# bcd_rtc_clock

File: config.mk
export PLATFORM = sky130hd
export DESIGN_NAME = bcd_rtc_clock
export DESIGN_NICKNAME = d
export VERILOG_FILES = /design/src/rtl/bcd_rtc_clock.sv
export SDC_FILE = /design/constraint.sdc
export NUM_CORES = 1
export LEC_CHECK = 0
export ABC_CLOCK_PERIOD_IN_PS = 4100
export CORE_ASPECT_RATIO = 0.9
export CORE_MARGIN = 8
export CORE_UTILIZATION = 54
export DETAILED_ROUTE_END_ITERATION = 7
export PLACE_DENSITY = 0.9
export SLEW_MARGIN = 20
export SYNTH_ARGS = -nofsm -noshare
export SYNTH_HDL_FRONTEND = slang
export SYNTH_SLANG_ARGS = --single-unit
File: constraint.sdc
create_clock -name CLK -period 4.1 [get_ports CLK]
set_clock_uncertainty 0.1 [all_clocks]
set_input_delay 1.23 -clock CLK [delete_from_list [all_inputs] [get_ports CLK]]
set_output_delay 1.23 -clock CLK [all_outputs]
set_load 0.005 [all_outputs]
File: src/rtl/bcd_rtc_clock.sv
// BCD HH:MM:SS time-of-day counter with seconds prescaler, validated loading,
// 12/24-hour display conversion, latched alarm and day-rollover pulse.
module bcd_rtc_clock #(
    parameter int CLK_DIV = 100_000_000,
    parameter int DIV_W   = (CLK_DIV > 1) ? $clog2(CLK_DIV) : 1
) (
    input  logic        CLK,
    input  logic        Reset_time,
    input  logic        Set_time,
    input  logic [23:0] Time_in,
    input  logic        Alarm_set,
    input  logic [23:0] Alarm_in,
    input  logic        Alarm_en,
    input  logic        Alarm_clr,
    input  logic        Mode_12h,
    output logic [23:0] Time_out,
    output logic        PM,
    output logic        Tick,
    output logic        Day_pulse,
    output logic        Alarm_flag,
    output logic        Set_err
);

    localparam logic [DIV_W-1:0] DIV_LAST = DIV_W'(CLK_DIV - 1);

    logic [23:0]      curTime_q, curTime_d;
    logic [23:0]      alarmTime_q, alarmTime_d;
    logic [DIV_W-1:0] div_q, div_d;
    logic             tick_q, tick_d;
    logic             dayPulse_q, dayPulse_d;
    logic             alarmFlag_q, alarmFlag_d;
    logic             setErr_q, setErr_d;

    logic             tickInt;
    logic             setValid;
    logic             alarmValid;
    logic [23:0]      nextTime;
    logic [3:0]       dispHh, dispHl;

    function automatic logic timeValid(input logic [23:0] t);
        logic [3:0] hh, hl, mh, ml, sh, sl;
        {hh, hl, mh, ml, sh, sl} = t;
        return (hh <= 4'd2) && (hl <= 4'd9) && !((hh == 4'd2) && (hl > 4'd3)) &&
               (mh <= 4'd5) && (ml <= 4'd9) && (sh <= 4'd5) && (sl <= 4'd9);
    endfunction

    function automatic logic [23:0] advanceTime(input logic [23:0] t);
        logic [3:0] hh, hl, mh, ml, sh, sl;
        {hh, hl, mh, ml, sh, sl} = t;
        if (sl != 4'd9) begin
            sl = sl + 4'd1;
        end else begin
            sl = 4'd0;
            if (sh != 4'd5) begin
                sh = sh + 4'd1;
            end else begin
                sh = 4'd0;
                if (ml != 4'd9) begin
                    ml = ml + 4'd1;
                end else begin
                    ml = 4'd0;
                    if (mh != 4'd5) begin
                        mh = mh + 4'd1;
                    end else begin
                        mh = 4'd0;
                        if ((hh == 4'd2) && (hl == 4'd3)) begin
                            hh = 4'd0;
                            hl = 4'd0;
                        end else if (hl == 4'd9) begin
                            hh = hh + 4'd1;
                            hl = 4'd0;
                        end else begin
                            hl = hl + 4'd1;
                        end
                    end
                end
            end
        end
        return {hh, hl, mh, ml, sh, sl};
    endfunction

    // A valid load wins over a coincident tick; a rejected load lets the tick through.
    always_comb begin
        tickInt     = (div_q == DIV_LAST);
        setValid    = Set_time && timeValid(Time_in);
        alarmValid  = Alarm_set && timeValid(Alarm_in);
        nextTime    = advanceTime(curTime_q);
        curTime_d   = curTime_q;
        div_d       = tickInt ? '0 : div_q + 1'b1;
        tick_d      = 1'b0;
        dayPulse_d  = 1'b0;
        alarmTime_d = alarmValid ? Alarm_in : alarmTime_q;
        alarmFlag_d = alarmFlag_q;
        setErr_d    = (Set_time && !setValid) || (Alarm_set && !alarmValid);
        if (setValid) begin
            curTime_d = Time_in;
            div_d     = '0;
        end else if (tickInt) begin
            curTime_d  = nextTime;
            tick_d     = 1'b1;
            dayPulse_d = (curTime_q == 24'h235959);
        end
        if (Alarm_clr) begin
            alarmFlag_d = 1'b0;
        end
        if (!setValid && tickInt && Alarm_en && (nextTime == alarmTime_q)) begin
            alarmFlag_d = 1'b1;
        end
    end

    always_ff @(posedge CLK or posedge Reset_time) begin
        if (Reset_time) begin
            curTime_q   <= '0;
            alarmTime_q <= '0;
            div_q       <= '0;
            tick_q      <= 1'b0;
            dayPulse_q  <= 1'b0;
            alarmFlag_q <= 1'b0;
            setErr_q    <= 1'b0;
        end else begin
            curTime_q   <= curTime_d;
            alarmTime_q <= alarmTime_d;
            div_q       <= div_d;
            tick_q      <= tick_d;
            dayPulse_q  <= dayPulse_d;
            alarmFlag_q <= alarmFlag_d;
            setErr_q    <= setErr_d;
        end
    end

    // 12-hour view: 00 shows as 12, 13..23 drop by twelve with a BCD borrow.
    always_comb begin
        dispHh = curTime_q[23:20];
        dispHl = curTime_q[19:16];
        if (Mode_12h) begin
            if (curTime_q[23:16] == 8'h00) begin
                dispHh = 4'd1;
                dispHl = 4'd2;
            end else if (curTime_q[23:20] == 4'd2) begin
                if (curTime_q[19:16] >= 4'd2) begin
                    dispHh = 4'd1;
                    dispHl = curTime_q[19:16] - 4'd2;
                end else begin
                    dispHh = 4'd0;
                    dispHl = curTime_q[19:16] + 4'd8;
                end
            end else if ((curTime_q[23:20] == 4'd1) && (curTime_q[19:16] >= 4'd3)) begin
                dispHh = 4'd0;
                dispHl = curTime_q[19:16] - 4'd2;
            end
        end
    end

    assign Time_out   = {dispHh, dispHl, curTime_q[15:0]};
    assign PM         = (curTime_q[23:20] == 4'd2) ||
                        ((curTime_q[23:20] == 4'd1) && (curTime_q[19:16] >= 4'd2));
    assign Tick       = tick_q;
    assign Day_pulse  = dayPulse_q;
    assign Alarm_flag = alarmFlag_q;
    assign Set_err    = setErr_q;

endmodule

Figure 1. Signal wires on met1 (bcd_rtc_clock).
Supply wires on this layer in gray.
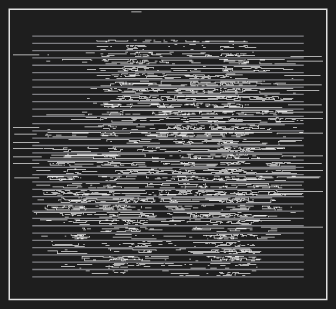
nets with wire on the layer: 612
share of all routed wire: 43%
main direction: horizontal
longest straight run: 54.3 um
routed vias: 4406
grt met1 use: 26.9%

Figure 2. The metal 2 layer (bcd_rtc_clock).
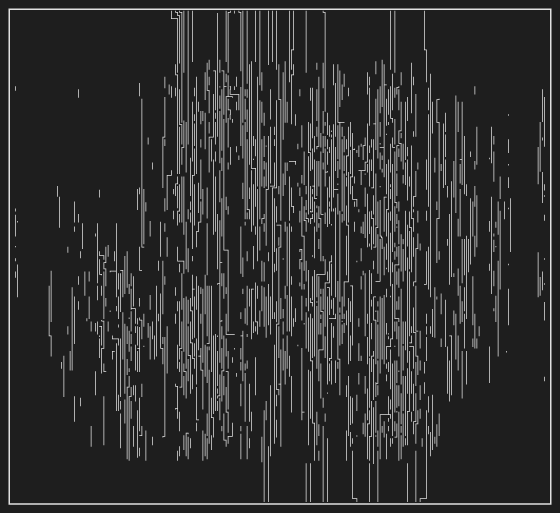
longest straight run: 48.6 um
nets with wire on the layer: 587
wire length on this layer: 6390 um
main direction: vertical
share of all routed wire: 48%
met2 GRT Util: 34.1%
final wirelength: 13.3 mm

==> flow_metrics.tcl <==
# implementation run metrics
set metrics [dict create \
    dr.pass1.iters 5 \
    path_buffers 2 \
    synthArstFlopShare_pct 100 \
    rows 33 \
    finalNetCount 684 \
    swShare_pct 31.1 \
    wl_per_cell_um 17.8 \
    synth_top_area_share_pct 39.2 \
    crit_top_cell "clkdlybuf4s50_1" \
    arrival_ns 2.66 \
    grt_antenna_before_repair 0 \
    pin_count 84 \
    gp_congestion 0.856 \
    fin_ws_ns 0.112 \
    insertion_delay_ns 0.36 \
    cts_hold_buf 0 \
    seqCellArea_um2 1980 \
    r2r-start "curTime_q[0]" \
    clock_power_share_pct 30.4 \
    ys_sh_adder_pct 2.73 \
    synthTopCellsByArea "dfrtp_1 (39%), mux2_2 (4.7%), nor2_1 (4.5%)" \
    met3_usage_pct 5.35 \
    outcome "complete, no violations" \
    drcViolationCount 0 \
    finalMaxSlewViolations 0 \
    synth_area_per_cell_um2 9.05 \
    grt_max_degree 80 \
    setup_tns_ns 0 \
    tritoncts.num_buffers 9 \
    synth-main-ff-cell "dfrtp_1" \
]
metal layers:
metal | share of wire (%) | wire (um) | up-vias
met5 | 0 | 0 | -
met4 | 2.0 | 263 | 0
met3 | 7.1 | 945 | 23
met2 | 48 | 6390 | 197
met1 | 43 | 5680 | 2118
li1 | - | - | 2068
registers in the layout (all words and copies together) (netlist names):
signal / cells
Alarm_flag: 1
Day_pulse: 1
Tick: 1
div_q: 27
alarmTime_q: 24
Set_err: 1
curTime_q: 24

# vc_output_allocator

Figure 3. The metal 2 layer (vc_output_allocator).
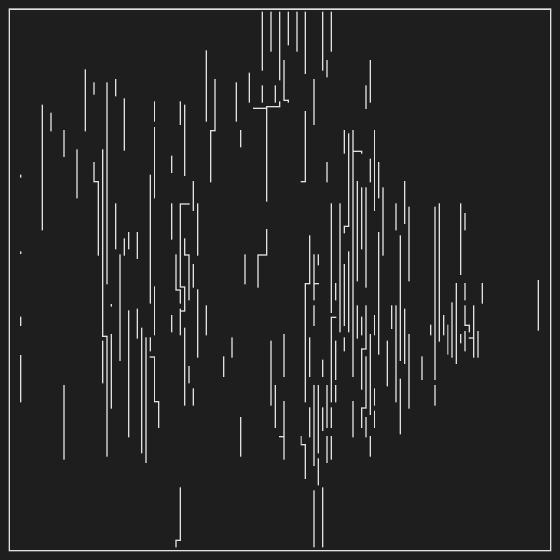
Figure 4. Metal 3 (vc_output_allocator).
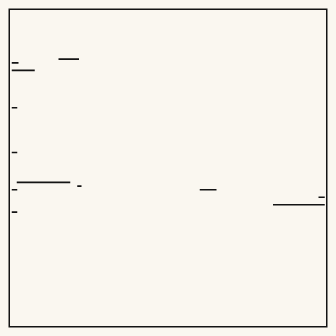
File: config.mk
export PLATFORM = sky130hd
export DESIGN_NAME = vc_output_allocator
export DESIGN_NICKNAME = d
export VERILOG_FILES = /design/src/rtl/vc_output_allocator.sv
export SDC_FILE = /design/constraint.sdc
export NUM_CORES = 1
export LEC_CHECK = 0
export ABC_AREA = 1
export CAP_MARGIN = 40
export CORE_MARGIN = 3
export CORE_UTILIZATION = 30
export CTS_CLUSTER_DIAMETER = 50
export DETAILED_ROUTE_END_ITERATION = 6
export HOLD_SLACK_MARGIN = 0.06
export MAX_ROUTING_LAYER = met4
export PLACE_DENSITY_LB_ADDON = 0.12
export SLEW_MARGIN = 5
export SYNTH_ARGS = -nofsm -noshare
export SYNTH_HDL_FRONTEND = slang
export SYNTH_SLANG_ARGS = --single-unit
File: constraint.sdc
create_clock -name clk_i -period 1.85 [get_ports clk_i]
set_input_delay 0.4625 -clock clk_i [delete_from_list [all_inputs] [get_ports clk_i]]
set_output_delay 0.4625 -clock clk_i [all_outputs]
set_load 0.02 [all_outputs]
File: src/rtl/vc_output_allocator.sv
// Per-output-port VC allocator: round-robin grant held until the owner's tail flit.
// Optional ownership watchdog enabled by defining VC_ALLOC_TIMEOUT_EN.
module vc_output_allocator #(
  parameter int VC_NUM    = 4,
  parameter int TIMEOUT_W = 8
) (
  input  logic                      clk_i,
  input  logic                      rst_ni,
  input  logic [VC_NUM-1:0]         req_i,
  input  logic [VC_NUM-1:0]         tail_i,
  input  logic                      out_rdy_i,
  output logic [VC_NUM-1:0]         alloc_o,
  output logic [$clog2(VC_NUM)-1:0] owner_o,
  output logic                      busy_o,
  output logic                      timeout_o
);

  localparam int PTR_W = $clog2(VC_NUM);

  typedef enum logic {
    IDLE = 1'b0,
    BUSY = 1'b1
  } state_e;

  state_e             state_q, state_d;
  logic [PTR_W-1:0]   owner_q, owner_d;
  logic [PTR_W-1:0]   rr_ptr_q, rr_ptr_d;
  logic [VC_NUM-1:0]  alloc_q, alloc_d;
  logic [PTR_W-1:0]   win_idx;
  logic               win_found;
  logic               expire;

  // Modular add that stays inside 0..VC_NUM-1 for non-power-of-two VC_NUM.
  function automatic logic [PTR_W-1:0] wrap_add(input logic [PTR_W-1:0] p, input int inc);
    int s;
    s = int'(p) + inc;
    if (s >= VC_NUM) s = s - VC_NUM;
    return PTR_W'(s);
  endfunction

  // First requester found scanning upward from rr_ptr.
  always_comb begin
    win_found = 1'b0;
    win_idx   = '0;
    for (int i = 0; i < VC_NUM; i++) begin
      if (!win_found && req_i[wrap_add(rr_ptr_q, i)]) begin
        win_found = 1'b1;
        win_idx   = wrap_add(rr_ptr_q, i);
      end
    end
  end

  always_comb begin
    state_d  = state_q;
    owner_d  = owner_q;
    rr_ptr_d = rr_ptr_q;
    alloc_d  = alloc_q;
    case (state_q)
      IDLE: begin
        if (win_found && out_rdy_i) begin
          state_d  = BUSY;
          owner_d  = win_idx;
          rr_ptr_d = wrap_add(win_idx, 1);
          alloc_d  = VC_NUM'(1) << win_idx;
        end
      end
      BUSY: begin
        // Owner tail wins over a simultaneous watchdog expiry.
        if (tail_i[owner_q] || expire) begin
          state_d = IDLE;
          alloc_d = '0;
        end
      end
      default: begin
        state_d = IDLE;
        alloc_d = '0;
      end
    endcase
  end

  always_ff @(posedge clk_i or negedge rst_ni) begin
    if (!rst_ni) begin
      state_q  <= IDLE;
      owner_q  <= '0;
      rr_ptr_q <= '0;
      alloc_q  <= '0;
    end else begin
      state_q  <= state_d;
      owner_q  <= owner_d;
      rr_ptr_q <= rr_ptr_d;
      alloc_q  <= alloc_d;
    end
  end

`ifdef VC_ALLOC_TIMEOUT_EN
  logic [TIMEOUT_W-1:0] cnt_q, cnt_d;
  logic                 timeout_q, timeout_d;

  // Expiry fires on the BUSY edge where the counter would reach all-ones.
  assign expire = (state_q == BUSY) && !tail_i[owner_q] && (&(cnt_q + TIMEOUT_W'(1)));

  always_comb begin
    cnt_d     = cnt_q;
    timeout_d = 1'b0;
    if (state_q == IDLE) begin
      cnt_d = '0;
    end else begin
      cnt_d     = cnt_q + TIMEOUT_W'(1);
      timeout_d = expire;
    end
  end

  always_ff @(posedge clk_i or negedge rst_ni) begin
    if (!rst_ni) begin
      cnt_q     <= '0;
      timeout_q <= 1'b0;
    end else begin
      cnt_q     <= cnt_d;
      timeout_q <= timeout_d;
    end
  end

  assign timeout_o = timeout_q;
`else
  logic unused_timeout_cfg;
  assign unused_timeout_cfg = ^TIMEOUT_W;
  assign expire             = 1'b0;
  assign timeout_o          = 1'b0;
`endif

  assign alloc_o = alloc_q;
  assign owner_o = owner_q;
  assign busy_o  = (state_q == BUSY);

endmodule

==> flow_metrics.tcl <==
# implementation run metrics
set metrics [dict create \
    outcome "complete, no violations" \
    fp_nets 128 \
    most_common_cell "nand2_1" \
    worstPathRequired_ns 2.03 \
    grt_pass1_vias 805 \
    synthTopCellsByArea "dfrtp_1 (28%), nand2_1 (24%), nand2_2 (7.1%)" \
    yosys.area_share.simple_pct 55.5 \
    grt_max_degree 11 \
    h-tree-depth 1 \
    synth_stat.cells 117 \
    crit_path_start "req_i[2]" \
    grt_use_met1_pct 15.4 \
    max_stage_delay_ns 0.44 \
    hold_end "alloc_o[2]" \
    inv_count 13 \
    dr.max_layer_used "met4" \
    bufAreaShareNonClock_pct 22.8 \
    initCoreUtil_pct 31.9 \
    ys_chip_area_um2 798 \
    place_hpwl_mm 1.47 \
    clock_buffers 4 \
    power_leakage_nw 0.618 \
    hold_violations 0 \
    grt.total_usage_pct 12.7 \
    synth_top_area_share_pct 28.2 \
    power-top-group "combinational logic" \
    cts_tree "built" \
    drcViolationCount 0 \
    clock-root-buffer "clkbuf_4" \
    pg_seq_uw 365 \
    synth_flop_count 9 \
    buffers 26 \
    clock_power_share_pct 6.9 \
    pre_cts_ws_ns -0.226 \
    fp.dieW_um 57.6 \
    fillers 256 \
    crit_end "owner_o[0]" \
    holdPathStages 2 \
    rows 18 \
    fin_skew_ns 0.00126 \
    wl_per_cell_um 10.5 \
    wl_met2_um 917 \
    yosys-top-cells-count "nand2_1 (51), inv_1 (10), nand3_1 (10)" \
    cts_hold_buf 0 \
    gp_congestion 0.789 \
    crit_family "simple AND/OR/NAND/NOR gates" \
    arrival_ns 1.93 \
    vias_per_cell 4.52 \
    synth_area_per_cell_um2 6.82 \
    p_total_mw 2.15 \
    finalCritPeriodShare_pct 94.8 \
    ys_sh_adder_pct 0 \
    final_util_pct 45.3 \
    dr.pass1.iters 2 \
    maxCapViolCount 0 \
    yosys.area_share.xor_xnor_pct 0 \
    first_iter_violations 16 \
    layout.cells.non_filler 175 \
    path_buffers 3 \
]
## Picture notes: Figure 3
nets with wire on the layer: 125
longest straight run: 26.2 um
final wirelength: 1.83 mm
met2 GRT Util: 19.7%
routed vias: 791

## Picture notes: Figure 4
wire length on this layer: 33.4 um
share of all routed wire: 1.8%
nets with wire on the layer: 10
M3 GR Usage: 0.905%

-- placed cells by master (no fill, tap or decap), types with 2 or more instances in the layout --
| cell type | instances |
|---|---|
| inv_2 | 4 |
| nand2_1 | 50 |
| nand3_2 | 3 |
| clkdlybuf4s50_1 | 14 |
| clkbuf_4 | 3 |
| nor2_1 | 3 |
| dfrtp_1 | 9 |
| dlymetal6s2s_1 | 3 |
| nor2_8 | 2 |
| nand2_4 | 3 |
| o21ai_2 | 2 |
| nand2_2 | 9 |
| a21oi_2 | 2 |
| inv_1 | 8 |
| a21oi_1 | 2 |
| buf_4 | 8 |
| nand3_1 | 8 |

# sliced_adder

Figure 5. Signal wires on met1 (sliced_adder).
Supply wires on this layer in gray.
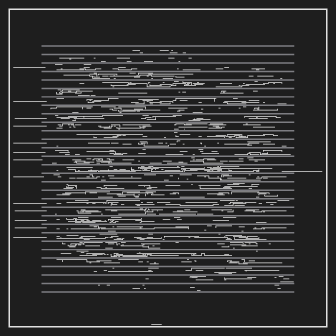
Figure 6. The metal 2 layer (sliced_adder).
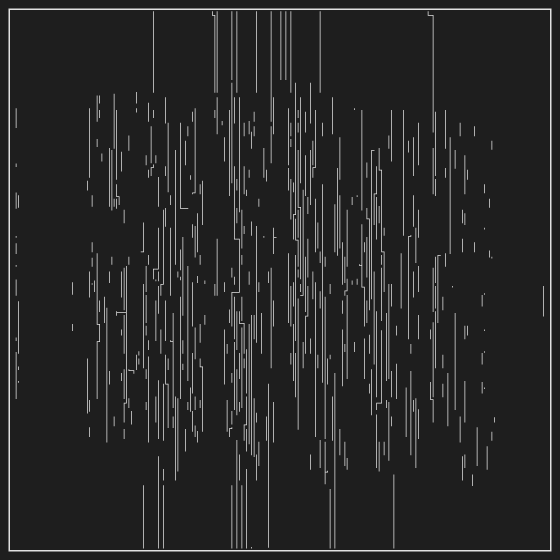
Figure 7. Metal 3 (sliced_adder).
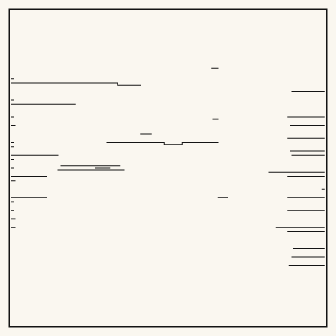
## src/rtl/sliced_adder_pkg.sv

```systemverilog
// Shared definitions for the sliced adder: FSM state encoding and default geometry.
// Latency: n/a (package only).
// Backpressure: n/a (package only).
package sliced_adder_pkg;

    // Default operand width and bits processed per clock cycle.
    localparam int DEF_WIDTH = 16;
    localparam int DEF_SLICE = 4;

    // Controller states.
    typedef enum logic {
        ST_IDLE = 1'b0,
        ST_RUN  = 1'b1
    } state_t;

endpackage

```

## src/rtl/slice_add.sv

```systemverilog
// Combinational SLICE-bit ripple adder, time-multiplexed across the slices of a wide operand.
// Latency: 0 cycles (pure combinational).
// Backpressure: none; the output follows the inputs.
//
// Ports:
//   a, b : SLICE-bit operands
//   ci   : carry into bit 0
//   s    : SLICE-bit sum
//   co   : carry out of the MSB
//   cm   : carry into the MSB (XOR with co gives signed overflow)
module slice_add #(
    parameter int SLICE = 4
) (
    input  logic [SLICE-1:0] a,
    input  logic [SLICE-1:0] b,
    input  logic             ci,
    output logic [SLICE-1:0] s,
    output logic             co,
    output logic             cm
);

    logic [SLICE:0] c;

    always_comb begin
        c    = '0;
        s    = '0;
        c[0] = ci;
        for (int i = 0; i < SLICE; i++) begin
            s[i]   = a[i] ^ b[i] ^ c[i];
            c[i+1] = (a[i] & b[i]) | (a[i] & c[i]) | (b[i] & c[i]);
        end
    end

    assign co = c[SLICE];
    assign cm = c[SLICE-1];

endmodule

```

## src/rtl/sliced_adder.sv

```systemverilog
// Multi-cycle WIDTH-bit adder/subtractor processing SLICE bits per cycle, LSB slice first.
// Latency: WIDTH/SLICE cycles from the start edge to the done pulse; outputs all registered.
// Backpressure: start is only sampled while idle; start during busy is ignored.
//
// Ports:
//   clk, rst          : clock (rising edge), asynchronous active-high reset
//   start, sub, ci    : request, subtract select, carry/borrow in (latched on start)
//   a, b, acc         : operands and accumulate select (latched on start)
//   busy, done        : operation in flight, one-cycle completion pulse
//   sum, co, ovf      : result, final carry (1 = no borrow when subtracting), signed overflow
//
// Optional feature: define SLICED_ADDER_ACCUM_EN to let acc=1 substitute the current visible
// sum for a as the first operand. Without it, acc is accepted but has no effect.
module sliced_adder
    import sliced_adder_pkg::*;
#(
    parameter int WIDTH = DEF_WIDTH,
    parameter int SLICE = DEF_SLICE
) (
    input  logic             clk,
    input  logic             rst,
    input  logic             start,
    input  logic             sub,
    input  logic [WIDTH-1:0] a,
    input  logic [WIDTH-1:0] b,
    input  logic             ci,
    input  logic             acc,
    output logic             busy,
    output logic             done,
    output logic [WIDTH-1:0] sum,
    output logic             co,
    output logic             ovf
);

    localparam int NS = WIDTH / SLICE;
    localparam int IW = (NS > 1) ? $clog2(NS) : 1;

    generate
        if ((SLICE < 1) || ((WIDTH % SLICE) != 0)) begin : g_bad_geometry
            $error("sliced_adder: WIDTH must be a non-zero multiple of SLICE");
        end
    endgenerate

    state_t           state_q;
    state_t           state_d;

    // Operand registers shift right by one slice per cycle, so the active slice is always
    // at the bottom and no wide index multiplexer is needed.
    logic [WIDTH-1:0] opa_q;
    logic [WIDTH-1:0] opb_q;
    logic             carry_q;
    logic [IW-1:0]    idx_q;

    // Partial result: each new slice enters at the top and older slices move down, so after
    // the last slice the register holds the complete result in order.
    logic [WIDTH-1:0] part_q;
    logic [WIDTH-1:0] part_d;
    logic [WIDTH+SLICE-1:0] part_cat;

    logic [SLICE-1:0] slice_s;
    logic             slice_co;
    logic             slice_cm;
    logic             accept;
    logic             last;
    logic [WIDTH-1:0] first_op;

    assign accept = (state_q == ST_IDLE) && start;
    assign last   = (idx_q == IW'(NS - 1));

`ifdef SLICED_ADDER_ACCUM_EN
    assign first_op = acc ? sum : a;
`else
    assign first_op = a;
    logic unused_acc;
    assign unused_acc = acc;
`endif

    slice_add #(
        .SLICE (SLICE)
    ) u_slice_add (
        .a  (opa_q[SLICE-1:0]),
        .b  (opb_q[SLICE-1:0]),
        .ci (carry_q),
        .s  (slice_s),
        .co (slice_co),
        .cm (slice_cm)
    );

    assign part_cat = {slice_s, part_q};
    assign part_d   = part_cat[WIDTH+SLICE-1:SLICE];

    // FSM state register.
    always_ff @(posedge clk or posedge rst) begin
        if (rst) begin
            state_q <= ST_IDLE;
        end else begin
            state_q <= state_d;
        end
    end

    // FSM next-state logic.
    always_comb begin
        state_d = state_q;
        case (state_q)
            ST_IDLE: if (start) state_d = ST_RUN;
            ST_RUN:  if (last)  state_d = ST_IDLE;
            default:            state_d = ST_IDLE;
        endcase
    end

    assign busy = (state_q == ST_RUN);

    // Datapath and output registers.
    always_ff @(posedge clk or posedge rst) begin
        if (rst) begin
            opa_q   <= '0;
            opb_q   <= '0;
            carry_q <= 1'b0;
            idx_q   <= '0;
            part_q  <= '0;
            sum     <= '0;
            co      <= 1'b0;
            ovf     <= 1'b0;
            done    <= 1'b0;
        end else begin
            done <= 1'b0;
            if (accept) begin
                opa_q   <= first_op;
                // Subtraction is a + ~b + 1; a caller-supplied ci then acts as borrow-in.
                opb_q   <= sub ? ~b : b;
                carry_q <= ci ^ sub;
                idx_q   <= '0;
            end else if (state_q == ST_RUN) begin
                opa_q   <= opa_q >> SLICE;
                opb_q   <= opb_q >> SLICE;
                carry_q <= slice_co;
                part_q  <= part_d;
                idx_q   <= idx_q + 1'b1;
                if (last) begin
                    sum  <= part_d;
                    co   <= slice_co;
                    ovf  <= slice_cm ^ slice_co;
                    done <= 1'b1;
                end
            end
        end
    end

endmodule

```

## config.mk

```make
export PLATFORM = sky130hd
export DESIGN_NAME = sliced_adder
export DESIGN_NICKNAME = d
export VERILOG_FILES = /design/src/rtl/sliced_adder_pkg.sv /design/src/rtl/slice_add.sv /design/src/rtl/sliced_adder.sv
export SDC_FILE = /design/constraint.sdc
export NUM_CORES = 1
export LEC_CHECK = 0
export CAP_MARGIN = 20
export CORE_MARGIN = 10
export CORE_UTILIZATION = 47
export CTS_CLUSTER_SIZE = 28
export DETAILED_ROUTE_END_ITERATION = 6
export PLACE_DENSITY_LB_ADDON = 0.25
export SETUP_SLACK_MARGIN = 0.5
export SYNTH_ARGS = -nofsm -noshare
export SYNTH_HDL_FRONTEND = slang
export SYNTH_SLANG_ARGS = --single-unit
```

## constraint.sdc

```tcl
create_clock -name clk -period 2.11 [get_ports clk]
set_input_delay 0.422 -clock clk [delete_from_list [all_inputs] [get_ports clk]]
set_output_delay 0.422 -clock clk [all_outputs]
set_load 0.05 [all_outputs]
```

==> flow_metrics.tcl <==
# implementation run metrics
set metrics [dict create \
    final_layout_size_suffix_gt1_share_pct 26.3 \
    crit_end "ovf" \
    largest_class "registers" \
    regToRegSetupSlack_ns -0.006 \
    grt_antenna_before_repair 0 \
    cts_hold_buf 0 \
    ys_types 27 \
    post-route-cell-area_um2 3980 \
    rsz0062_at_grt "true" \
    synth_area_per_cell_um2 12.8 \
    diodes 0 \
    holdPathStages 2 \
    r2r-end "ovf" \
    m1WireLength_mm 2.47 \
    most_common_cell "dfrtp_1" \
    fp.dieH_um 101 \
    hold_class "reg2reg" \
    chipArea_um2 10300 \
    dr.pass1.iters 4 \
    grt_pass1_vias 2024 \
    route.met3.wl_um 380 \
    dr.max_layer_used "met4" \
    endpoint_kind "flop" \
    cts_tree "built" \
    violations "negative setup slack" \
    reg2reg_depth 9 \
    finalCritPeriodShare_pct 100 \
    rows 29 \
    final_util_pct 62.3 \
    critPathKind "reg2reg" \
    synth-edff-count 0 \
    start_kind "flop" \
    setup_tns_ns -0.00597 \
    fin_ws_ns -0.00597 \
    cts_buffer_depth 2 \
    cts.repair.resized 58 \
    grt_pass1_wl_mm 9.56 \
    ys_sh_adder_pct 2.98 \
    place_hpwl_mm 4.17 \
    finalSetupViolations 1 \
    ff_count 67 \
    reg.largest.list "opa_q x16, opb_q x16, sum x16" \
    layout.cells.non_filler 385 \
    whs_ns 0.484 \
    yosys-top-cells-count "dfrtp_1 (67), mux2i_1 (17), nand2_1 (17)" \
    r2r-start "opa_q[0]" \
    yosys.area_share.aoi_pct 8.14 \
    yosysWarnings 0 \
    warning_count 30 \
    synth_top_area_share_pct 54.0 \
    outcome "complete, but fails checks" \
    met3_usage_pct 3.54 \
    clock-root-buffer "clkbuf_8" \
    grt.total_usage_pct 11.6 \
    finalMaxSlewViolations 0 \
    synth_flop_count 67 \
    insertion_delay_ns 0.33 \
    initCoreUtil_pct 48.6 \
    vdd_drop_max_mv 0.908 \
    power_leakage_nw 1.78 \
]
Notes on Figure 5 above:
wire length on this layer: 2470 um
longest straight run: 21.2 um
share of all routed wire: 42%
nets with wire on the layer: 307
main direction: horizontal
routed vias: 1963
grt met1 use: 14.1%
final wirelength: 5.82 mm

Notes on Figure 6 above:
main direction: vertical
nets with wire on the layer: 296
share of all routed wire: 50%
wire length on this layer: 2910 um
longest straight run: 37.1 um

Notes on Figure 7 above:
main direction: horizontal
longest straight run: 34.0 um
share of all routed wire: 6.5%
wire length on this layer: 381 um
nets with wire on the layer: 38

==> worst max-delay path, cell delays in order (launching register included) <==
cell	delay [ns]
dfrtp_1	0.35
inv_2	0.05
fa_2	0.38
inv_2	0.06
fa_2	0.19
fa_2	0.21
inv_2	0.04
fa_2	0.35
xnor2_1	0.13
mux2_4	0.25
==> report_power, final <==
| group | total, mW | internal, mW | switching (mW) |
|---|---|---|---|
| Sequential | 2.18 | 1.83 | 0.350 |
| Clock | 1.05 | 0.603 | 0.445 |
| Combinational | 2.60 | 1.21 | 1.39 |

# fwd_hazard_ctrl

$ cat config.mk
export PLATFORM = sky130hd
export DESIGN_NAME = fwd_hazard_ctrl
export DESIGN_NICKNAME = d
export VERILOG_FILES = /design/src/rtl/fwd_hazard_ctrl.sv
export SDC_FILE = /design/constraint.sdc
export NUM_CORES = 1
export LEC_CHECK = 0
export CAP_MARGIN = 15
export CORE_MARGIN = 2
export CORE_UTILIZATION = 45
export DETAILED_ROUTE_END_ITERATION = 7
export PLACE_DENSITY = 0.81
export SYNTH_ARGS = -nofsm -noshare
export SYNTH_HDL_FRONTEND = slang
export SYNTH_HIERARCHICAL = 1
export SYNTH_SLANG_ARGS = --single-unit
$ cat constraint.sdc
create_clock -name clk -period 3.2 [get_ports clk]
set_input_delay 0.32 -clock clk [delete_from_list [all_inputs] [get_ports clk]]
set_output_delay 0.32 -clock clk [all_outputs]
set_load 0.01 [all_outputs]
$ cat src/rtl/fwd_hazard_ctrl.sv
// Forwarding and hazard controller for the pipelined KGP-RISC core.
// Per-operand forward selects for EX, load-use / multi-cycle stall requests
// for ID, and a single-entry scoreboard for the MUL/DIV unit.

// Per-operand slice: EX-stage forward select plus ID-stage hazard hits.
module fwd_lane #(
    parameter int AW       = 5,
    parameter int ZERO_REG = 1
) (
    input  logic [AW-1:0] ex_src,
    input  logic [AW-1:0] id_src,
    input  logic [AW-1:0] ex_mem_rd,
    input  logic          ex_mem_we,
    input  logic [AW-1:0] mem_wb_rd,
    input  logic          mem_wb_we,
    input  logic [AW-1:0] mc_dst,
    input  logic          mc_done,
    input  logic          mc_live,
    input  logic [AW-1:0] id_ex_rd,
    input  logic          id_ex_memread,
    input  logic          mc_issue,
    input  logic [AW-1:0] mc_rd,
    output logic [1:0]    sel,
    output logic          ld_hit,
    output logic          mc_hit
);
    // A destination only matches when it is actually written and, with
    // ZERO_REG set, it is not the hardwired zero register.
    function automatic logic hit(input logic we, input logic [AW-1:0] rd,
                                 input logic [AW-1:0] src);
        return we && (ZERO_REG == 0 || rd != '0) && (rd == src);
    endfunction

    // Forward priority: youngest producer (EX/MEM) first, then the MC
    // result bus, then MEM/WB.
    always_comb begin
        sel = 2'b00;
        if (hit(ex_mem_we, ex_mem_rd, ex_src))
            sel = 2'b10;
        else if (hit(mc_done, mc_dst, ex_src))
            sel = 2'b11;
        else if (hit(mem_wb_we, mem_wb_rd, ex_src))
            sel = 2'b01;
    end

    assign ld_hit = hit(id_ex_memread, id_ex_rd, id_src);
    assign mc_hit = hit(mc_live, mc_dst, id_src) | hit(mc_issue, mc_rd, id_src);
endmodule

module fwd_hazard_ctrl #(
    parameter int AW       = 5,
    parameter int NSRC     = 2,
    parameter int MC_LAT   = 4,
    parameter int ZERO_REG = 1,
    parameter int CNT_W    = 16
) (
    input  logic                 clk,
    input  logic                 rst,
    input  logic [NSRC*AW-1:0]   id_ex_src,
    input  logic [AW-1:0]        ex_mem_rd,
    input  logic                 ex_mem_regwrite,
    input  logic [AW-1:0]        mem_wb_rd,
    input  logic                 mem_wb_regwrite,
    input  logic [NSRC*AW-1:0]   if_id_src,
    input  logic                 if_id_valid,
    input  logic                 if_id_mc,
    input  logic [AW-1:0]        id_ex_rd,
    input  logic                 id_ex_memread,
    input  logic                 mc_issue,
    input  logic [AW-1:0]        mc_rd,
    output logic [NSRC*2-1:0]    fwd_sel,
    output logic                 stall,
    output logic                 flush_id_ex,
    output logic                 mc_done,
    output logic [AW-1:0]        mc_done_rd,
    output logic [CNT_W-1:0]     stall_cycles
);
    localparam logic [3:0]       MC_INIT = 4'(MC_LAT - 1);
    localparam logic [CNT_W-1:0] CNT_MAX = '1;

    logic          mc_busy;
    logic [3:0]    mc_cnt;
    logic [AW-1:0] mc_dst;

    // mc_live: the MC result is still at least two cycles away, so a
    // consumer in ID could not yet be in EX on the done cycle.
    logic mc_live;
    assign mc_live    = mc_busy && (mc_cnt >= 4'd2);
    assign mc_done    = mc_busy && (mc_cnt == 4'd0);
    assign mc_done_rd = mc_dst;

    logic [NSRC-1:0][1:0] lane_sel;
    logic [NSRC-1:0]      ld_hit;
    logic [NSRC-1:0]      mc_hit;

    for (genvar i = 0; i < NSRC; i++) begin : g_lane
        fwd_lane #(.AW(AW), .ZERO_REG(ZERO_REG)) u_lane (
            .ex_src        (id_ex_src[i*AW +: AW]),
            .id_src        (if_id_src[i*AW +: AW]),
            .ex_mem_rd     (ex_mem_rd),
            .ex_mem_we     (ex_mem_regwrite),
            .mem_wb_rd     (mem_wb_rd),
            .mem_wb_we     (mem_wb_regwrite),
            .mc_dst        (mc_dst),
            .mc_done       (mc_done),
            .mc_live       (mc_live),
            .id_ex_rd      (id_ex_rd),
            .id_ex_memread (id_ex_memread),
            .mc_issue      (mc_issue),
            .mc_rd         (mc_rd),
            .sel           (lane_sel[i]),
            .ld_hit        (ld_hit[i]),
            .mc_hit        (mc_hit[i])
        );
    end

    assign fwd_sel = lane_sel;

    logic load_use, mc_raw, mc_struct;
    assign load_use  = if_id_valid && (|ld_hit);
    assign mc_raw    = if_id_valid && (|mc_hit);
    assign mc_struct = if_id_valid && if_id_mc && (mc_live || mc_issue);

    // Reset masks the stall immediately, even though hazards are combinational
    // from live pipeline inputs.
    assign stall       = !rst && (load_use || mc_raw || mc_struct);
    assign flush_id_ex = stall;

    // MC scoreboard: a new issue always reloads, even on the done cycle.
    always_ff @(posedge clk or posedge rst) begin
        if (rst) begin
            mc_busy <= 1'b0;
            mc_cnt  <= 4'd0;
            mc_dst  <= '0;
        end else if (mc_issue) begin
            mc_busy <= 1'b1;
            mc_cnt  <= MC_INIT;
            mc_dst  <= mc_rd;
        end else if (mc_busy && mc_cnt != 4'd0) begin
            mc_cnt  <= mc_cnt - 4'd1;
        end else if (mc_busy) begin
            mc_busy <= 1'b0;
        end
    end

    // Saturating count of stalled cycles.
    always_ff @(posedge clk or posedge rst) begin
        if (rst)
            stall_cycles <= '0;
        else if (stall && stall_cycles != CNT_MAX)
            stall_cycles <= stall_cycles + 1'b1;
    end
endmodule

Figure 8. Signal wires on met1 (fwd_hazard_ctrl).
Supply wires on this layer in gray.
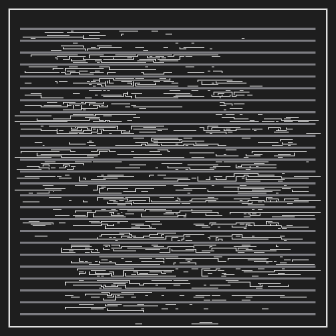
wire length on this layer: 2540 um
nets with wire on the layer: 312
longest straight run: 22.5 um
main direction: horizontal
routed vias: 1968
final wirelength: 5.54 mm
grt met1 use: 29.5%

==> flow_metrics.tcl <==
# implementation run metrics
set metrics [dict create \
    outcome "complete, no violations" \
    hold_violations 0 \
    drcViolationCount 0 \
    synthesis.area_um2 2100 \
    internal_power_uw 761 \
    finalSetupViolations 0 \
    fin_ws_ns 0.163 \
    rsz0062_at_grt "false" \
    grt_pass1_wl_mm 9.21 \
    dp_cells 355 \
    h-tree-depth 1 \
    regToRegSetupSlack_ns 0.50 \
    setup_tns_ns 0 \
    max_freq_mhz 329 \
    finalCritPeriodShare_pct 94.9 \
    gp_congestion 0.913 \
    fin_skew_ns 0.00186 \
    yosys-top-cells-count "xnor2_1 (47), dfrtp_1 (26), xor2_1 (21)" \
    post-route-cell-area_um2 3000 \
    synthTopCellsByArea "dfrtp_1 (31%), xnor2_1 (20%), xor2_1 (8.8%)" \
    clkTransAtPathRegs_ns 0.09 \
    p_total_mw 1.15 \
    ys_seq_share_pct 31.0 \
    max_stage_delay_ns 0.49 \
    lay_top_count "clkdlybuf4s50_1" \
    critical_path_depth 9 \
    core_um2 4410 \
    sh_seq_area_pct 21.7 \
    route.met3.wl_um 276 \
    r2r-start "mc_cnt[0]" \
    arrival_ns 2.72 \
    mux_share_pct 4.29 \
    tightest_slew_ns 0.401 \
    synth_area_per_cell_um2 9.21 \
    power-top-group "combinational logic" \
    first_iter_violations 50 \
    hold_class "in2async" \
    placed_area_um2 2920 \
    synth-main-ff-cell "dfrtp_1" \
    critPathKind "reg2out" \
    synth_top_area_share_pct 31.0 \
    endpoint_kind "output port" \
    clock_power_share_pct 18.1 \
    seqCellArea_um2 652 \
    syn_inst 228 \
    synthArstFlopShare_pct 100 \
    power_frac_comb_pct 41.6 \
    warning_count 28 \
    whs_ns 0.427 \
    seqPwrFrac_pct 40.2 \
    crit_end "flush_id_ex" \
    dr.pass1.iters 4 \
    met3_usage_pct 2.22 \
    topCombFamilyByArea "XOR/XNOR gates" \
]
Figure 9. The metal 2 layer (fwd_hazard_ctrl).
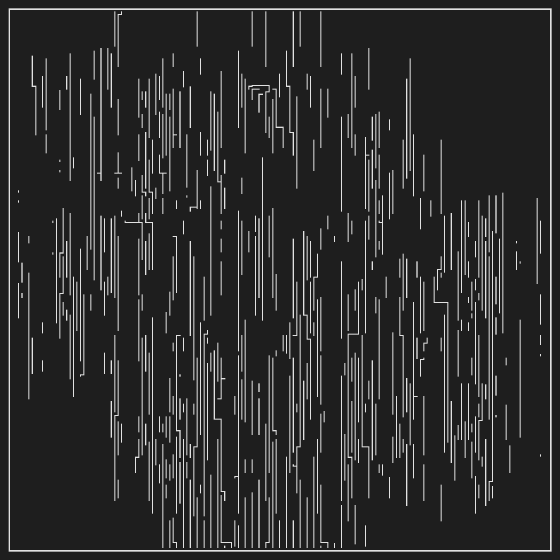
wire length on this layer: 2710 um
longest straight run: 33.5 um
main direction: vertical
share of all routed wire: 49%
nets with wire on the layer: 305
met2 GRT Util: 38.2%

==> registers in the layout (all words and copies together), names as in the netlist <==
name          cells
mc_busy           1
stall_cycles     16
mc_done_rd        5
mc_cnt            4
==> worst min-delay path by stage <==
stage                                start                to  slack (ns)  cells after the start
after floorplan                        rst           mc_busy        0.37                      1
after global placement    stall_cycles[13]  stall_cycles[13]        0.49                      1
after detailed placement  stall_cycles[13]  stall_cycles[13]        0.50                      1
after CTS                              rst  stall_cycles[15]        0.43                      3
after global routing                   rst  stall_cycles[15]        0.50                      3
final                                  rst   stall_cycles[1]        0.43                      3

# lock_sequencer

===== config.mk =====
export PLATFORM = sky130hd
export DESIGN_NAME = lock_sequencer
export DESIGN_NICKNAME = d
export VERILOG_FILES = /design/src/rtl/lock_sequencer.sv
export SDC_FILE = /design/constraint.sdc
export NUM_CORES = 1
export LEC_CHECK = 0
export CAP_MARGIN = 20
export CORE_ASPECT_RATIO = 0.7
export CORE_MARGIN = 5
export CORE_UTILIZATION = 53
export CTS_BUF_LIST = sky130_fd_sc_hd__clkbuf_8
export CTS_CLUSTER_DIAMETER = 30
export DETAILED_ROUTE_END_ITERATION = 8
export GPL_TIMING_DRIVEN = 0
export PLACE_DENSITY_LB_ADDON = 0.2
export SETUP_SLACK_MARGIN = 0.05
export SLEW_MARGIN = 0
export SYNTH_ARGS = -nofsm -noshare
export SYNTH_HDL_FRONTEND = slang
export SYNTH_SLANG_ARGS = --single-unit

===== constraint.sdc =====
create_clock -name clk -period 2.7 [get_ports clk]
set_clock_uncertainty 0.1 [all_clocks]
set_input_delay 0.27 -clock clk [delete_from_list [all_inputs] [get_ports clk]]
set_output_delay 0.27 -clock clk [all_outputs]
set_load 0.05 [all_outputs]

===== src/rtl/lock_sequencer.sv =====
// Front-end sequencer for the serial lock pattern detector: collects an entered
// code, replays it into the detector, then decides between unlock and failure.
module lock_sequencer #(
    parameter int unsigned CODE_LEN       = 4,
    parameter int unsigned MAX_ATTEMPTS   = 3,
    parameter int unsigned UNLOCK_CYCLES  = 16,
    parameter int unsigned LOCKOUT_CYCLES = 64,
    parameter int unsigned TIMEOUT_CYCLES = 32
) (
    input  logic                              clk,
    input  logic                              reset_n,
    input  logic                              bit_valid,
    input  logic                              bit_in,
    input  logic                              det_match,
    output logic                              det_clr,
    output logic                              det_din,
    output logic                              unlock,
    output logic                              alarm,
    output logic                              busy,
    output logic [$clog2(MAX_ATTEMPTS+1)-1:0] fail_cnt
);

    localparam int unsigned FW      = $clog2(MAX_ATTEMPTS + 1);
    localparam int unsigned MAX_A   = (UNLOCK_CYCLES > LOCKOUT_CYCLES) ? UNLOCK_CYCLES : LOCKOUT_CYCLES;
    localparam int unsigned MAX_B   = (TIMEOUT_CYCLES > CODE_LEN) ? TIMEOUT_CYCLES : CODE_LEN;
    localparam int unsigned MAX_CNT = (MAX_A > MAX_B) ? MAX_A : MAX_B;
    localparam int unsigned CW      = $clog2(MAX_CNT + 1);
    localparam int unsigned IW      = $clog2(CODE_LEN);

    localparam logic [2:0] S_IDLE     = 3'd0;
    localparam logic [2:0] S_ENTRY    = 3'd1;
    localparam logic [2:0] S_CLEAR    = 3'd2;
    localparam logic [2:0] S_STREAM   = 3'd3;
    localparam logic [2:0] S_CHECK    = 3'd4;
    localparam logic [2:0] S_UNLOCKED = 3'd5;
    localparam logic [2:0] S_LOCKOUT  = 3'd6;

    logic [2:0]          state, state_n;
    logic [CODE_LEN-1:0] buffer, buffer_n;
    logic [CW-1:0]       bit_cnt, bit_cnt_n;
    logic [CW-1:0]       idx, idx_n;
    logic [CW-1:0]       timer, timer_n;
    logic [FW-1:0]       fail_n;
    logic                det_clr_n, det_din_n, unlock_n, alarm_n, busy_n;

    // Next-state, datapath and next-output decode
    always_comb begin
        state_n   = state;
        buffer_n  = buffer;
        bit_cnt_n = bit_cnt;
        idx_n     = idx;
        timer_n   = timer;
        fail_n    = fail_cnt;

        case (state)
            S_IDLE: begin
                if (bit_valid) begin
                    buffer_n[0] = bit_in;
                    bit_cnt_n   = CW'(1);
                    timer_n     = '0;
                    state_n     = (CODE_LEN == 1) ? S_CLEAR : S_ENTRY;
                end
            end
            S_ENTRY: begin
                if (bit_valid) begin
                    // A bit arriving on the expiry edge still wins over the timeout
                    buffer_n[IW'(bit_cnt)] = bit_in;
                    bit_cnt_n              = bit_cnt + CW'(1);
                    timer_n                = '0;
                    if (bit_cnt == CW'(CODE_LEN - 1)) begin
                        state_n = S_CLEAR;
                    end
                end else if (timer >= CW'(TIMEOUT_CYCLES - 1)) begin
                    state_n   = S_IDLE;
                    timer_n   = '0;
                    bit_cnt_n = '0;
                end else begin
                    timer_n = timer + CW'(1);
                end
            end
            S_CLEAR: begin
                idx_n     = '0;
                bit_cnt_n = '0;
                state_n   = S_STREAM;
            end
            S_STREAM: begin
                if (idx == CW'(CODE_LEN - 1)) begin
                    idx_n   = '0;
                    state_n = S_CHECK;
                end else begin
                    idx_n = idx + CW'(1);
                end
            end
            S_CHECK: begin
                timer_n = '0;
                if (det_match) begin
                    fail_n  = '0;
                    state_n = S_UNLOCKED;
                end else begin
                    if (fail_cnt < FW'(MAX_ATTEMPTS)) begin
                        fail_n = fail_cnt + FW'(1);
                    end
                    state_n = (fail_n == FW'(MAX_ATTEMPTS)) ? S_LOCKOUT : S_IDLE;
                end
            end
            S_UNLOCKED: begin
                if (timer >= CW'(UNLOCK_CYCLES - 1)) begin
                    timer_n = '0;
                    state_n = S_IDLE;
                end else begin
                    timer_n = timer + CW'(1);
                end
            end
            S_LOCKOUT: begin
                if (timer >= CW'(LOCKOUT_CYCLES - 1)) begin
                    timer_n = '0;
                    fail_n  = '0;
                    state_n = S_IDLE;
                end else begin
                    timer_n = timer + CW'(1);
                end
            end
            default: begin
                state_n = S_IDLE;
            end
        endcase

        // Outputs follow the next state so the registered copies line up with it
        det_clr_n = (state_n == S_CLEAR);
        det_din_n = (state_n == S_STREAM) ? buffer_n[IW'(idx_n)] : 1'b0;
        unlock_n  = (state_n == S_UNLOCKED);
        alarm_n   = (state_n == S_LOCKOUT);
        busy_n    = (state_n != S_IDLE) && (state_n != S_ENTRY);
    end

    // State, counters and registered outputs
    always_ff @(posedge clk or negedge reset_n) begin
        if (!reset_n) begin
            state    <= S_IDLE;
            buffer   <= '0;
            bit_cnt  <= '0;
            idx      <= '0;
            timer    <= '0;
            fail_cnt <= '0;
            det_clr  <= 1'b0;
            det_din  <= 1'b0;
            unlock   <= 1'b0;
            alarm    <= 1'b0;
            busy     <= 1'b0;
        end else begin
            state    <= state_n;
            buffer   <= buffer_n;
            bit_cnt  <= bit_cnt_n;
            idx      <= idx_n;
            timer    <= timer_n;
            fail_cnt <= fail_n;
            det_clr  <= det_clr_n;
            det_din  <= det_din_n;
            unlock   <= unlock_n;
            alarm    <= alarm_n;
            busy     <= busy_n;
        end
    end

endmodule


Figure 10. Signal wires on met1 (lock_sequencer).
Supply wires on this layer in gray.
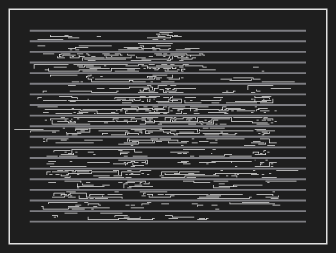
wire length on this layer: 1830 um
nets with wire on the layer: 209
longest straight run: 22.1 um
share of all routed wire: 45%
main direction: horizontal
routed vias: 1582
final wirelength: 4.08 mm
grt met1 use: 26.1%

==> flow_metrics.tcl <==
# implementation run metrics
set metrics [dict create \
    h-tree-depth 2 \
    grt_antenna_before_repair 0 \
    fillers 307 \
    synth_stat.cells 194 \
    powerDensity_nw_per_um2 967 \
    r2r-start "timer[0]" \
    wl_per_cell_um 15.4 \
    ys_seq_share_pct 46.8 \
    synth_top_area_share_pct 46.8 \
    synth-main-ff-cell "dfrtp_1" \
    final_layout_size_suffix_gt1_share_pct 10.3 \
    ff_count 35 \
    initCoreUtil_pct 53.9 \
    pin_count 12 \
    drcViolationCount 0 \
    most_common_cell "dfrtp_1" \
    comb_area_um2 943 \
    insertion_delay_ns 0.29 \
    crit_family "AND-OR/OR-AND gates" \
    port_buffers 11 \
    lay_top_count "dfrtp_1" \
    place_hpwl_mm 3.05 \
    crit_end "timer[3]" \
    synth_area_per_cell_um2 9.64 \
    outcome "complete, no violations" \
    fp.dieH_um 59.7 \
    critPathKind "reg2reg" \
    diodes 0 \
    core_um2 3470 \
    reg2reg_depth 6 \
    tritoncts.num_buffers 5 \
    finalNetCount 224 \
    mux_share_pct 4.55 \
    synthesis.area_um2 1870 \
    yosysWarnings 0 \
    cts.repair.resized 0 \
    arrival_ns 2.46 \
    buffers 16 \
]
Figure 11. The metal 2 layer (lock_sequencer).
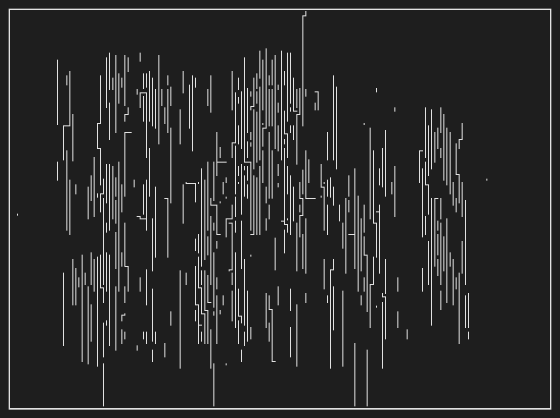
nets with wire on the layer: 193
wire length on this layer: 1840 um
longest straight run: 19.4 um
share of all routed wire: 45%
met2 GRT Util: 29.8%

-- per-stage QoR --
| stage | hold WS [ns] | area (um^2) | std cells | util, % |
|---|---|---|---|---|
| floorplan | -0.126 | 1870 | 194 | - |
| global placement | 0.368 | 2040 | 255 | 58.9 |
| detailed placement | 0.283 | 2040 | 255 | 58.8 |
| CTS | 0.388 | 2150 | 264 | 61.9 |
| global route | 0.397 | 2150 | 264 | 61.9 |
| finish | 0.385 | 2150 | 264 | 61.9 |
-- routing by layer --
metal  part of all wire (%)  track usage (%)
met4                    2.9             10.4
met2                     45             29.8
met5                      0                0
met3                    7.1             5.87
met1                     45             26.1

# mptw_pte_fetch

Figure 12. Signal wires on met1 (mptw_pte_fetch).
Supply wires on this layer in gray.
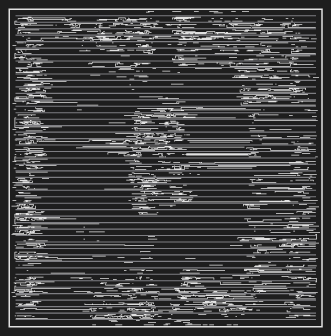
<file path="config.mk">
export PLATFORM = sky130hd
export DESIGN_NAME = mptw_pte_fetch
export DESIGN_NICKNAME = d
export VERILOG_FILES = /design/src/rtl/mptw_pkg.sv /design/src/rtl/mptw_pte_fetch.sv
export SDC_FILE = /design/constraint.sdc
export NUM_CORES = 1
export LEC_CHECK = 0
export CORE_AREA = 2 2 129 131
export CTS_CLUSTER_SIZE = 24
export DETAILED_ROUTE_END_ITERATION = 8
export DIE_AREA = 0 0 131 133
export DONT_BUFFER_PORTS = 1
export PLACE_DENSITY = 0.5
export SLEW_MARGIN = 5
export SYNTH_ARGS = -nofsm -noshare
export SYNTH_HDL_FRONTEND = slang
export SYNTH_SLANG_ARGS = --single-unit
</file>
<file path="constraint.sdc">
create_clock -name clk_i -period 1.9 [get_ports clk_i]
set_clock_uncertainty 0.15 [all_clocks]
set_input_delay 0.19 -clock clk_i [delete_from_list [all_inputs] [get_ports clk_i]]
set_output_delay 0.19 -clock clk_i [all_outputs]
set_load 0.03 [all_outputs]
</file>
<file path="src/rtl/mptw_pkg.sv">
// Shared types for the MPT walker: the transaction carried between stages and
// the flush command/status encodings.
package mptw_pkg;

  localparam int MPTW_PADDR_WIDTH = 56;

  typedef struct packed {
    logic [7:0]                  id;
    logic [MPTW_PADDR_WIDTH-1:0] ptaddr;
    logic [1:0]                  level;
    logic                        speculative;
  } mptw_transaction_t;

  typedef enum logic [1:0] {
    MPT_FLUSH_NONE = 2'd0,
    MPT_FLUSH_ALL  = 2'd1,
    MPT_FLUSH_SPEC = 2'd2
  } mptw_flush_ctrl_e;

  typedef enum logic [0:0] {
    MPT_FLUSHED_NONE      = 1'b0,
    MPT_FLUSHED_COMPLETED = 1'b1
  } mptw_flush_status_e;

  function automatic logic [MPTW_PADDR_WIDTH-1:0] txn_ptaddr(input mptw_transaction_t t);
    return t.ptaddr;
  endfunction

  function automatic logic txn_speculative(input mptw_transaction_t t);
    return t.speculative;
  endfunction

endpackage

</file>
<file path="src/rtl/mptw_pte_fetch.sv">
// Single-outstanding MPT entry fetch stage: holds one transaction, reads its
// entry from memory and presents transaction + entry downstream; supports flush.
module mptw_pte_fetch
  import mptw_pkg::*;
#(
  parameter int DATA_WIDTH  = $bits(mptw_transaction_t),
  parameter int PTE_WIDTH   = 64,
  parameter int PADDR_WIDTH = 56
) (
  input  logic                                clk_i,
  input  logic                                rst_i,
  input  logic                                s_data_valid,
  output logic                                s_data_ready,
  input  logic [DATA_WIDTH-1:0]               s_data_data,
  output logic                                m_data_valid,
  input  logic                                m_data_ready,
  output logic [DATA_WIDTH-1:0]               m_data_data,
  output logic [PTE_WIDTH-1:0]                m_data_pte,
  output logic                                m_data_err,
  output logic                                mem_req_o,
  output logic [PADDR_WIDTH-1:0]              mem_addr_o,
  input  logic                                mem_gnt_i,
  input  logic                                mem_rvalid_i,
  input  logic [PTE_WIDTH-1:0]                mem_rdata_i,
  input  logic                                mem_err_i,
  input  logic [$bits(mptw_flush_ctrl_e)-1:0] s_ctrl_flush,
  output logic [$bits(mptw_flush_status_e)-1:0] m_status_flushed,
  output logic                                m_status_busy,
  output logic                                m_status_stalled
);

  typedef enum logic [2:0] {
    ST_IDLE  = 3'd0,
    ST_REQ   = 3'd1,
    ST_WAIT  = 3'd2,
    ST_OUT   = 3'd3,
    ST_DRAIN = 3'd4
  } state_e;

  state_e                 state_reg;
  logic [DATA_WIDTH-1:0]  held_reg;
  logic [PTE_WIDTH-1:0]   pte_reg;
  logic                   err_reg;
  logic                   m_valid_reg;
  logic                   mem_req_reg;
  logic                   busy_reg;

  logic flush_all;
  logic flush_spec;
  logic flush_hit;
  logic held_spec;

  assign held_spec  = txn_speculative(held_reg);
  assign flush_all  = (s_ctrl_flush == MPT_FLUSH_ALL);
  assign flush_spec = (s_ctrl_flush == MPT_FLUSH_SPEC) && held_spec;

  // IDLE holds nothing live, so only FLUSH_ALL matters there (it blocks capture);
  // DRAIN ignores further flushes.
  always_comb begin
    flush_hit = 1'b0;
    unique case (state_reg)
      ST_IDLE:                   flush_hit = flush_all;
      ST_REQ, ST_WAIT, ST_OUT:   flush_hit = flush_all || flush_spec;
      default:                   flush_hit = 1'b0;
    endcase
  end

  always_comb begin
    s_data_ready = 1'b0;
    if (!flush_hit) begin
      s_data_ready = (state_reg == ST_IDLE) ||
                     ((state_reg == ST_OUT) && m_data_ready);
    end
  end

  always_comb begin
    m_status_flushed = MPT_FLUSHED_NONE;
    unique case (state_reg)
      ST_IDLE, ST_OUT: if (flush_hit) m_status_flushed = MPT_FLUSHED_COMPLETED;
      ST_REQ:          if (flush_hit && !mem_gnt_i) m_status_flushed = MPT_FLUSHED_COMPLETED;
      ST_WAIT:         if (flush_hit && mem_rvalid_i) m_status_flushed = MPT_FLUSHED_COMPLETED;
      ST_DRAIN:        if (mem_rvalid_i) m_status_flushed = MPT_FLUSHED_COMPLETED;
      default:         m_status_flushed = MPT_FLUSHED_NONE;
    endcase
  end

  assign m_status_stalled = ((state_reg == ST_REQ) && !mem_gnt_i) ||
                            ((state_reg == ST_OUT) && !m_data_ready);

  always_ff @(posedge clk_i) begin
    if (rst_i) begin
      state_reg   <= ST_IDLE;
      held_reg    <= '0;
      pte_reg     <= '0;
      err_reg     <= 1'b0;
      m_valid_reg <= 1'b0;
      mem_req_reg <= 1'b0;
      busy_reg    <= 1'b0;
    end else begin
      unique case (state_reg)
        ST_IDLE: begin
          if (!flush_hit && s_data_valid) begin
            held_reg    <= s_data_data;
            state_reg   <= ST_REQ;
            mem_req_reg <= 1'b1;
            busy_reg    <= 1'b1;
          end
        end
        ST_REQ: begin
          if (flush_hit) begin
            held_reg    <= '0;
            pte_reg     <= '0;
            err_reg     <= 1'b0;
            mem_req_reg <= 1'b0;
            // A grant in the flush cycle means a response is still coming back.
            if (mem_gnt_i) begin
              state_reg <= ST_DRAIN;
            end else begin
              state_reg <= ST_IDLE;
              busy_reg  <= 1'b0;
            end
          end else if (mem_gnt_i) begin
            state_reg   <= ST_WAIT;
            mem_req_reg <= 1'b0;
          end
        end
        ST_WAIT: begin
          if (flush_hit) begin
            held_reg <= '0;
            pte_reg  <= '0;
            err_reg  <= 1'b0;
            // Response landing in the flush cycle is consumed here; nothing to drain.
            if (mem_rvalid_i) begin
              state_reg <= ST_IDLE;
              busy_reg  <= 1'b0;
            end else begin
              state_reg <= ST_DRAIN;
            end
          end else if (mem_rvalid_i) begin
            pte_reg     <= mem_rdata_i;
            err_reg     <= mem_err_i;
            state_reg   <= ST_OUT;
            m_valid_reg <= 1'b1;
          end
        end
        ST_OUT: begin
          if (flush_hit) begin
            held_reg    <= '0;
            pte_reg     <= '0;
            err_reg     <= 1'b0;
            m_valid_reg <= 1'b0;
            state_reg   <= ST_IDLE;
            busy_reg    <= 1'b0;
          end else if (m_data_ready) begin
            m_valid_reg <= 1'b0;
            if (s_data_valid) begin
              held_reg    <= s_data_data;
              state_reg   <= ST_REQ;
              mem_req_reg <= 1'b1;
            end else begin
              state_reg <= ST_IDLE;
              busy_reg  <= 1'b0;
            end
          end
        end
        ST_DRAIN: begin
          if (mem_rvalid_i) begin
            state_reg <= ST_IDLE;
            busy_reg  <= 1'b0;
          end
        end
        default: begin
          state_reg   <= ST_IDLE;
          m_valid_reg <= 1'b0;
          mem_req_reg <= 1'b0;
          busy_reg    <= 1'b0;
        end
      endcase
    end
  end

  assign m_data_valid  = m_valid_reg;
  assign m_data_data   = held_reg;
  assign m_data_pte    = pte_reg;
  assign m_data_err    = err_reg;
  assign mem_req_o     = mem_req_reg;
  assign mem_addr_o    = PADDR_WIDTH'(txn_ptaddr(held_reg));
  assign m_status_busy = busy_reg;

endmodule

</file>
==> flow_metrics.tcl <==
# implementation run metrics
set metrics [dict create \
    powerDensity_nw_per_um2 1040 \
    fp_nets 636 \
    regToRegSetupSlack_ns -0.04 \
    grt_pass1_wl_mm 23.8 \
    synthTopCellsByArea "dfxtp_1 (53%), a22o_1 (11%), a22oi_1 (9.4%)" \
    path_buffers 2 \
    vdd_drop_max_mv 0.608 \
    final_layout_size_suffix_gt1_share_pct 17.2 \
    cp_max_fo 6 \
    fin_ws_ns -0.0521 \
    fp.dieH_um 133 \
    ys_chip_area_um2 5170 \
    hold_violations 1 \
    r2r-end "m_data_pte[33]" \
    comb_share_pct 24.9 \
    placed_area_um2 5160 \
    timing.slew.headroom_pct 56.8 \
    finalSetupViolations 36 \
    whs_ns -0.0376 \
    ys_sh_adder_pct 0 \
    violations "negative hold slack, negative setup slack" \
    topCombFamilyByArea "AND-OR/OR-AND gates" \
    cts.repair.resized 13 \
    ff_count 138 \
    synthArstFlopShare_pct 0 \
    p_total_mw 7.76 \
    bufAreaShareNonClock_pct 26.3 \
    yosysWarnings 0 \
    largest_class "registers" \
    grt_max_degree 72 \
    synth_stat.cells 496 \
    post-route-cell-area_um2 7490 \
    chipArea_um2 17400 \
    outcome "complete, but fails checks" \
]
## Picture notes: Figure 12
longest straight run: 45.1 um
wire length on this layer: 6400 um
grt met1 use: 18.3%
routed vias: 4460
final wirelength: 17.5 mm

## metrics by stage
step,hold WS (ns),instances
after floorplan,0.173,496
final,-0.0376,847
after global routing,0.00281,847
after global placement,0.119,658
after detailed placement,0.121,658
after CTS,-0.131,835
## power breakdown
part,leakage [nW],switching (mW),internal (mW)
combinational,1.47,0.492,0.468
clock,0.285,1.32,2.08
sequential,1.12,0.388,3.02
## metal layers
layer	part of all wire, %	global-route usage [%]	vias up
li1	-	-	2008
met1	37	18.3	2125
met2	52	32.4	287
met3	8.5	7.12	38
met4	2.9	7.33	2
met5	0.074	0	-

# instr_fetch_unit_flat

Figure 13. Signal wires on met1 (instr_fetch_unit_flat).
Supply wires on this layer in gray.
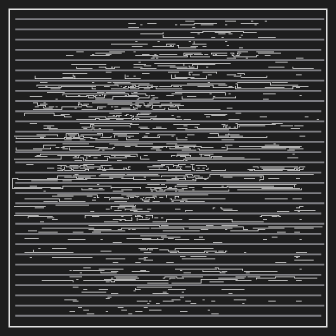
Figure 14. The metal 2 layer (instr_fetch_unit_flat).
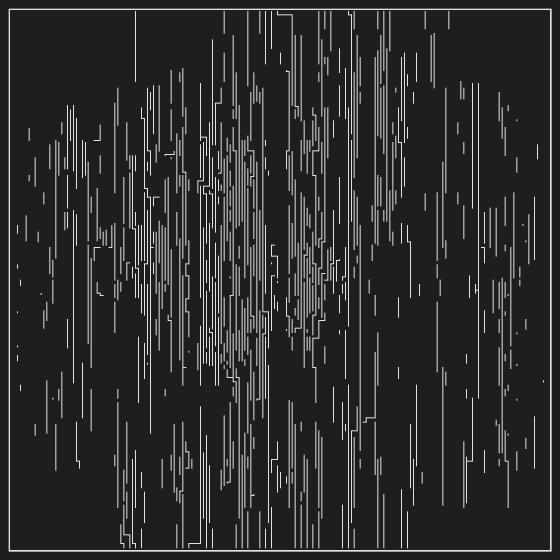
Figure 15. Metal 3 (instr_fetch_unit_flat).
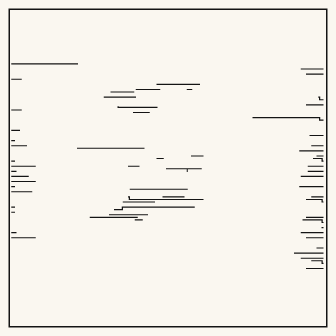
**src/rtl/instr_fetch_unit_if.sv**
```systemverilog
// Fetch-stage bus bundle.
//   redirect_valid/redirect_pc : PC override from the branch/jump logic
//   mem_req/mem_addr           : instruction memory read request (always accepted)
//   mem_rvalid/mem_rdata       : instruction memory read response
//   instr_valid/instr/instr_pc : fetched instruction presented to decode
//   instr_ready                : decode accepts the presented instruction
// modport master : the fetch unit
// modport slave  : memory + decode + redirect source
interface instr_fetch_unit_if #(
  parameter int ADDR_W  = 16,
  parameter int INSTR_W = 16
);
  logic               redirect_valid;
  logic [ADDR_W-1:0]  redirect_pc;
  logic               mem_req;
  logic [ADDR_W-1:0]  mem_addr;
  logic               mem_rvalid;
  logic [INSTR_W-1:0] mem_rdata;
  logic               instr_valid;
  logic [INSTR_W-1:0] instr;
  logic [ADDR_W-1:0]  instr_pc;
  logic               instr_ready;

  modport master (
    input  redirect_valid, redirect_pc, mem_rvalid, mem_rdata, instr_ready,
    output mem_req, mem_addr, instr_valid, instr, instr_pc
  );

  modport slave (
    output redirect_valid, redirect_pc, mem_rvalid, mem_rdata, instr_ready,
    input  mem_req, mem_addr, instr_valid, instr, instr_pc
  );
endinterface

```
**src/rtl/instr_fetch_unit.sv**
```systemverilog
// Instruction fetch stage. Owns the PC, issues one outstanding read at a
// time, and presents each returned word to decode with valid/ready.
// A redirect overrides sequential PC+PC_STEP fetch; a response that was
// in flight when a redirect arrived is dropped.
// Ports:
//   clk   : rising-edge clock
//   rst_n : asynchronous active-low reset
//   bus   : instr_fetch_unit_if.master (redirect, memory and decode signals)
module instr_fetch_unit #(
  parameter int               ADDR_W   = 16,
  parameter int               INSTR_W  = 16,
  parameter logic [ADDR_W-1:0] RESET_PC = '0,
  parameter int               PC_STEP  = 4
) (
  input  logic                clk,
  input  logic                rst_n,
  instr_fetch_unit_if.master  bus
);

  typedef enum logic [1:0] {S_REQ, S_WAIT, S_HOLD} state_e;

  state_e             state_q, state_d;
  logic [ADDR_W-1:0]  pc_q, pc_d;
  logic               discard_q, discard_d;
  logic               instr_valid_q, instr_valid_d;
  logic [INSTR_W-1:0] instr_q, instr_d;
  logic [ADDR_W-1:0]  instr_pc_q, instr_pc_d;

  // Gated with rst_n so no request is visible while reset is held.
  assign bus.mem_req     = rst_n && (state_q == S_REQ) && !bus.redirect_valid;
  assign bus.mem_addr    = pc_q;
  assign bus.instr_valid = instr_valid_q;
  assign bus.instr       = instr_q;
  assign bus.instr_pc    = instr_pc_q;

  always_ff @(posedge clk or negedge rst_n) begin
    if (!rst_n) begin
      state_q       <= S_REQ;
      pc_q          <= RESET_PC;
      discard_q     <= 1'b0;
      instr_valid_q <= 1'b0;
      instr_q       <= '0;
      instr_pc_q    <= '0;
    end else begin
      state_q       <= state_d;
      pc_q          <= pc_d;
      discard_q     <= discard_d;
      instr_valid_q <= instr_valid_d;
      instr_q       <= instr_d;
      instr_pc_q    <= instr_pc_d;
    end
  end

  always_comb begin
    state_d       = state_q;
    pc_d          = pc_q;
    discard_d     = discard_q;
    instr_valid_d = instr_valid_q;
    instr_d       = instr_q;
    instr_pc_d    = instr_pc_q;

    case (state_q)
      S_REQ: begin
        // mem_rvalid here is a protocol violation and is ignored.
        if (bus.redirect_valid) pc_d = bus.redirect_pc;
        else                    state_d = S_WAIT;
      end
      S_WAIT: begin
        if (bus.mem_rvalid && bus.redirect_valid) begin
          // Response consumed by the redirect; nothing left in flight.
          pc_d      = bus.redirect_pc;
          discard_d = 1'b0;
          state_d   = S_REQ;
        end else if (bus.mem_rvalid && discard_q) begin
          discard_d = 1'b0;
          state_d   = S_REQ;
        end else if (bus.mem_rvalid) begin
          instr_d       = bus.mem_rdata;
          instr_pc_d    = pc_q;
          pc_d          = pc_q + ADDR_W'(PC_STEP);
          instr_valid_d = 1'b1;
          state_d       = S_HOLD;
        end else if (bus.redirect_valid) begin
          // Old response still owed by memory: remember to drop it.
          pc_d      = bus.redirect_pc;
          discard_d = 1'b1;
        end
      end
      S_HOLD: begin
        // Redirect flushes the held word even if decode is ready.
        if (bus.redirect_valid) begin
          instr_valid_d = 1'b0;
          pc_d          = bus.redirect_pc;
          state_d       = S_REQ;
        end else if (bus.instr_ready) begin
          instr_valid_d = 1'b0;
          state_d       = S_REQ;
        end
      end
      default: state_d = S_REQ;
    endcase
  end

endmodule

```
**src/flat_wrapper.sv**
```systemverilog
// flat-port wrapper written by rule: the top's interface ports become plain ports
module instr_fetch_unit_flat 
#(
  parameter int               ADDR_W   = 16,
  parameter int               INSTR_W  = 16,
  parameter logic [ADDR_W-1:0] RESET_PC = '0,
  parameter int               PC_STEP  = 4
)
  (clk, rst_n, bus_redirect_valid, bus_redirect_pc, bus_mem_rvalid, bus_mem_rdata, bus_instr_ready, bus_mem_req, bus_mem_addr, bus_instr_valid, bus_instr, bus_instr_pc);
  instr_fetch_unit_if #(.ADDR_W(ADDR_W), .INSTR_W(INSTR_W)) bus_i ();
  input  logic clk;
  input  logic rst_n;
  input wire logic [$bits(bus_i.redirect_valid)-1:0] bus_redirect_valid;
  input wire logic [$bits(bus_i.redirect_pc)-1:0] bus_redirect_pc;
  input wire logic [$bits(bus_i.mem_rvalid)-1:0] bus_mem_rvalid;
  input wire logic [$bits(bus_i.mem_rdata)-1:0] bus_mem_rdata;
  input wire logic [$bits(bus_i.instr_ready)-1:0] bus_instr_ready;
  output wire logic [$bits(bus_i.mem_req)-1:0] bus_mem_req;
  output wire logic [$bits(bus_i.mem_addr)-1:0] bus_mem_addr;
  output wire logic [$bits(bus_i.instr_valid)-1:0] bus_instr_valid;
  output wire logic [$bits(bus_i.instr)-1:0] bus_instr;
  output wire logic [$bits(bus_i.instr_pc)-1:0] bus_instr_pc;
  assign bus_i.redirect_valid = bus_redirect_valid;
  assign bus_i.redirect_pc = bus_redirect_pc;
  assign bus_i.mem_rvalid = bus_mem_rvalid;
  assign bus_i.mem_rdata = bus_mem_rdata;
  assign bus_i.instr_ready = bus_instr_ready;
  assign bus_mem_req = bus_i.mem_req;
  assign bus_mem_addr = bus_i.mem_addr;
  assign bus_instr_valid = bus_i.instr_valid;
  assign bus_instr = bus_i.instr;
  assign bus_instr_pc = bus_i.instr_pc;
  instr_fetch_unit #(.ADDR_W(ADDR_W), .INSTR_W(INSTR_W), .RESET_PC(RESET_PC), .PC_STEP(PC_STEP)) u_core (.clk(clk), .rst_n(rst_n), .bus(bus_i));
endmodule
```
**config.mk**
```make
export PLATFORM = sky130hd
export DESIGN_NAME = instr_fetch_unit_flat
export DESIGN_NICKNAME = d
export VERILOG_FILES = /design/src/rtl/instr_fetch_unit_if.sv /design/src/rtl/instr_fetch_unit.sv /design/src/flat_wrapper.sv
export SDC_FILE = /design/constraint.sdc
export NUM_CORES = 1
export LEC_CHECK = 0
export CORE_UTILIZATION = 35
export DETAILED_ROUTE_END_ITERATION = 6
export PLACE_DENSITY = 0.68
export SYNTH_ARGS = -nofsm -noshare
export SYNTH_HDL_FRONTEND = slang
export SYNTH_SLANG_ARGS = --single-unit
```
**constraint.sdc**
```tcl
create_clock -name clk -period 1.6 [get_ports clk]
set_input_delay 0.4 -clock clk [delete_from_list [all_inputs] [get_ports clk]]
set_output_delay 0.4 -clock clk [all_outputs]
set_load 0.01 [all_outputs]
```
==> flow_metrics.tcl <==
# implementation run metrics
set metrics [dict create \
    finalSetupViolations 1 \
    yosys.area_share.simple_pct 15.0 \
    whs_ns 0.282 \
    ys_sh_adder_pct 0.531 \
    final_layout_size_suffix_gt1_share_pct 34.2 \
    sh_seq_area_pct 32.6 \
    cts_hold_buf 0 \
    rows 29 \
    worstPathRequired_ns 1.78 \
    path_buffers 0 \
    synth-main-ff-cell "dfrtp_1" \
    violations "design-rule violations, negative setup slack" \
    power-top-group "combinational logic" \
    yosysWarnings 0 \
    crit_path_start "u_core.bus.mem_addr[12]" \
    placed_area_um2 3530 \
    cp_max_fo 4 \
    drcViolationCount 13 \
    synth_area_per_cell_um2 11.3 \
    cts.repair.resized 56 \
    vias_per_cell 5.25 \
    crit_family "simple AND/OR/NAND/NOR gates" \
    clock_buffers 7 \
    outcome "complete, but fails checks" \
    finalMaxSlewViolations 0 \
    grt-busiest-layer "met2" \
    fin_ws_ns -0.0378 \
    synthTopCellsByArea "dfrtp_1 (55%), mux2_2 (14%), nand2_1 (4.0%)" \
    regToRegSetupSlack_ns -0.04 \
    most_common_cell "dfrtp_1" \
    seqPwrFrac_pct 36.4 \
    power_leakage_nw 1.94 \
    synth_flop_count 52 \
    yosys.area_share.xor_xnor_pct 0 \
    comb_share_pct 27.6 \
    crit_chain "nand4_1, or4_4, a22oi_2, o311ai_2" \
    gp_congestion 0.874 \
    yosys.area_share.aoi_pct 11.4 \
]
About Figure 13:
wire length on this layer: 3020 um
longest straight run: 31.7 um
grt met1 use: 25.5%
final wirelength: 6.99 mm
routed vias: 2245

About Figure 14:
longest straight run: 49.0 um
wire length on this layer: 3520 um
share of all routed wire: 50%
main direction: vertical

About Figure 15:
longest straight run: 19.5 um
share of all routed wire: 5.2%
wire length on this layer: 365 um

stage by stage:
stage	total power [mW]	setup TNS, ns	worst slack (ns)	cells	util [%]
final	5.84	-0.0378	-0.0378	428	62.3
after global routing	6.22	-0.391	-0.0816	428	62.3
after CTS	5.72	0	0.000551	418	58.5
after detailed placement	4.86	-22.49	-0.525	395	55.0
after global placement	4.79	-20.56	-0.485	395	55.0
after floorplan	3.28	0	0.0371	208	-
metal layers:
layer	routed length, um	vias up	part of all wire, %
li1	-	1047	-
met1	3020	1110	43
met2	3520	78	50
met3	365	10	5.2
met5	0	-	0
met4	93	0	1.3

# uart_tx

Figure 16. Signal wires on met1 (uart_tx).
Supply wires on this layer in gray.
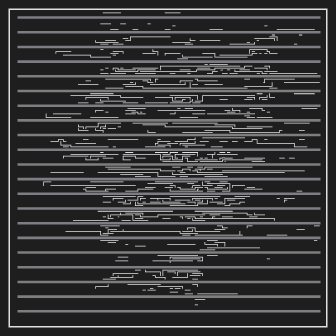
### config.mk
export PLATFORM = sky130hd
export DESIGN_NAME = uart_tx
export DESIGN_NICKNAME = d
export VERILOG_FILES = /design/src/rtl/uart_tx.sv
export SDC_FILE = /design/constraint.sdc
export NUM_CORES = 1
export LEC_CHECK = 0
export CORE_UTILIZATION = 45
export DETAILED_ROUTE_END_ITERATION = 8
export GPL_TIMING_DRIVEN = 0
export PLACE_DENSITY = 0.78
export SLEW_MARGIN = 20
export SYNTH_ARGS = -nofsm -noshare
export SYNTH_HDL_FRONTEND = slang
export SYNTH_SLANG_ARGS = --single-unit
### constraint.sdc
create_clock -name clk -period 2.7 [get_ports clk]
set_input_delay 0.54 -clock clk [delete_from_list [all_inputs] [get_ports clk]]
set_output_delay 0.54 -clock clk [all_outputs]
set_load 0.005 [all_outputs]
### src/rtl/uart_tx.sv
// UART serial transmitter: start bit, 5-8 data bits LSB first, optional parity, 1-2 stop bits.
// Optional macro UART_TX_CTS_EN gates frame acceptance on the active-low cts_n input.
module uart_tx #(
   parameter int OVERSAMPLE = 16
) (
   input  logic        clk,
   input  logic        rst,
   input  logic        tx_tick,
   input  logic [1:0]  data_bit_num_i,
   input  logic        parity_en_i,
   input  logic        parity_type_i,
   input  logic        stop_bit_num_i,
   input  logic        start_tx_i,
   input  logic [31:0] tx_data_i,
   output logic        tx_busy_o,
   output logic        tx_done_o,
   input  logic        cts_n,
   output logic        tx
);

   localparam int CW = $clog2(OVERSAMPLE);
   localparam logic [CW-1:0] TICK_LAST = CW'(OVERSAMPLE - 1);

   typedef enum logic [2:0] {IDLE, START, DATA, PARITY, STOP} state_e;

   state_e        state_q, state_d;
   logic [CW-1:0] tick_q, tick_d;
   logic [2:0]    bit_q, bit_d;
   logic [7:0]    shift_q, shift_d;
   logic [2:0]    last_q, last_d;
   logic          pen_q, pen_d;
   logic          par_q, par_d;
   logic          stop2_q, stop2_d;
   logic          tx_q, tx_d;
   logic          busy_q, busy_d;
   logic          done_q, done_d;

   logic          accept;
   logic          bit_end;
   logic [7:0]    data_mask;
   logic [7:0]    data_masked;
   logic          unused_data;

`ifdef UART_TX_CTS_EN
   assign accept = start_tx_i & ~cts_n;
`else
   logic unused_cts;
   assign unused_cts = cts_n;
   assign accept     = start_tx_i;
`endif

   assign unused_data = ^tx_data_i[31:8];

   // Only the N configured bits are kept, so both shifting and parity see zeros above them.
   assign data_mask   = 8'hFF >> (2'd3 - data_bit_num_i);
   assign data_masked = tx_data_i[7:0] & data_mask;
   assign bit_end     = tx_tick && (tick_q == TICK_LAST);

   always_comb begin
      state_d = state_q;
      tick_d  = tick_q;
      bit_d   = bit_q;
      shift_d = shift_q;
      last_d  = last_q;
      pen_d   = pen_q;
      par_d   = par_q;
      stop2_d = stop2_q;
      if (tx_tick) tick_d = tick_q + 1'b1;

      case (state_q)
         IDLE: begin
            tick_d = '0;
            bit_d  = '0;
            if (accept) begin
               state_d = START;
               shift_d = data_masked;
               last_d  = 3'd4 + {1'b0, data_bit_num_i};
               pen_d   = parity_en_i;
               par_d   = (^data_masked) ^ parity_type_i;
               stop2_d = stop_bit_num_i;
            end
         end
         START: begin
            if (bit_end) begin
               state_d = DATA;
               tick_d  = '0;
               bit_d   = '0;
            end
         end
         DATA: begin
            if (bit_end) begin
               tick_d  = '0;
               shift_d = shift_q >> 1;
               if (bit_q == last_q) begin
                  bit_d   = '0;
                  state_d = pen_q ? PARITY : STOP;
               end else begin
                  bit_d = bit_q + 3'd1;
               end
            end
         end
         PARITY: begin
            if (bit_end) begin
               tick_d  = '0;
               bit_d   = '0;
               state_d = STOP;
            end
         end
         STOP: begin
            if (bit_end) begin
               tick_d = '0;
               if (stop2_q && (bit_q == 3'd0)) begin
                  bit_d = 3'd1;
               end else begin
                  bit_d   = '0;
                  state_d = IDLE;
               end
            end
         end
         default: state_d = IDLE;
      endcase

      // Outputs are registered from the next state so tx never sees a combinational input path.
      case (state_d)
         START:   tx_d = 1'b0;
         DATA:    tx_d = shift_d[0];
         PARITY:  tx_d = par_d;
         default: tx_d = 1'b1;
      endcase
      busy_d = (state_d != IDLE);
      done_d = (state_q != IDLE) && (state_d == IDLE);
   end

   always_ff @(posedge clk or posedge rst) begin
      if (rst) begin
         state_q <= IDLE;
         tick_q  <= '0;
         bit_q   <= '0;
         shift_q <= '0;
         last_q  <= '0;
         pen_q   <= 1'b0;
         par_q   <= 1'b0;
         stop2_q <= 1'b0;
         tx_q    <= 1'b1;
         busy_q  <= 1'b0;
         done_q  <= 1'b0;
      end else begin
         state_q <= state_d;
         tick_q  <= tick_d;
         bit_q   <= bit_d;
         shift_q <= shift_d;
         last_q  <= last_d;
         pen_q   <= pen_d;
         par_q   <= par_d;
         stop2_q <= stop2_d;
         tx_q    <= tx_d;
         busy_q  <= busy_d;
         done_q  <= done_d;
      end
   end

   assign tx        = tx_q;
   assign tx_busy_o = busy_q;
   assign tx_done_o = done_q;

endmodule
==> flow_metrics.tcl <==
# implementation run metrics
set metrics [dict create \
    outcome "complete, no violations" \
    max_freq_mhz 490 \
    layout.cells.non_filler 217 \
    final_util_pct 56.0 \
    ant_nets 0 \
    maxCapViolCount 0 \
    ff_count 27 \
    final_layout_size_suffix_gt1_share_pct 8.67 \
    pg_seq_uw 650 \
    post-route-cell-area_um2 1710 \
    reg.largest.list "shift_q x8, tick_q x4" \
    synthesis.area_um2 1440 \
    comb_area_um2 698 \
    warning_count 52 \
    setup_tns_ns 0 \
    start_kind "input port" \
    comb_cell_power_uw 440 \
    grt.total_usage_pct 18.0 \
    seqCellArea_um2 677 \
    wl_per_cell_um 13.2 \
    dp_cells 213 \
    cts.repair.resized 0 \
    rows 20 \
    fp.dieH_um 58.5 \
    clock_power_share_pct 14.3 \
    cp_max_fo 10 \
]
Notes on Figure 16 above:
share of all routed wire: 47%
longest straight run: 19.3 um
main direction: horizontal

routing by layer:
metal  track usage [%]  wire [um]
met1              24.4       1340
met2              28.4       1410
met3              2.86         90
met4              8.16         34
met5                 0          0
path summary, 6_finish.rpt:
kind / start / endpoint
max in group asynchronous: rst / tick_q[0]
setup reg to reg: tick_q[0] / tx
hold / removal: stop2_q / stop2_q
setup / recovery: tx_tick / tx
min in group asynchronous: rst / shift_q[2]
hold reg to reg: stop2_q / stop2_q

# sram_rd_resp_buf_flat

Figure 17. Signal wires on met1 (sram_rd_resp_buf_flat).
Supply wires on this layer in gray.
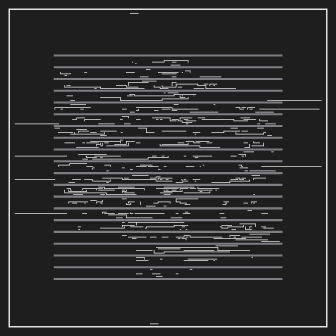
Figure 18. The metal 2 layer (sram_rd_resp_buf_flat).
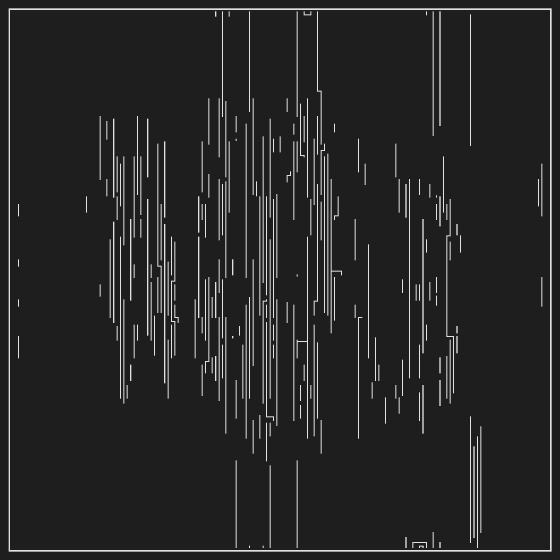
--- src/rtl/sram_rd_resp_buf_if.sv ---
// Request/response handshake bundle for the SRAM read-response buffer.
// The slave modport is the buffer itself; the master modport is the
// cache-side requester that issues reads and consumes response words.
interface sram_rd_resp_buf_if #(
  parameter int ADDR_WIDTH  = 11,
  parameter int DATA_WIDTH  = 2,
  parameter int WMASK_WIDTH = 4
);
  logic                                    req_valid;
  logic                                    req_ready;
  logic [ADDR_WIDTH-1:0]                   req_addr;
  logic                                    resp_valid;
  logic                                    resp_ready;
  logic [WMASK_WIDTH-1:0][DATA_WIDTH-1:0]  resp_data;

  modport slave (
    input  req_valid,
    input  req_addr,
    input  resp_ready,
    output req_ready,
    output resp_valid,
    output resp_data
  );

  modport master (
    output req_valid,
    output req_addr,
    output resp_ready,
    input  req_ready,
    input  resp_valid,
    input  resp_data
  );
endinterface

--- src/rtl/sram_rd_resp_buf.sv ---
// Decoupled read front-end for a 1-cycle-latency synchronous-read SRAM.
// Requests go straight to the SRAM; the returned word is either handed
// downstream in the same cycle (bypass) or parked in a 2-entry skid FIFO
// so it survives the SRAM output register being overwritten.
module sram_rd_resp_buf #(
  parameter int DEEPTH      = 2048,
  parameter int DATA_WIDTH  = 2,
  parameter int WMASK_WIDTH = 4,
  parameter int ADDR_WIDTH  = $clog2(DEEPTH)
) (
  input  logic                                    clk,
  input  logic                                    rst_n,
  input  logic                                    flush,
  sram_rd_resp_buf_if.slave                       bus,
  output logic                                    mem_ren,
  output logic [ADDR_WIDTH-1:0]                   mem_raddr,
  input  logic [WMASK_WIDTH-1:0][DATA_WIDTH-1:0]  mem_rdata,
  output logic [1:0]                              occupancy
);

  typedef logic [WMASK_WIDTH-1:0][DATA_WIDTH-1:0] word_t;

  // Control state: read in flight, FIFO pointers and fill level.
  logic       pend_q,   pend_d;
  logic [1:0] occ_q,    occ_d;
  logic       wr_ptr_q, wr_ptr_d;
  logic       rd_ptr_q, rd_ptr_d;

  // Skid storage; deliberately never reset, occ_q says what is live.
  word_t      fifo_q [2];

  logic [1:0] outstanding;
  logic       fifo_nempty;
  logic       capture;
  logic       pop;
  logic       accept;

  // Handshake and datapath steering, derived from registered state only.
  always_comb begin
    outstanding    = occ_q + {1'b0, pend_q};
    fifo_nempty    = (occ_q != 2'd0);

    bus.req_ready  = rst_n && !flush && (outstanding < 2'd2);
    accept         = bus.req_valid && bus.req_ready;
    mem_ren        = accept;
    mem_raddr      = bus.req_addr;

    bus.resp_valid = rst_n && !flush && (fifo_nempty || pend_q);
    bus.resp_data  = fifo_nempty ? fifo_q[rd_ptr_q] : mem_rdata;

    // The in-flight word must be parked unless it leaves via bypass now.
    capture        = pend_q && (fifo_nempty || !bus.resp_ready);
    pop            = bus.resp_valid && bus.resp_ready && fifo_nempty;

    occupancy      = rst_n ? occ_q : 2'd0;
  end

  // Next-state for the control registers; flush and reset both empty the buffer.
  always_comb begin
    pend_d   = accept;
    occ_d    = occ_q + {1'b0, capture} - {1'b0, pop};
    wr_ptr_d = wr_ptr_q ^ capture;
    rd_ptr_d = rd_ptr_q ^ pop;
    if (flush) begin
      pend_d   = 1'b0;
      occ_d    = 2'd0;
      wr_ptr_d = 1'b0;
      rd_ptr_d = 1'b0;
    end
  end

  // Control register update with synchronous active-low reset.
  always_ff @(posedge clk) begin
    if (!rst_n) begin
      pend_q   <= 1'b0;
      occ_q    <= 2'd0;
      wr_ptr_q <= 1'b0;
      rd_ptr_q <= 1'b0;
    end else begin
      pend_q   <= pend_d;
      occ_q    <= occ_d;
      wr_ptr_q <= wr_ptr_d;
      rd_ptr_q <= rd_ptr_d;
    end
  end

  // Park the SRAM output word into the skid FIFO when it is not consumed.
  always_ff @(posedge clk) begin
    if (rst_n && !flush && capture) begin
      fifo_q[wr_ptr_q] <= mem_rdata;
    end
  end

endmodule

--- src/flat_wrapper.sv ---
// flat-port wrapper written by rule: the top's interface ports become plain ports
module sram_rd_resp_buf_flat 
#(
  parameter int DEEPTH      = 2048,
  parameter int DATA_WIDTH  = 2,
  parameter int WMASK_WIDTH = 4,
  parameter int ADDR_WIDTH  = $clog2(DEEPTH)
)
  (clk, rst_n, flush, mem_ren, mem_raddr, mem_rdata, occupancy, bus_req_valid, bus_req_addr, bus_resp_ready, bus_req_ready, bus_resp_valid, bus_resp_data);
  sram_rd_resp_buf_if #(.ADDR_WIDTH(ADDR_WIDTH), .DATA_WIDTH(DATA_WIDTH), .WMASK_WIDTH(WMASK_WIDTH)) bus_i ();
  input  logic clk;
  input  logic rst_n;
  input  logic flush;
  output logic mem_ren;
  output logic [ADDR_WIDTH-1:0] mem_raddr;
  input  logic [WMASK_WIDTH-1:0][DATA_WIDTH-1:0] mem_rdata;
  output logic [1:0] occupancy;
  input wire logic [$bits(bus_i.req_valid)-1:0] bus_req_valid;
  input wire logic [$bits(bus_i.req_addr)-1:0] bus_req_addr;
  input wire logic [$bits(bus_i.resp_ready)-1:0] bus_resp_ready;
  output wire logic [$bits(bus_i.req_ready)-1:0] bus_req_ready;
  output wire logic [$bits(bus_i.resp_valid)-1:0] bus_resp_valid;
  output wire logic [$bits(bus_i.resp_data)-1:0] bus_resp_data;
  assign bus_i.req_valid = bus_req_valid;
  assign bus_i.req_addr = bus_req_addr;
  assign bus_i.resp_ready = bus_resp_ready;
  assign bus_req_ready = bus_i.req_ready;
  assign bus_resp_valid = bus_i.resp_valid;
  assign bus_resp_data = bus_i.resp_data;
  sram_rd_resp_buf #(.DEEPTH(DEEPTH), .DATA_WIDTH(DATA_WIDTH), .WMASK_WIDTH(WMASK_WIDTH), .ADDR_WIDTH(ADDR_WIDTH)) u_core (.clk(clk), .rst_n(rst_n), .flush(flush), .bus(bus_i), .mem_ren(mem_ren), .mem_raddr(mem_raddr), .mem_rdata(mem_rdata), .occupancy(occupancy));
endmodule
--- config.mk ---
export PLATFORM = sky130hd
export DESIGN_NAME = sram_rd_resp_buf_flat
export DESIGN_NICKNAME = d
export VERILOG_FILES = /design/src/rtl/sram_rd_resp_buf_if.sv /design/src/rtl/sram_rd_resp_buf.sv /design/src/flat_wrapper.sv
export SDC_FILE = /design/constraint.sdc
export NUM_CORES = 1
export LEC_CHECK = 0
export ABC_AREA = 1
export CAP_MARGIN = 20
export CORE_MARGIN = 10
export CORE_UTILIZATION = 39
export CTS_BUF_LIST = sky130_fd_sc_hd__clkbuf_4 sky130_fd_sc_hd__clkbuf_8
export DETAILED_ROUTE_END_ITERATION = 10
export PLACE_DENSITY = 0.78
export SETUP_SLACK_MARGIN = 0.4
export SYNTH_ARGS = -nofsm -noshare
export SYNTH_HDL_FRONTEND = slang
export SYNTH_SLANG_ARGS = --single-unit
--- constraint.sdc ---
create_clock -name clk -period 1.55 [get_ports clk]
set_input_delay 0.31 -clock clk [delete_from_list [all_inputs] [get_ports clk]]
set_output_delay 0.31 -clock clk [all_outputs]
set_load 0.01 [all_outputs]
==> flow_metrics.tcl <==
# implementation run metrics
set metrics [dict create \
    drcViolationCount 0 \
    outcome "complete, but fails checks" \
    finalSetupViolations 11 \
    synthesis.area_um2 1100 \
    yosys-top-cells-count "nand2_1 (29), inv_1 (24), edfxtp_1 (16)" \
    fillers 221 \
    rows 19 \
    fin_ws_ns -0.0872 \
    bufAreaShareNonClock_pct 29.7 \
    wl_per_cell_um 14.2 \
    clock_net_power_uw 278 \
    pg_seq_uw 607 \
    vias_per_cell 4.71 \
    crit_path_start "u_core.occ_q[0]" \
    path_buffers 3 \
    num-multi-input-gates 67 \
    seqPwrFrac_pct 57.5 \
    comb_share_pct 25.3 \
    pre_cts_ws_ns -0.506 \
    violations "negative setup slack" \
    r2r-end "u_core.occ_q[1]" \
    synth-edff-count 16 \
    ant_nets 0 \
    r2r-start "u_core.occ_q[0]" \
    grt.total_usage_pct 11.0 \
    initCoreUtil_pct 40.2 \
    min-delay-start "flush" \
    yosys.area_share.aoi_pct 9.00 \
    warning_count 29 \
    cts.sinks 21 \
]
About Figure 17:
longest straight run: 15.2 um
nets with wire on the layer: 171
share of all routed wire: 34%
wire length on this layer: 980 um
final wirelength: 2.86 mm
routed vias: 952
grt met1 use: 9.68%

About Figure 18:
nets with wire on the layer: 169
share of all routed wire: 53%
main direction: vertical
longest straight run: 27.2 um
wire length on this layer: 1510 um

==> flip-flops by register name, summed over array words and instances, names as in the netlist <==
name / flops
u_core.fifo_q: 16
u_core.occ_q: 2
u_core.pend_q: 1
u_core.rd_ptr_q: 1
u_core.wr_ptr_q: 1
==> cells in the final DEF, fill, tap and decap left out, drive strengths merged <==
cell type	netlist	final
nand3	5	5
clkdlybuf4s15	0	2
clkbuf	0	4
nand2	31	31
clkdlybuf4s50	0	9
edfxtp	16	16
a21oi	3	3
buf	14	43
dfxtp	5	5
ha	2	2
nor2	10	10
inv	24	24
dlygate4sd2	0	1
o21ai	16	16

# afe_pulser_sched

Figure 19. Signal wires on met1 (afe_pulser_sched).
Supply wires on this layer in gray.
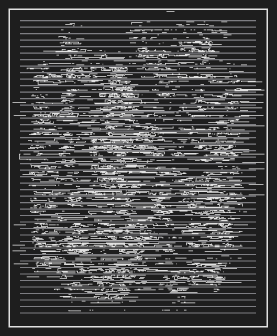
Figure 20. The metal 2 layer (afe_pulser_sched).
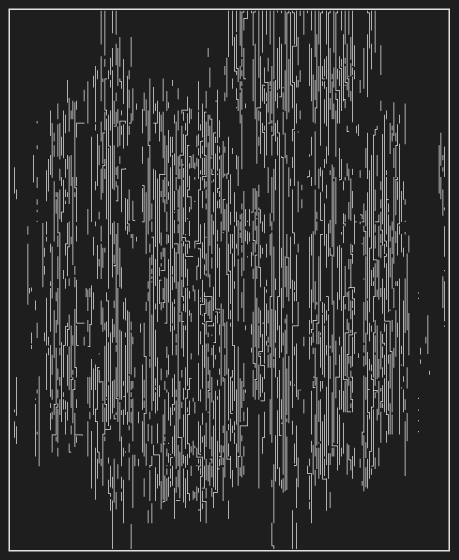
==> config.mk <==
export PLATFORM = sky130hd
export DESIGN_NAME = afe_pulser_sched
export DESIGN_NICKNAME = d
export VERILOG_FILES = /design/src/rtl/afe_pulser_pkg.sv /design/src/rtl/afe_pulser_sched.sv
export SDC_FILE = /design/constraint.sdc
export NUM_CORES = 1
export LEC_CHECK = 0
export CORE_ASPECT_RATIO = 1.25
export CORE_MARGIN = 4
export CORE_UTILIZATION = 50
export DETAILED_ROUTE_END_ITERATION = 16
export PLACE_DENSITY = 0.76
export SLEW_MARGIN = 20
export SYNTH_ARGS = -nofsm -noshare
export SYNTH_HDL_FRONTEND = slang
export SYNTH_SLANG_ARGS = --single-unit
==> constraint.sdc <==
create_clock -name lclk -period 7.5 [get_ports lclk]
set_input_delay 0.75 -clock lclk [delete_from_list [all_inputs] [get_ports lclk]]
set_output_delay 0.75 -clock lclk [all_outputs]
set_load 0.005 [all_outputs]
==> src/rtl/afe_pulser_pkg.sv <==
// Shared types and helpers for the AFE pulser scheduler.
//   state_e            : scheduler FSM encoding
//   cfg_t              : per-launch configuration (effective period, burst length, width)
//   MIN_PERIOD_DEFAULT : default minimum trigger spacing / manual holdoff in lclk cycles
package afe_pulser_pkg;

  localparam int unsigned PERIOD_W           = 32;
  localparam int unsigned CNT_W              = 16;
  localparam int unsigned WIDTH_W            = 16;
  localparam int unsigned MIN_PERIOD_DEFAULT = 8;

  typedef enum logic [1:0] {
    S_IDLE = 2'd0,
    S_FIRE = 2'd1,
    S_WAIT = 2'd2,
    S_HOLD = 2'd3
  } state_e;

  // Configuration captured at launch and held constant while busy
  typedef struct packed {
    logic [PERIOD_W-1:0] eff_period;
    logic [CNT_W-1:0]    n_pulses;
    logic [WIDTH_W-1:0]  width;
  } cfg_t;

  // Raise a requested period to the minimum spacing
  function automatic logic [PERIOD_W-1:0] clamp_period(
    input logic [PERIOD_W-1:0] req,
    input logic [PERIOD_W-1:0] floor_v
  );
    return (req < floor_v) ? floor_v : req;
  endfunction

  // Increment that sticks at all-ones instead of wrapping
  function automatic logic [CNT_W-1:0] sat_inc(input logic [CNT_W-1:0] v);
    return (v == '1) ? v : v + CNT_W'(1);
  endfunction

endpackage

==> src/rtl/afe_pulser_sched.sv <==
// Trigger scheduler for the AFE pulser: launches bursts of single-cycle trig
// strobes spaced eff_period apart, or a single manual trig followed by a holdoff.
// Ports:
//   lclk, lclk_rst : clock and synchronous active-high reset
//   start          : rising edge launches a burst (ignored while busy)
//   stop           : rising edge aborts any activity
//   sw_trig        : rising edge in idle requests one manual trig
//   period         : burst trigger spacing in lclk cycles (clamped to MIN_PERIOD)
//   n_pulses       : burst length, 0 = continuous
//   width_in       : pulse width handed to the pulser, latched at launch
//   trig           : single-cycle fire strobe
//   width          : latched pulse width
//   busy           : high whenever the scheduler is not idle
//   pulse_cnt      : burst pulses fired since last launch (saturating)
//   done           : one-cycle strobe on burst completion or abort
module afe_pulser_sched
  import afe_pulser_pkg::*;
#(
  parameter int unsigned MIN_PERIOD = MIN_PERIOD_DEFAULT
) (
  input  logic                lclk,
  input  logic                lclk_rst,
  input  logic                start,
  input  logic                stop,
  input  logic                sw_trig,
  input  logic [PERIOD_W-1:0] period,
  input  logic [CNT_W-1:0]    n_pulses,
  input  logic [WIDTH_W-1:0]  width_in,
  output logic                trig,
  output logic [WIDTH_W-1:0]  width,
  output logic                busy,
  output logic [CNT_W-1:0]    pulse_cnt,
  output logic                done
);

  localparam logic [PERIOD_W-1:0] MIN_P     = PERIOD_W'(MIN_PERIOD);
  localparam logic [PERIOD_W-1:0] HOLD_LOAD = PERIOD_W'(MIN_PERIOD - 2);
  localparam logic [PERIOD_W-1:0] TWO       = PERIOD_W'(2);

  state_e              r_state;
  state_e              w_state_nxt;
  cfg_t                r_cfg;
  cfg_t                w_cfg_nxt;
  logic [PERIOD_W-1:0] r_wait_cnt;
  logic [PERIOD_W-1:0] w_wait_nxt;
  logic [CNT_W-1:0]    r_pulse_cnt;
  logic [CNT_W-1:0]    w_pulse_cnt_nxt;
  logic                r_manual;
  logic                w_manual_nxt;
  logic                r_trig;
  logic                w_trig_nxt;
  logic                r_done;
  logic                w_done_nxt;
  logic                r_busy;
  logic                w_busy_nxt;

  logic                r_start_d;
  logic                r_stop_d;
  logic                r_sw_d;
  logic                r_armed;
  logic                w_start_e;
  logic                w_stop_e;
  logic                w_sw_e;
  logic                w_burst_end;

  // r_armed masks the first cycle after reset so a level held through
  // release is absorbed into the delay registers instead of reading as an edge.
  assign w_start_e = start   & ~r_start_d & r_armed;
  assign w_stop_e  = stop    & ~r_stop_d  & r_armed;
  assign w_sw_e    = sw_trig & ~r_sw_d    & r_armed;

  assign w_burst_end = (r_cfg.n_pulses != '0) && (r_pulse_cnt == r_cfg.n_pulses);

  // Edge-detect registers
  always_ff @(posedge lclk) begin
    if (lclk_rst) begin
      r_start_d <= 1'b0;
      r_stop_d  <= 1'b0;
      r_sw_d    <= 1'b0;
      r_armed   <= 1'b0;
    end else begin
      r_start_d <= start;
      r_stop_d  <= stop;
      r_sw_d    <= sw_trig;
      r_armed   <= 1'b1;
    end
  end

  // State and registered outputs
  always_ff @(posedge lclk) begin
    if (lclk_rst) begin
      r_state     <= S_IDLE;
      r_cfg       <= '0;
      r_wait_cnt  <= '0;
      r_pulse_cnt <= '0;
      r_manual    <= 1'b0;
      r_trig      <= 1'b0;
      r_done      <= 1'b0;
      r_busy      <= 1'b0;
    end else begin
      r_state     <= w_state_nxt;
      r_cfg       <= w_cfg_nxt;
      r_wait_cnt  <= w_wait_nxt;
      r_pulse_cnt <= w_pulse_cnt_nxt;
      r_manual    <= w_manual_nxt;
      r_trig      <= w_trig_nxt;
      r_done      <= w_done_nxt;
      r_busy      <= w_busy_nxt;
    end
  end

  // Next-state and next-output logic. trig/pulse_cnt are computed on the
  // transition into S_FIRE so the registered strobe lines up with S_FIRE.
  always_comb begin
    w_state_nxt     = r_state;
    w_cfg_nxt       = r_cfg;
    w_wait_nxt      = r_wait_cnt;
    w_pulse_cnt_nxt = r_pulse_cnt;
    w_manual_nxt    = r_manual;
    w_trig_nxt      = 1'b0;
    w_done_nxt      = 1'b0;

    unique case (r_state)
      S_IDLE: begin
        // A stop edge in idle swallows any coincident request
        if (!w_stop_e) begin
          if (w_start_e) begin
            w_cfg_nxt.eff_period = clamp_period(period, MIN_P);
            w_cfg_nxt.n_pulses   = n_pulses;
            w_cfg_nxt.width      = width_in;
            w_manual_nxt         = 1'b0;
            w_pulse_cnt_nxt      = CNT_W'(1);
            w_trig_nxt           = 1'b1;
            w_state_nxt          = S_FIRE;
          end else if (w_sw_e) begin
            w_cfg_nxt.width = width_in;
            w_manual_nxt    = 1'b1;
            w_trig_nxt      = 1'b1;
            w_state_nxt     = S_FIRE;
          end
        end
      end

      S_FIRE: begin
        if (w_stop_e) begin
          w_done_nxt  = 1'b1;
          w_state_nxt = S_IDLE;
        end else if (r_manual) begin
          w_wait_nxt  = HOLD_LOAD;
          w_state_nxt = S_HOLD;
        end else begin
          w_wait_nxt  = r_cfg.eff_period - TWO;
          w_state_nxt = S_WAIT;
        end
      end

      S_WAIT: begin
        if (w_stop_e) begin
          w_done_nxt  = 1'b1;
          w_state_nxt = S_IDLE;
        end else if (r_wait_cnt == '0) begin
          if (w_burst_end) begin
            w_done_nxt  = 1'b1;
            w_state_nxt = S_IDLE;
          end else begin
            w_pulse_cnt_nxt = sat_inc(r_pulse_cnt);
            w_trig_nxt      = 1'b1;
            w_state_nxt     = S_FIRE;
          end
        end else begin
          w_wait_nxt = r_wait_cnt - PERIOD_W'(1);
        end
      end

      S_HOLD: begin
        if (w_stop_e) begin
          w_done_nxt  = 1'b1;
          w_state_nxt = S_IDLE;
        end else if (r_wait_cnt == '0) begin
          w_state_nxt = S_IDLE;
        end else begin
          w_wait_nxt = r_wait_cnt - PERIOD_W'(1);
        end
      end

      default: w_state_nxt = S_IDLE;
    endcase

    w_busy_nxt = (w_state_nxt != S_IDLE);
  end

  assign trig      = r_trig;
  assign width     = r_cfg.width;
  assign busy      = r_busy;
  assign pulse_cnt = r_pulse_cnt;
  assign done      = r_done;

endmodule

==> flow_metrics.tcl <==
# implementation run metrics
set metrics [dict create \
    yosys-top-cells-count "nand2_1 (164), dfxtp_1 (122), a21oi_1 (96)" \
    r2r-start "r_wait_cnt[0]" \
    outcome "complete, no violations" \
    buffers 108 \
    arrival_ns 3.77 \
    chipArea_um2 14200 \
    ys_types 53 \
    p_total_mw 2.01 \
    min_period_ns 3.47 \
    h-tree-depth 4 \
    most_common_cell "nand2_1" \
    finalMaxSlewViolations 0 \
    first_iter_violations 506 \
    vias_per_cell 5.90 \
    critPathKind "reg2reg" \
    hold_class "reg2reg" \
    finalSetupViolations 0 \
    min-delay-start "width[1]" \
    cts_tree "built" \
    fp_nets 884 \
    reg2reg_depth 9 \
    area_growth_pct 25.3 \
    path_buffers 1 \
    fillers 1068 \
    ys_seq_share_pct 39.5 \
    insertion_delay_ns 0.42 \
    hold_violations 0 \
    comb_cell_power_uw 489 \
    setup_tns_ns 0 \
    cp_max_fo 14 \
    grt_pass1_wl_mm 27.8 \
    clock_area_share_pct 7.53 \
    ant_nets 0 \
    r2r-end "r_wait_cnt[31]" \
    route.met3.wl_um 916 \
    yosysWarnings 0 \
    gr-usage-met2_pct 43.5 \
]
## Picture notes: Figure 19
nets with wire on the layer: 877
main direction: horizontal
longest straight run: 45.5 um
routed vias: 6228
grt met1 use: 26.4%
final wirelength: 17.0 mm

## Picture notes: Figure 20
share of all routed wire: 52%
longest straight run: 40.1 um
main direction: vertical
wire length on this layer: 8870 um
nets with wire on the layer: 799

## logic make-up after synthesis
group	after synthesis	share of synthesized area [%]
simple gates	363	28.1
flops	122	39.5
compound gates	209	20.0
xor+xnor	43	6.09
buf+inv	72	5.71
fa+ha+maj	3	0.607
## state kept, by name, summed over array words and instances (netlist names)
name        flops
r_sw_d          1
busy            1
done            1
trig            1
r_cfg          48
r_start_d       1
r_wait_cnt     32
r_armed         1
pulse_cnt      16
width          16
r_stop_d        1
r_state         2
r_manual        1

# lifo_rr_arbiter_flat

<file path="config.mk">
export PLATFORM = sky130hd
export DESIGN_NAME = lifo_rr_arbiter_flat
export DESIGN_NICKNAME = d
export VERILOG_FILES = /design/src/rtl/lifo_rr_arbiter_if.sv /design/src/rtl/lifo_rr_arbiter.sv /design/src/flat_wrapper.sv
export SDC_FILE = /design/constraint.sdc
export NUM_CORES = 1
export LEC_CHECK = 0
export CAP_MARGIN = 20
export CORE_MARGIN = 4
export CORE_UTILIZATION = 38
export CTS_CLUSTER_DIAMETER = 80
export DETAILED_ROUTE_END_ITERATION = 6
export HOLD_SLACK_MARGIN = 0.05
export PLACE_DENSITY = 0.82
export SYNTH_ARGS = -nofsm -noshare
export SYNTH_HDL_FRONTEND = slang
export SYNTH_SLANG_ARGS = --single-unit
</file>
<file path="constraint.sdc">
create_clock -name clk -period 5 [get_ports clk]
set_clock_uncertainty 0.2 [all_clocks]
set_input_delay 0.5 -clock clk [delete_from_list [all_inputs] [get_ports clk]]
set_output_delay 0.5 -clock clk [all_outputs]
set_load 0.01 [all_outputs]
</file>
<file path="src/rtl/lifo_rr_arbiter_if.sv">
// Client-side bundle for lifo_rr_arbiter: per-client push/pop requests and data,
// one-hot grant, and the tagged pop-return channel.
interface lifo_rr_arbiter_if #(
  parameter int unsigned DATA_W = 8
);
  logic [1:0]        req_push;
  logic [1:0]        req_pop;
  logic [DATA_W-1:0] req_data0;
  logic [DATA_W-1:0] req_data1;
  logic [1:0]        gnt;
  logic [DATA_W-1:0] rdata;
  logic [1:0]        rvalid;

  // Clients drive requests and observe grant/return
  modport master (
    output req_push, req_pop, req_data0, req_data1,
    input  gnt, rdata, rvalid
  );

  // Arbiter side
  modport slave (
    input  req_push, req_pop, req_data0, req_data1,
    output gnt, rdata, rvalid
  );
endinterface

</file>
<file path="src/rtl/lifo_rr_arbiter.sv">
// Round-robin arbiter sharing one LIFO between two clients, with occupancy tracking
// and tagged pop return. Optional sticky illegal-request flags under LIFO_RR_ARBITER_ERR_EN.
module lifo_rr_arbiter #(
  parameter int unsigned DEPTH  = 16,
  parameter int unsigned DATA_W = 8,
  localparam int unsigned CNT_W = $clog2(DEPTH + 1)
) (
  input  logic                clk,
  input  logic                rst,
  lifo_rr_arbiter_if.slave    cl,
  output logic                lifo_wr_en,
  output logic                lifo_rd_en,
  output logic [DATA_W-1:0]   lifo_data_in,
  input  logic [DATA_W-1:0]   lifo_data_out,
  output logic [CNT_W-1:0]    count,
  output logic                empty,
  output logic                full
`ifdef LIFO_RR_ARBITER_ERR_EN
  ,
  output logic                err,
  output logic [1:0]          err_src
`endif
);

  logic [CNT_W-1:0]  count_q, count_d;
  logic              last_q, last_d;
  logic              pend_v_q, pend_v_d;
  logic              pend_id_q, pend_id_d;
  logic [1:0]        rvalid_q, rvalid_d;
  logic [DATA_W-1:0] rdata_q, rdata_d;

  logic [1:0] push_ok;
  logic [1:0] pop_ok;
  logic [1:0] elig;
  logic [1:0] gnt_c;
  logic       win_id;
  logic       win_any;

  assign empty = (count_q == '0);
  assign full  = (count_q == CNT_W'(DEPTH));
  assign count = count_q;

  // Eligibility: exactly one of push/pop, gated by occupancy; nothing during reset
  always_comb begin
    push_ok = cl.req_push & ~cl.req_pop & {2{~full}};
    pop_ok  = cl.req_pop & ~cl.req_push & {2{~empty}};
    elig    = (push_ok | pop_ok) & {2{~rst}};
  end

  // Round-robin pick: on contention the client that did not win last time goes
  always_comb begin
    gnt_c = 2'b00;
    case (elig)
      2'b01:   gnt_c = 2'b01;
      2'b10:   gnt_c = 2'b10;
      2'b11:   gnt_c = last_q ? 2'b01 : 2'b10;
      default: gnt_c = 2'b00;
    endcase
  end

  assign win_id  = gnt_c[1];
  assign win_any = |gnt_c;

  assign cl.gnt       = gnt_c;
  assign lifo_wr_en   = win_any & cl.req_push[win_id];
  assign lifo_rd_en   = win_any & cl.req_pop[win_id];
  assign lifo_data_in = gnt_c[1] ? cl.req_data1 : cl.req_data0;

  // Next state: occupancy, priority pointer and the one-deep pop-return pipeline
  always_comb begin
    count_d   = count_q;
    last_d    = last_q;
    pend_v_d  = lifo_rd_en;
    pend_id_d = win_id;
    rvalid_d  = 2'b00;
    rdata_d   = rdata_q;

    if (win_any) begin
      last_d = win_id;
    end
    if (lifo_wr_en) begin
      count_d = count_q + CNT_W'(1);
    end else if (lifo_rd_en) begin
      count_d = count_q - CNT_W'(1);
    end

    // LIFO data_out is valid the cycle after rd_en; capture it and tag the owner
    if (pend_v_q) begin
      rvalid_d = pend_id_q ? 2'b10 : 2'b01;
      rdata_d  = lifo_data_out;
    end
  end

  always_ff @(posedge clk) begin
    if (rst) begin
      count_q   <= '0;
      last_q    <= 1'b1;
      pend_v_q  <= 1'b0;
      pend_id_q <= 1'b0;
      rvalid_q  <= 2'b00;
      rdata_q   <= '0;
    end else begin
      count_q   <= count_d;
      last_q    <= last_d;
      pend_v_q  <= pend_v_d;
      pend_id_q <= pend_id_d;
      rvalid_q  <= rvalid_d;
      rdata_q   <= rdata_d;
    end
  end

  assign cl.rvalid = rvalid_q;
  assign cl.rdata  = rdata_q;

`ifdef LIFO_RR_ARBITER_ERR_EN
  logic [1:0] illegal_c;
  logic       err_q, err_d;
  logic [1:0] err_src_q, err_src_d;

  // Sticky record of clients that asserted push and pop together
  always_comb begin
    illegal_c = cl.req_push & cl.req_pop;
    err_src_d = err_src_q | illegal_c;
    err_d     = err_q | (|illegal_c);
  end

  always_ff @(posedge clk) begin
    if (rst) begin
      err_q     <= 1'b0;
      err_src_q <= 2'b00;
    end else begin
      err_q     <= err_d;
      err_src_q <= err_src_d;
    end
  end

  assign err     = err_q;
  assign err_src = err_src_q;
`endif

endmodule

</file>
<file path="src/flat_wrapper.sv">
// flat-port wrapper written by rule: the top's interface ports become plain ports
module lifo_rr_arbiter_flat 
#(
  parameter int unsigned DEPTH  = 16,
  parameter int unsigned DATA_W = 8,
  localparam int unsigned CNT_W = $clog2(DEPTH + 1)
)
  (clk, rst, lifo_wr_en, lifo_rd_en, lifo_data_in, lifo_data_out, count, empty, full, cl_req_push, cl_req_pop, cl_req_data0, cl_req_data1, cl_gnt, cl_rdata, cl_rvalid);
  lifo_rr_arbiter_if #(.DATA_W(DATA_W)) cl_i ();
  input  logic clk;
  input  logic rst;
  output logic lifo_wr_en;
  output logic lifo_rd_en;
  output logic [DATA_W-1:0] lifo_data_in;
  input  logic [DATA_W-1:0] lifo_data_out;
  output logic [CNT_W-1:0] count;
  output logic empty;
  output logic full;
  input wire logic [$bits(cl_i.req_push)-1:0] cl_req_push;
  input wire logic [$bits(cl_i.req_pop)-1:0] cl_req_pop;
  input wire logic [$bits(cl_i.req_data0)-1:0] cl_req_data0;
  input wire logic [$bits(cl_i.req_data1)-1:0] cl_req_data1;
  output wire logic [$bits(cl_i.gnt)-1:0] cl_gnt;
  output wire logic [$bits(cl_i.rdata)-1:0] cl_rdata;
  output wire logic [$bits(cl_i.rvalid)-1:0] cl_rvalid;
  assign cl_i.req_push = cl_req_push;
  assign cl_i.req_pop = cl_req_pop;
  assign cl_i.req_data0 = cl_req_data0;
  assign cl_i.req_data1 = cl_req_data1;
  assign cl_gnt = cl_i.gnt;
  assign cl_rdata = cl_i.rdata;
  assign cl_rvalid = cl_i.rvalid;
  lifo_rr_arbiter #(.DEPTH(DEPTH), .DATA_W(DATA_W)) u_core (.clk(clk), .rst(rst), .cl(cl_i), .lifo_wr_en(lifo_wr_en), .lifo_rd_en(lifo_rd_en), .lifo_data_in(lifo_data_in), .lifo_data_out(lifo_data_out), .count(count), .empty(empty), .full(full));
endmodule
</file>
Figure 21. Signal wires on met1 (lifo_rr_arbiter_flat).
Supply wires on this layer in gray.
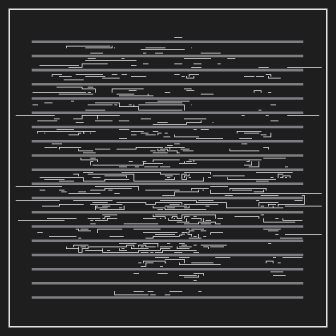
main direction: horizontal
longest straight run: 21.2 um
wire length on this layer: 1120 um
nets with wire on the layer: 191
share of all routed wire: 38%

==> flow_metrics.tcl <==
# implementation run metrics
set metrics [dict create \
    whs_ns 0.220 \
    cts_tree "built" \
    outcome "complete, no violations" \
    warning_count 26 \
    yosys.area_share.aoi_pct 10.9 \
    timing.slew.headroom_pct 67.8 \
    gp_congestion 0.951 \
    hold_class "reg2reg" \
    m1WireLength_mm 1.12 \
    cts_buffer_depth 2 \
    maxCapViolCount 0 \
    wl_met2_mm 1.47 \
    cts_hold_buf 0 \
    first_iter_violations 16 \
    met3_usage_pct 5.96 \
    ant_nets 0 \
    ff_count 18 \
    power_leakage_nw 0.713 \
    port_buffers 58 \
    internal_power_uw 425 \
]
==> state kept, by name, summed over array words and instances (netlist names) <==
register	count
u_core.count	5
u_core.pend_id_q	1
u_core.cl.rvalid	2
u_core.pend_v_q	1
u_core.last_q	1
u_core.cl.rdata	8
==> synthesized netlist by cell type (all sizes together) <==
master and count:
or4 1, dfxtp 18, mux2i 12, xnor2 7, ha 3, mux2 1
buf 3, o22ai 1, o221ai 1, nor3 2, nor2b 2, nand2 24
and3b 2, or3 1, o221a 1, a222oi 1, o21ai 3, xor2 1
a21o 3, nor2 21, a211oi 2, inv 8, clkbuf 4, a21oi 5
fa 1, nor3b 1, nand2b 2

# axi_rd_arbiter

File: src/rtl/axi_rd_arbiter.sv
// axi_rd_arbiter: two-master to one-slave AXI read-channel arbiter, one burst at a time.
// Define AXI_RD_ARB_FIXED_PRIO_EN for fixed priority (master 0 wins ties); default is round-robin.
module axi_rd_arbiter #(
    parameter int ID_W   = 4,
    parameter int ADDR_W = 32,
    parameter int DATA_W = 32,
    parameter int LEN_W  = 8
) (
    input  logic              clk,
    input  logic              reset,

    input  logic [ID_W-1:0]   m0_arid,
    input  logic [ADDR_W-1:0] m0_araddr,
    input  logic [LEN_W-1:0]  m0_arlen,
    input  logic [2:0]        m0_arsize,
    input  logic [1:0]        m0_arburst,
    input  logic [1:0]        m0_arlock,
    input  logic [3:0]        m0_arcache,
    input  logic [2:0]        m0_arprot,
    input  logic              m0_arvalid,
    output logic              m0_arready,
    output logic [ID_W-1:0]   m0_rid,
    output logic [DATA_W-1:0] m0_rdata,
    output logic [1:0]        m0_rresp,
    output logic              m0_rlast,
    output logic              m0_rvalid,
    input  logic              m0_rready,

    input  logic [ID_W-1:0]   m1_arid,
    input  logic [ADDR_W-1:0] m1_araddr,
    input  logic [LEN_W-1:0]  m1_arlen,
    input  logic [2:0]        m1_arsize,
    input  logic [1:0]        m1_arburst,
    input  logic [1:0]        m1_arlock,
    input  logic [3:0]        m1_arcache,
    input  logic [2:0]        m1_arprot,
    input  logic              m1_arvalid,
    output logic              m1_arready,
    output logic [ID_W-1:0]   m1_rid,
    output logic [DATA_W-1:0] m1_rdata,
    output logic [1:0]        m1_rresp,
    output logic              m1_rlast,
    output logic              m1_rvalid,
    input  logic              m1_rready,

    output logic [ID_W-1:0]   s_arid,
    output logic [ADDR_W-1:0] s_araddr,
    output logic [LEN_W-1:0]  s_arlen,
    output logic [2:0]        s_arsize,
    output logic [1:0]        s_arburst,
    output logic [1:0]        s_arlock,
    output logic [3:0]        s_arcache,
    output logic [2:0]        s_arprot,
    output logic              s_arvalid,
    input  logic              s_arready,
    input  logic [ID_W-1:0]   s_rid,
    input  logic [DATA_W-1:0] s_rdata,
    input  logic [1:0]        s_rresp,
    input  logic              s_rlast,
    input  logic              s_rvalid,
    output logic              s_rready,

    output logic              grant,
    output logic              busy
);

    typedef enum logic [1:0] {
        IDLE = 2'd0,
        ADDR = 2'd1,
        DATA = 2'd2
    } state_t;

    state_t state_q, state_d;
    logic   grant_q, grant_d;
    logic   pick;
    logic   ar_sel_m1;
    logic   burst_done;

    assign burst_done = (state_q == DATA) && s_rvalid && s_rready && s_rlast;

`ifdef AXI_RD_ARB_FIXED_PRIO_EN
    assign pick = !m0_arvalid;
`else
    logic last_grant_q, last_grant_d;

    // Both requesting: the master not served last wins; otherwise the lone requester.
    assign pick         = (m0_arvalid && m1_arvalid) ? !last_grant_q : m1_arvalid;
    assign last_grant_d = burst_done ? grant_q : last_grant_q;

    always_ff @(posedge clk) begin
        if (reset) begin
            last_grant_q <= 1'b1;
        end else begin
            last_grant_q <= last_grant_d;
        end
    end
`endif

    // NOTE: flops are written only with <= so every reader sees the pre-edge value.
    always_ff @(posedge clk) begin
        if (reset) begin
            state_q <= IDLE;
            grant_q <= 1'b0;
        end else begin
            state_q <= state_d;
            grant_q <= grant_d;
        end
    end

    // NOTE: every output of a combinational block gets a default first, so no path infers a latch.
    always_comb begin
        state_d = state_q;
        grant_d = grant_q;
        case (state_q)
            IDLE: begin
                if (m0_arvalid || m1_arvalid) begin
                    grant_d = pick;
                    state_d = ADDR;
                end
            end
            ADDR: begin
                if (s_arvalid && s_arready) begin
                    state_d = DATA;
                end
            end
            DATA: begin
                if (burst_done) begin
                    state_d = IDLE;
                end
            end
            default: state_d = IDLE;
        endcase
    end

    always_comb begin
        s_arvalid  = 1'b0;
        m0_arready = 1'b0;
        m1_arready = 1'b0;
        s_rready   = 1'b0;
        m0_rvalid  = 1'b0;
        m1_rvalid  = 1'b0;
        if (state_q == ADDR) begin
            s_arvalid  = grant_q ? m1_arvalid : m0_arvalid;
            m0_arready = !grant_q && s_arready;
            m1_arready = grant_q && s_arready;
        end
        if (state_q == DATA) begin
            s_rready  = grant_q ? m1_rready : m0_rready;
            m0_rvalid = !grant_q && s_rvalid;
            m1_rvalid = grant_q && s_rvalid;
        end
    end

    // Outside ADDR the AR payload defaults to master 0; s_arvalid is low then.
    assign ar_sel_m1 = (state_q == ADDR) && grant_q;
    assign s_arid    = ar_sel_m1 ? m1_arid    : m0_arid;
    assign s_araddr  = ar_sel_m1 ? m1_araddr  : m0_araddr;
    assign s_arlen   = ar_sel_m1 ? m1_arlen   : m0_arlen;
    assign s_arsize  = ar_sel_m1 ? m1_arsize  : m0_arsize;
    assign s_arburst = ar_sel_m1 ? m1_arburst : m0_arburst;
    assign s_arlock  = ar_sel_m1 ? m1_arlock  : m0_arlock;
    assign s_arcache = ar_sel_m1 ? m1_arcache : m0_arcache;
    assign s_arprot  = ar_sel_m1 ? m1_arprot  : m0_arprot;

    // R payload is broadcast; only rvalid is steered to the winner.
    assign m0_rid   = s_rid;
    assign m0_rdata = s_rdata;
    assign m0_rresp = s_rresp;
    assign m0_rlast = s_rlast;
    assign m1_rid   = s_rid;
    assign m1_rdata = s_rdata;
    assign m1_rresp = s_rresp;
    assign m1_rlast = s_rlast;

    assign grant = grant_q;
    assign busy  = (state_q != IDLE);

endmodule

File: config.mk
export PLATFORM = sky130hd
export DESIGN_NAME = axi_rd_arbiter
export DESIGN_NICKNAME = d
export VERILOG_FILES = /design/src/rtl/axi_rd_arbiter.sv
export SDC_FILE = /design/constraint.sdc
export NUM_CORES = 1
export LEC_CHECK = 0
export CORE_AREA = 2 2 119 121
export DETAILED_ROUTE_END_ITERATION = 12
export DIE_AREA = 0 0 121 123
export HOLD_SLACK_MARGIN = 0.02
export SLEW_MARGIN = 20
export SYNTH_ARGS = -nofsm -noshare
export SYNTH_HDL_FRONTEND = slang
export SYNTH_SLANG_ARGS = --single-unit
export TNS_END_PERCENT = 30
File: constraint.sdc
create_clock -name clk -period 3.8 [get_ports clk]
set_input_delay 0.57 -clock clk [delete_from_list [all_inputs] [get_ports clk]]
set_output_delay 0.57 -clock clk [all_outputs]
set_load 0.005 [all_outputs]
==> flow_metrics.tcl <==
# implementation run metrics
set metrics [dict create \
    outcome "complete, no violations" \
    place_hpwl_mm 5.39 \
    whs_ns 0.514 \
    lay_top_cells "clkdlybuf4s50_1 (192), mux2_2 (38), mux2_4 (20)" \
    yosys.area_share.aoi_pct 2.15 \
    p_total_uw 530 \
    top_register "state_q" \
    grt_pass1_wl_mm 8.35 \
    largest_register_ffs 2 \
    seqPwrFrac_pct 9.3 \
    final_util_pct 23.6 \
    hold_violations 0 \
    powerDensity_nw_per_um2 165 \
    area_growth_pct 96.9 \
    synthTopCellsByArea "buf_4 (36%), mux2_2 (26%), mux2_4 (18%)" \
    synth-edff-count 0 \
    fp_nets 338 \
    tritoncts.num_buffers 3 \
    clkTransAtPathRegs_ns 0.03 \
    ys_sh_adder_pct 0 \
    wl_per_cell_um 13.1 \
    grt_pass1_vias 1763 \
    max_stage_delay_ns 0.59 \
    num-multi-input-gates 85 \
    placed_area_um2 3140 \
    ys_chip_area_um2 1630 \
    synthArstFlopShare_pct 0 \
    diodes 0 \
    pg_seq_uw 49.4 \
    power-top-group "combinational logic" \
    clock_area_share_pct 2.34 \
    core_um2 13600 \
    syn_inst 175 \
    dr.pass1.iters 4 \
    synth_stat.cells 175 \
    vdd_drop_max_mv 0.124 \
    crit_family "simple AND/OR/NAND/NOR gates" \
    endpoint_kind "output port" \
    min_period_ns 2.94 \
    rows 43 \
    vias_per_cell 3.47 \
]
## routing by layer
metal	GRT usage [%]	vias to the layer above
li1	-	742
met1	5.90	690
met2	14.3	157
met3	4.34	24
met4	1.60	0
met5	0	-
## path summary, 6_finish.rpt
path                   start            to  cells after the start
setup / recovery  state_q[1]  s_araddr[22]                      4
hold / removal    state_q[1]    state_q[0]                      1
setup reg to reg       grant  last_grant_q                      3
hold reg to reg   state_q[1]    state_q[0]                      1
Figure 22. Signal wires on met1 (axi_rd_arbiter).
Supply wires on this layer in gray.
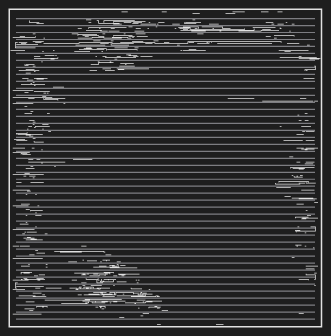
longest straight run: 36.3 um
share of all routed wire: 29%
main direction: horizontal
nets with wire on the layer: 327
wire length on this layer: 1780 um

Figure 23. The metal 2 layer (axi_rd_arbiter).
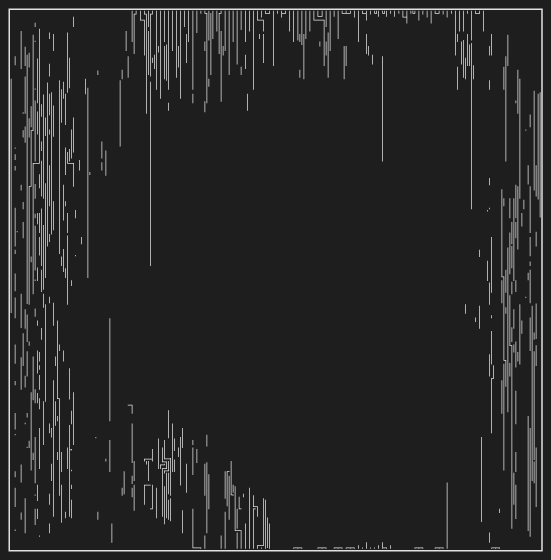
nets with wire on the layer: 399
wire length on this layer: 3200 um
longest straight run: 56.6 um
share of all routed wire: 53%
met2 GRT Util: 14.3%
routed vias: 1613
final wirelength: 6.08 mm



==> layout pictures side by side <==
Metal 3.
Plate I
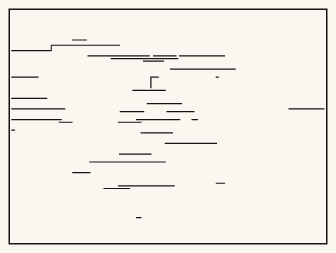
Plate II
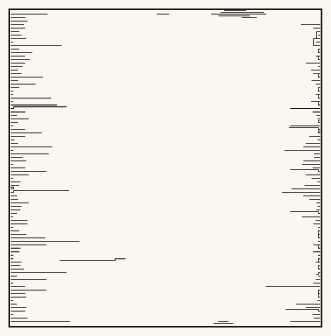
Plate III
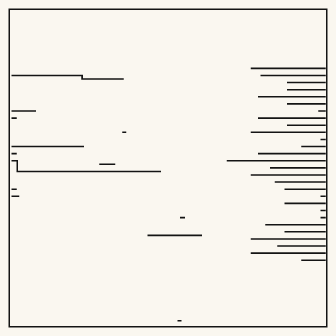
Plate IV
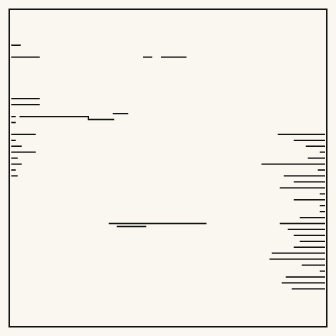
Plate V
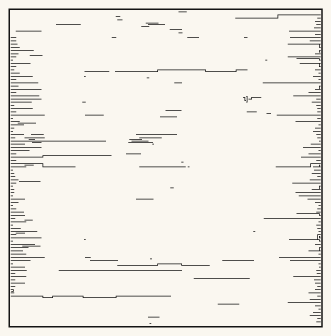
Plate VI
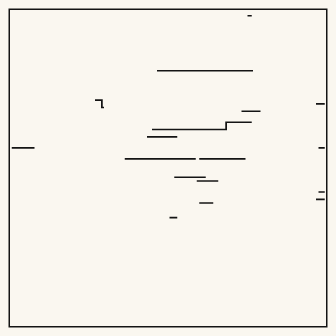
Plate I -> lock_sequencer
Plate V -> mptw_pte_fetch
Plate III -> lifo_rr_arbiter_flat
Plate VI -> uart_tx
Plate IV -> fwd_hazard_ctrl
Plate II -> axi_rd_arbiter

Key to Plate II:
nets with wire on the layer: 155
main direction: horizontal
wire length on this layer: 1000 um
share of all routed wire: 16%


==> layout pictures side by side <==
Signal metal coverage by tile.
image #1
Bar = 20 um. The die is cut into 16 by 12 equal tiles; dark purple is low, yellow is high, scaled to the fullest tile. Values are wire area over tile area, all layers added.
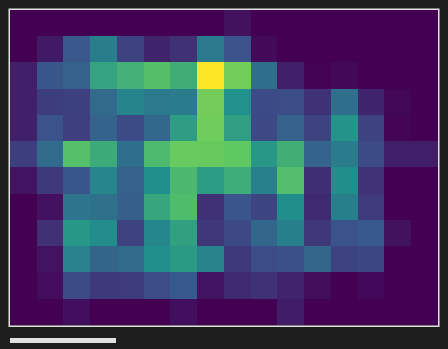
image #2
Bar = 20 um. The die is cut into 14 by 14 equal tiles; dark purple is low, yellow is high, scaled to the fullest tile. Values are wire area over tile area, all layers added.
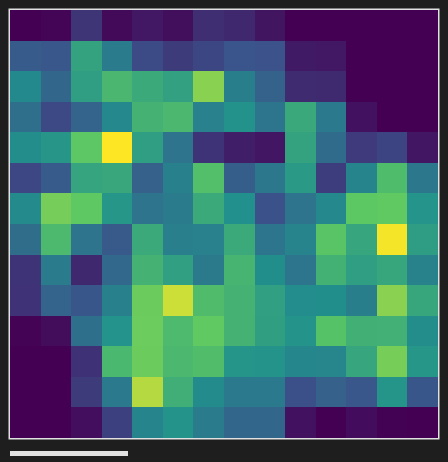
image #3
Bar = 20 um. The die is cut into 12 by 12 equal tiles; dark purple is low, yellow is high, scaled to the fullest tile. Values are wire area over tile area, all layers added.
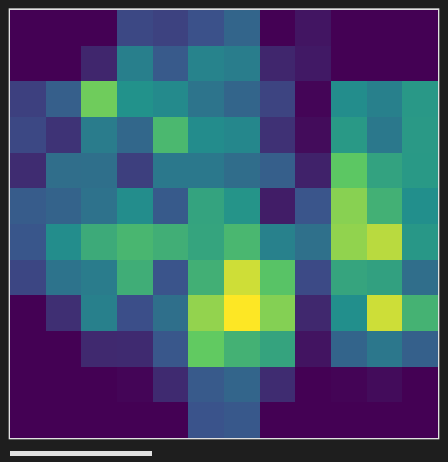
image #4
Bar = 20 um. The die is cut into 15 by 15 equal tiles; dark purple is low, yellow is high, scaled to the fullest tile. Values are wire area over tile area, all layers added.
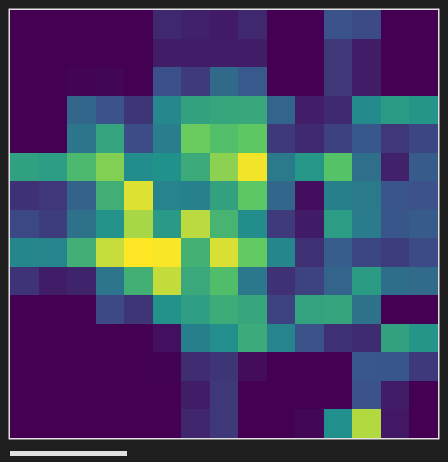
image #5
Bar = 20 um. The die is cut into 20 by 20 equal tiles; dark purple is low, yellow is high, scaled to the fullest tile. Values are wire area over tile area, all layers added.
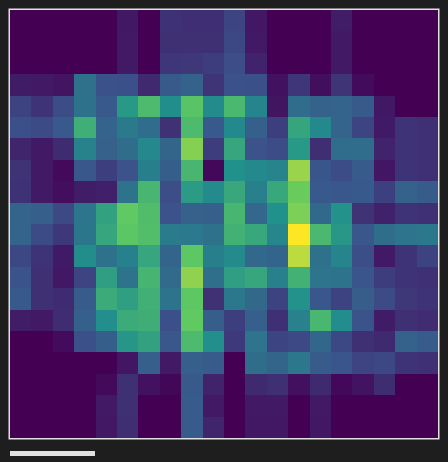
image #6
Bar = 20 um. The die is cut into 12 by 12 equal tiles; dark purple is low, yellow is high, scaled to the fullest tile. Values are wire area over tile area, all layers added.
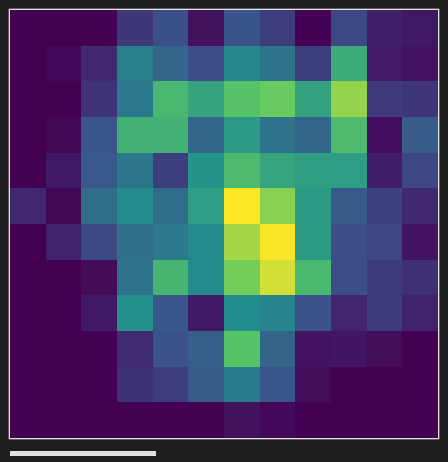
For sliced_adder, see image #5.
For uart_tx, see image #6.
For lifo_rr_arbiter_flat, see image #3.
For lock_sequencer, see image #1.
For sram_rd_resp_buf_flat, see image #4.
For fwd_hazard_ctrl, see image #2.
Of these, largest die: image #5

Key to image #3:
densest ninth of the die: middle right
emptiest ninth of the die: lower left
tiles over half the peak: 24%
fullest tile: 0.43

Power figures rest on the tool's default switching activity, not on a simulated workload.
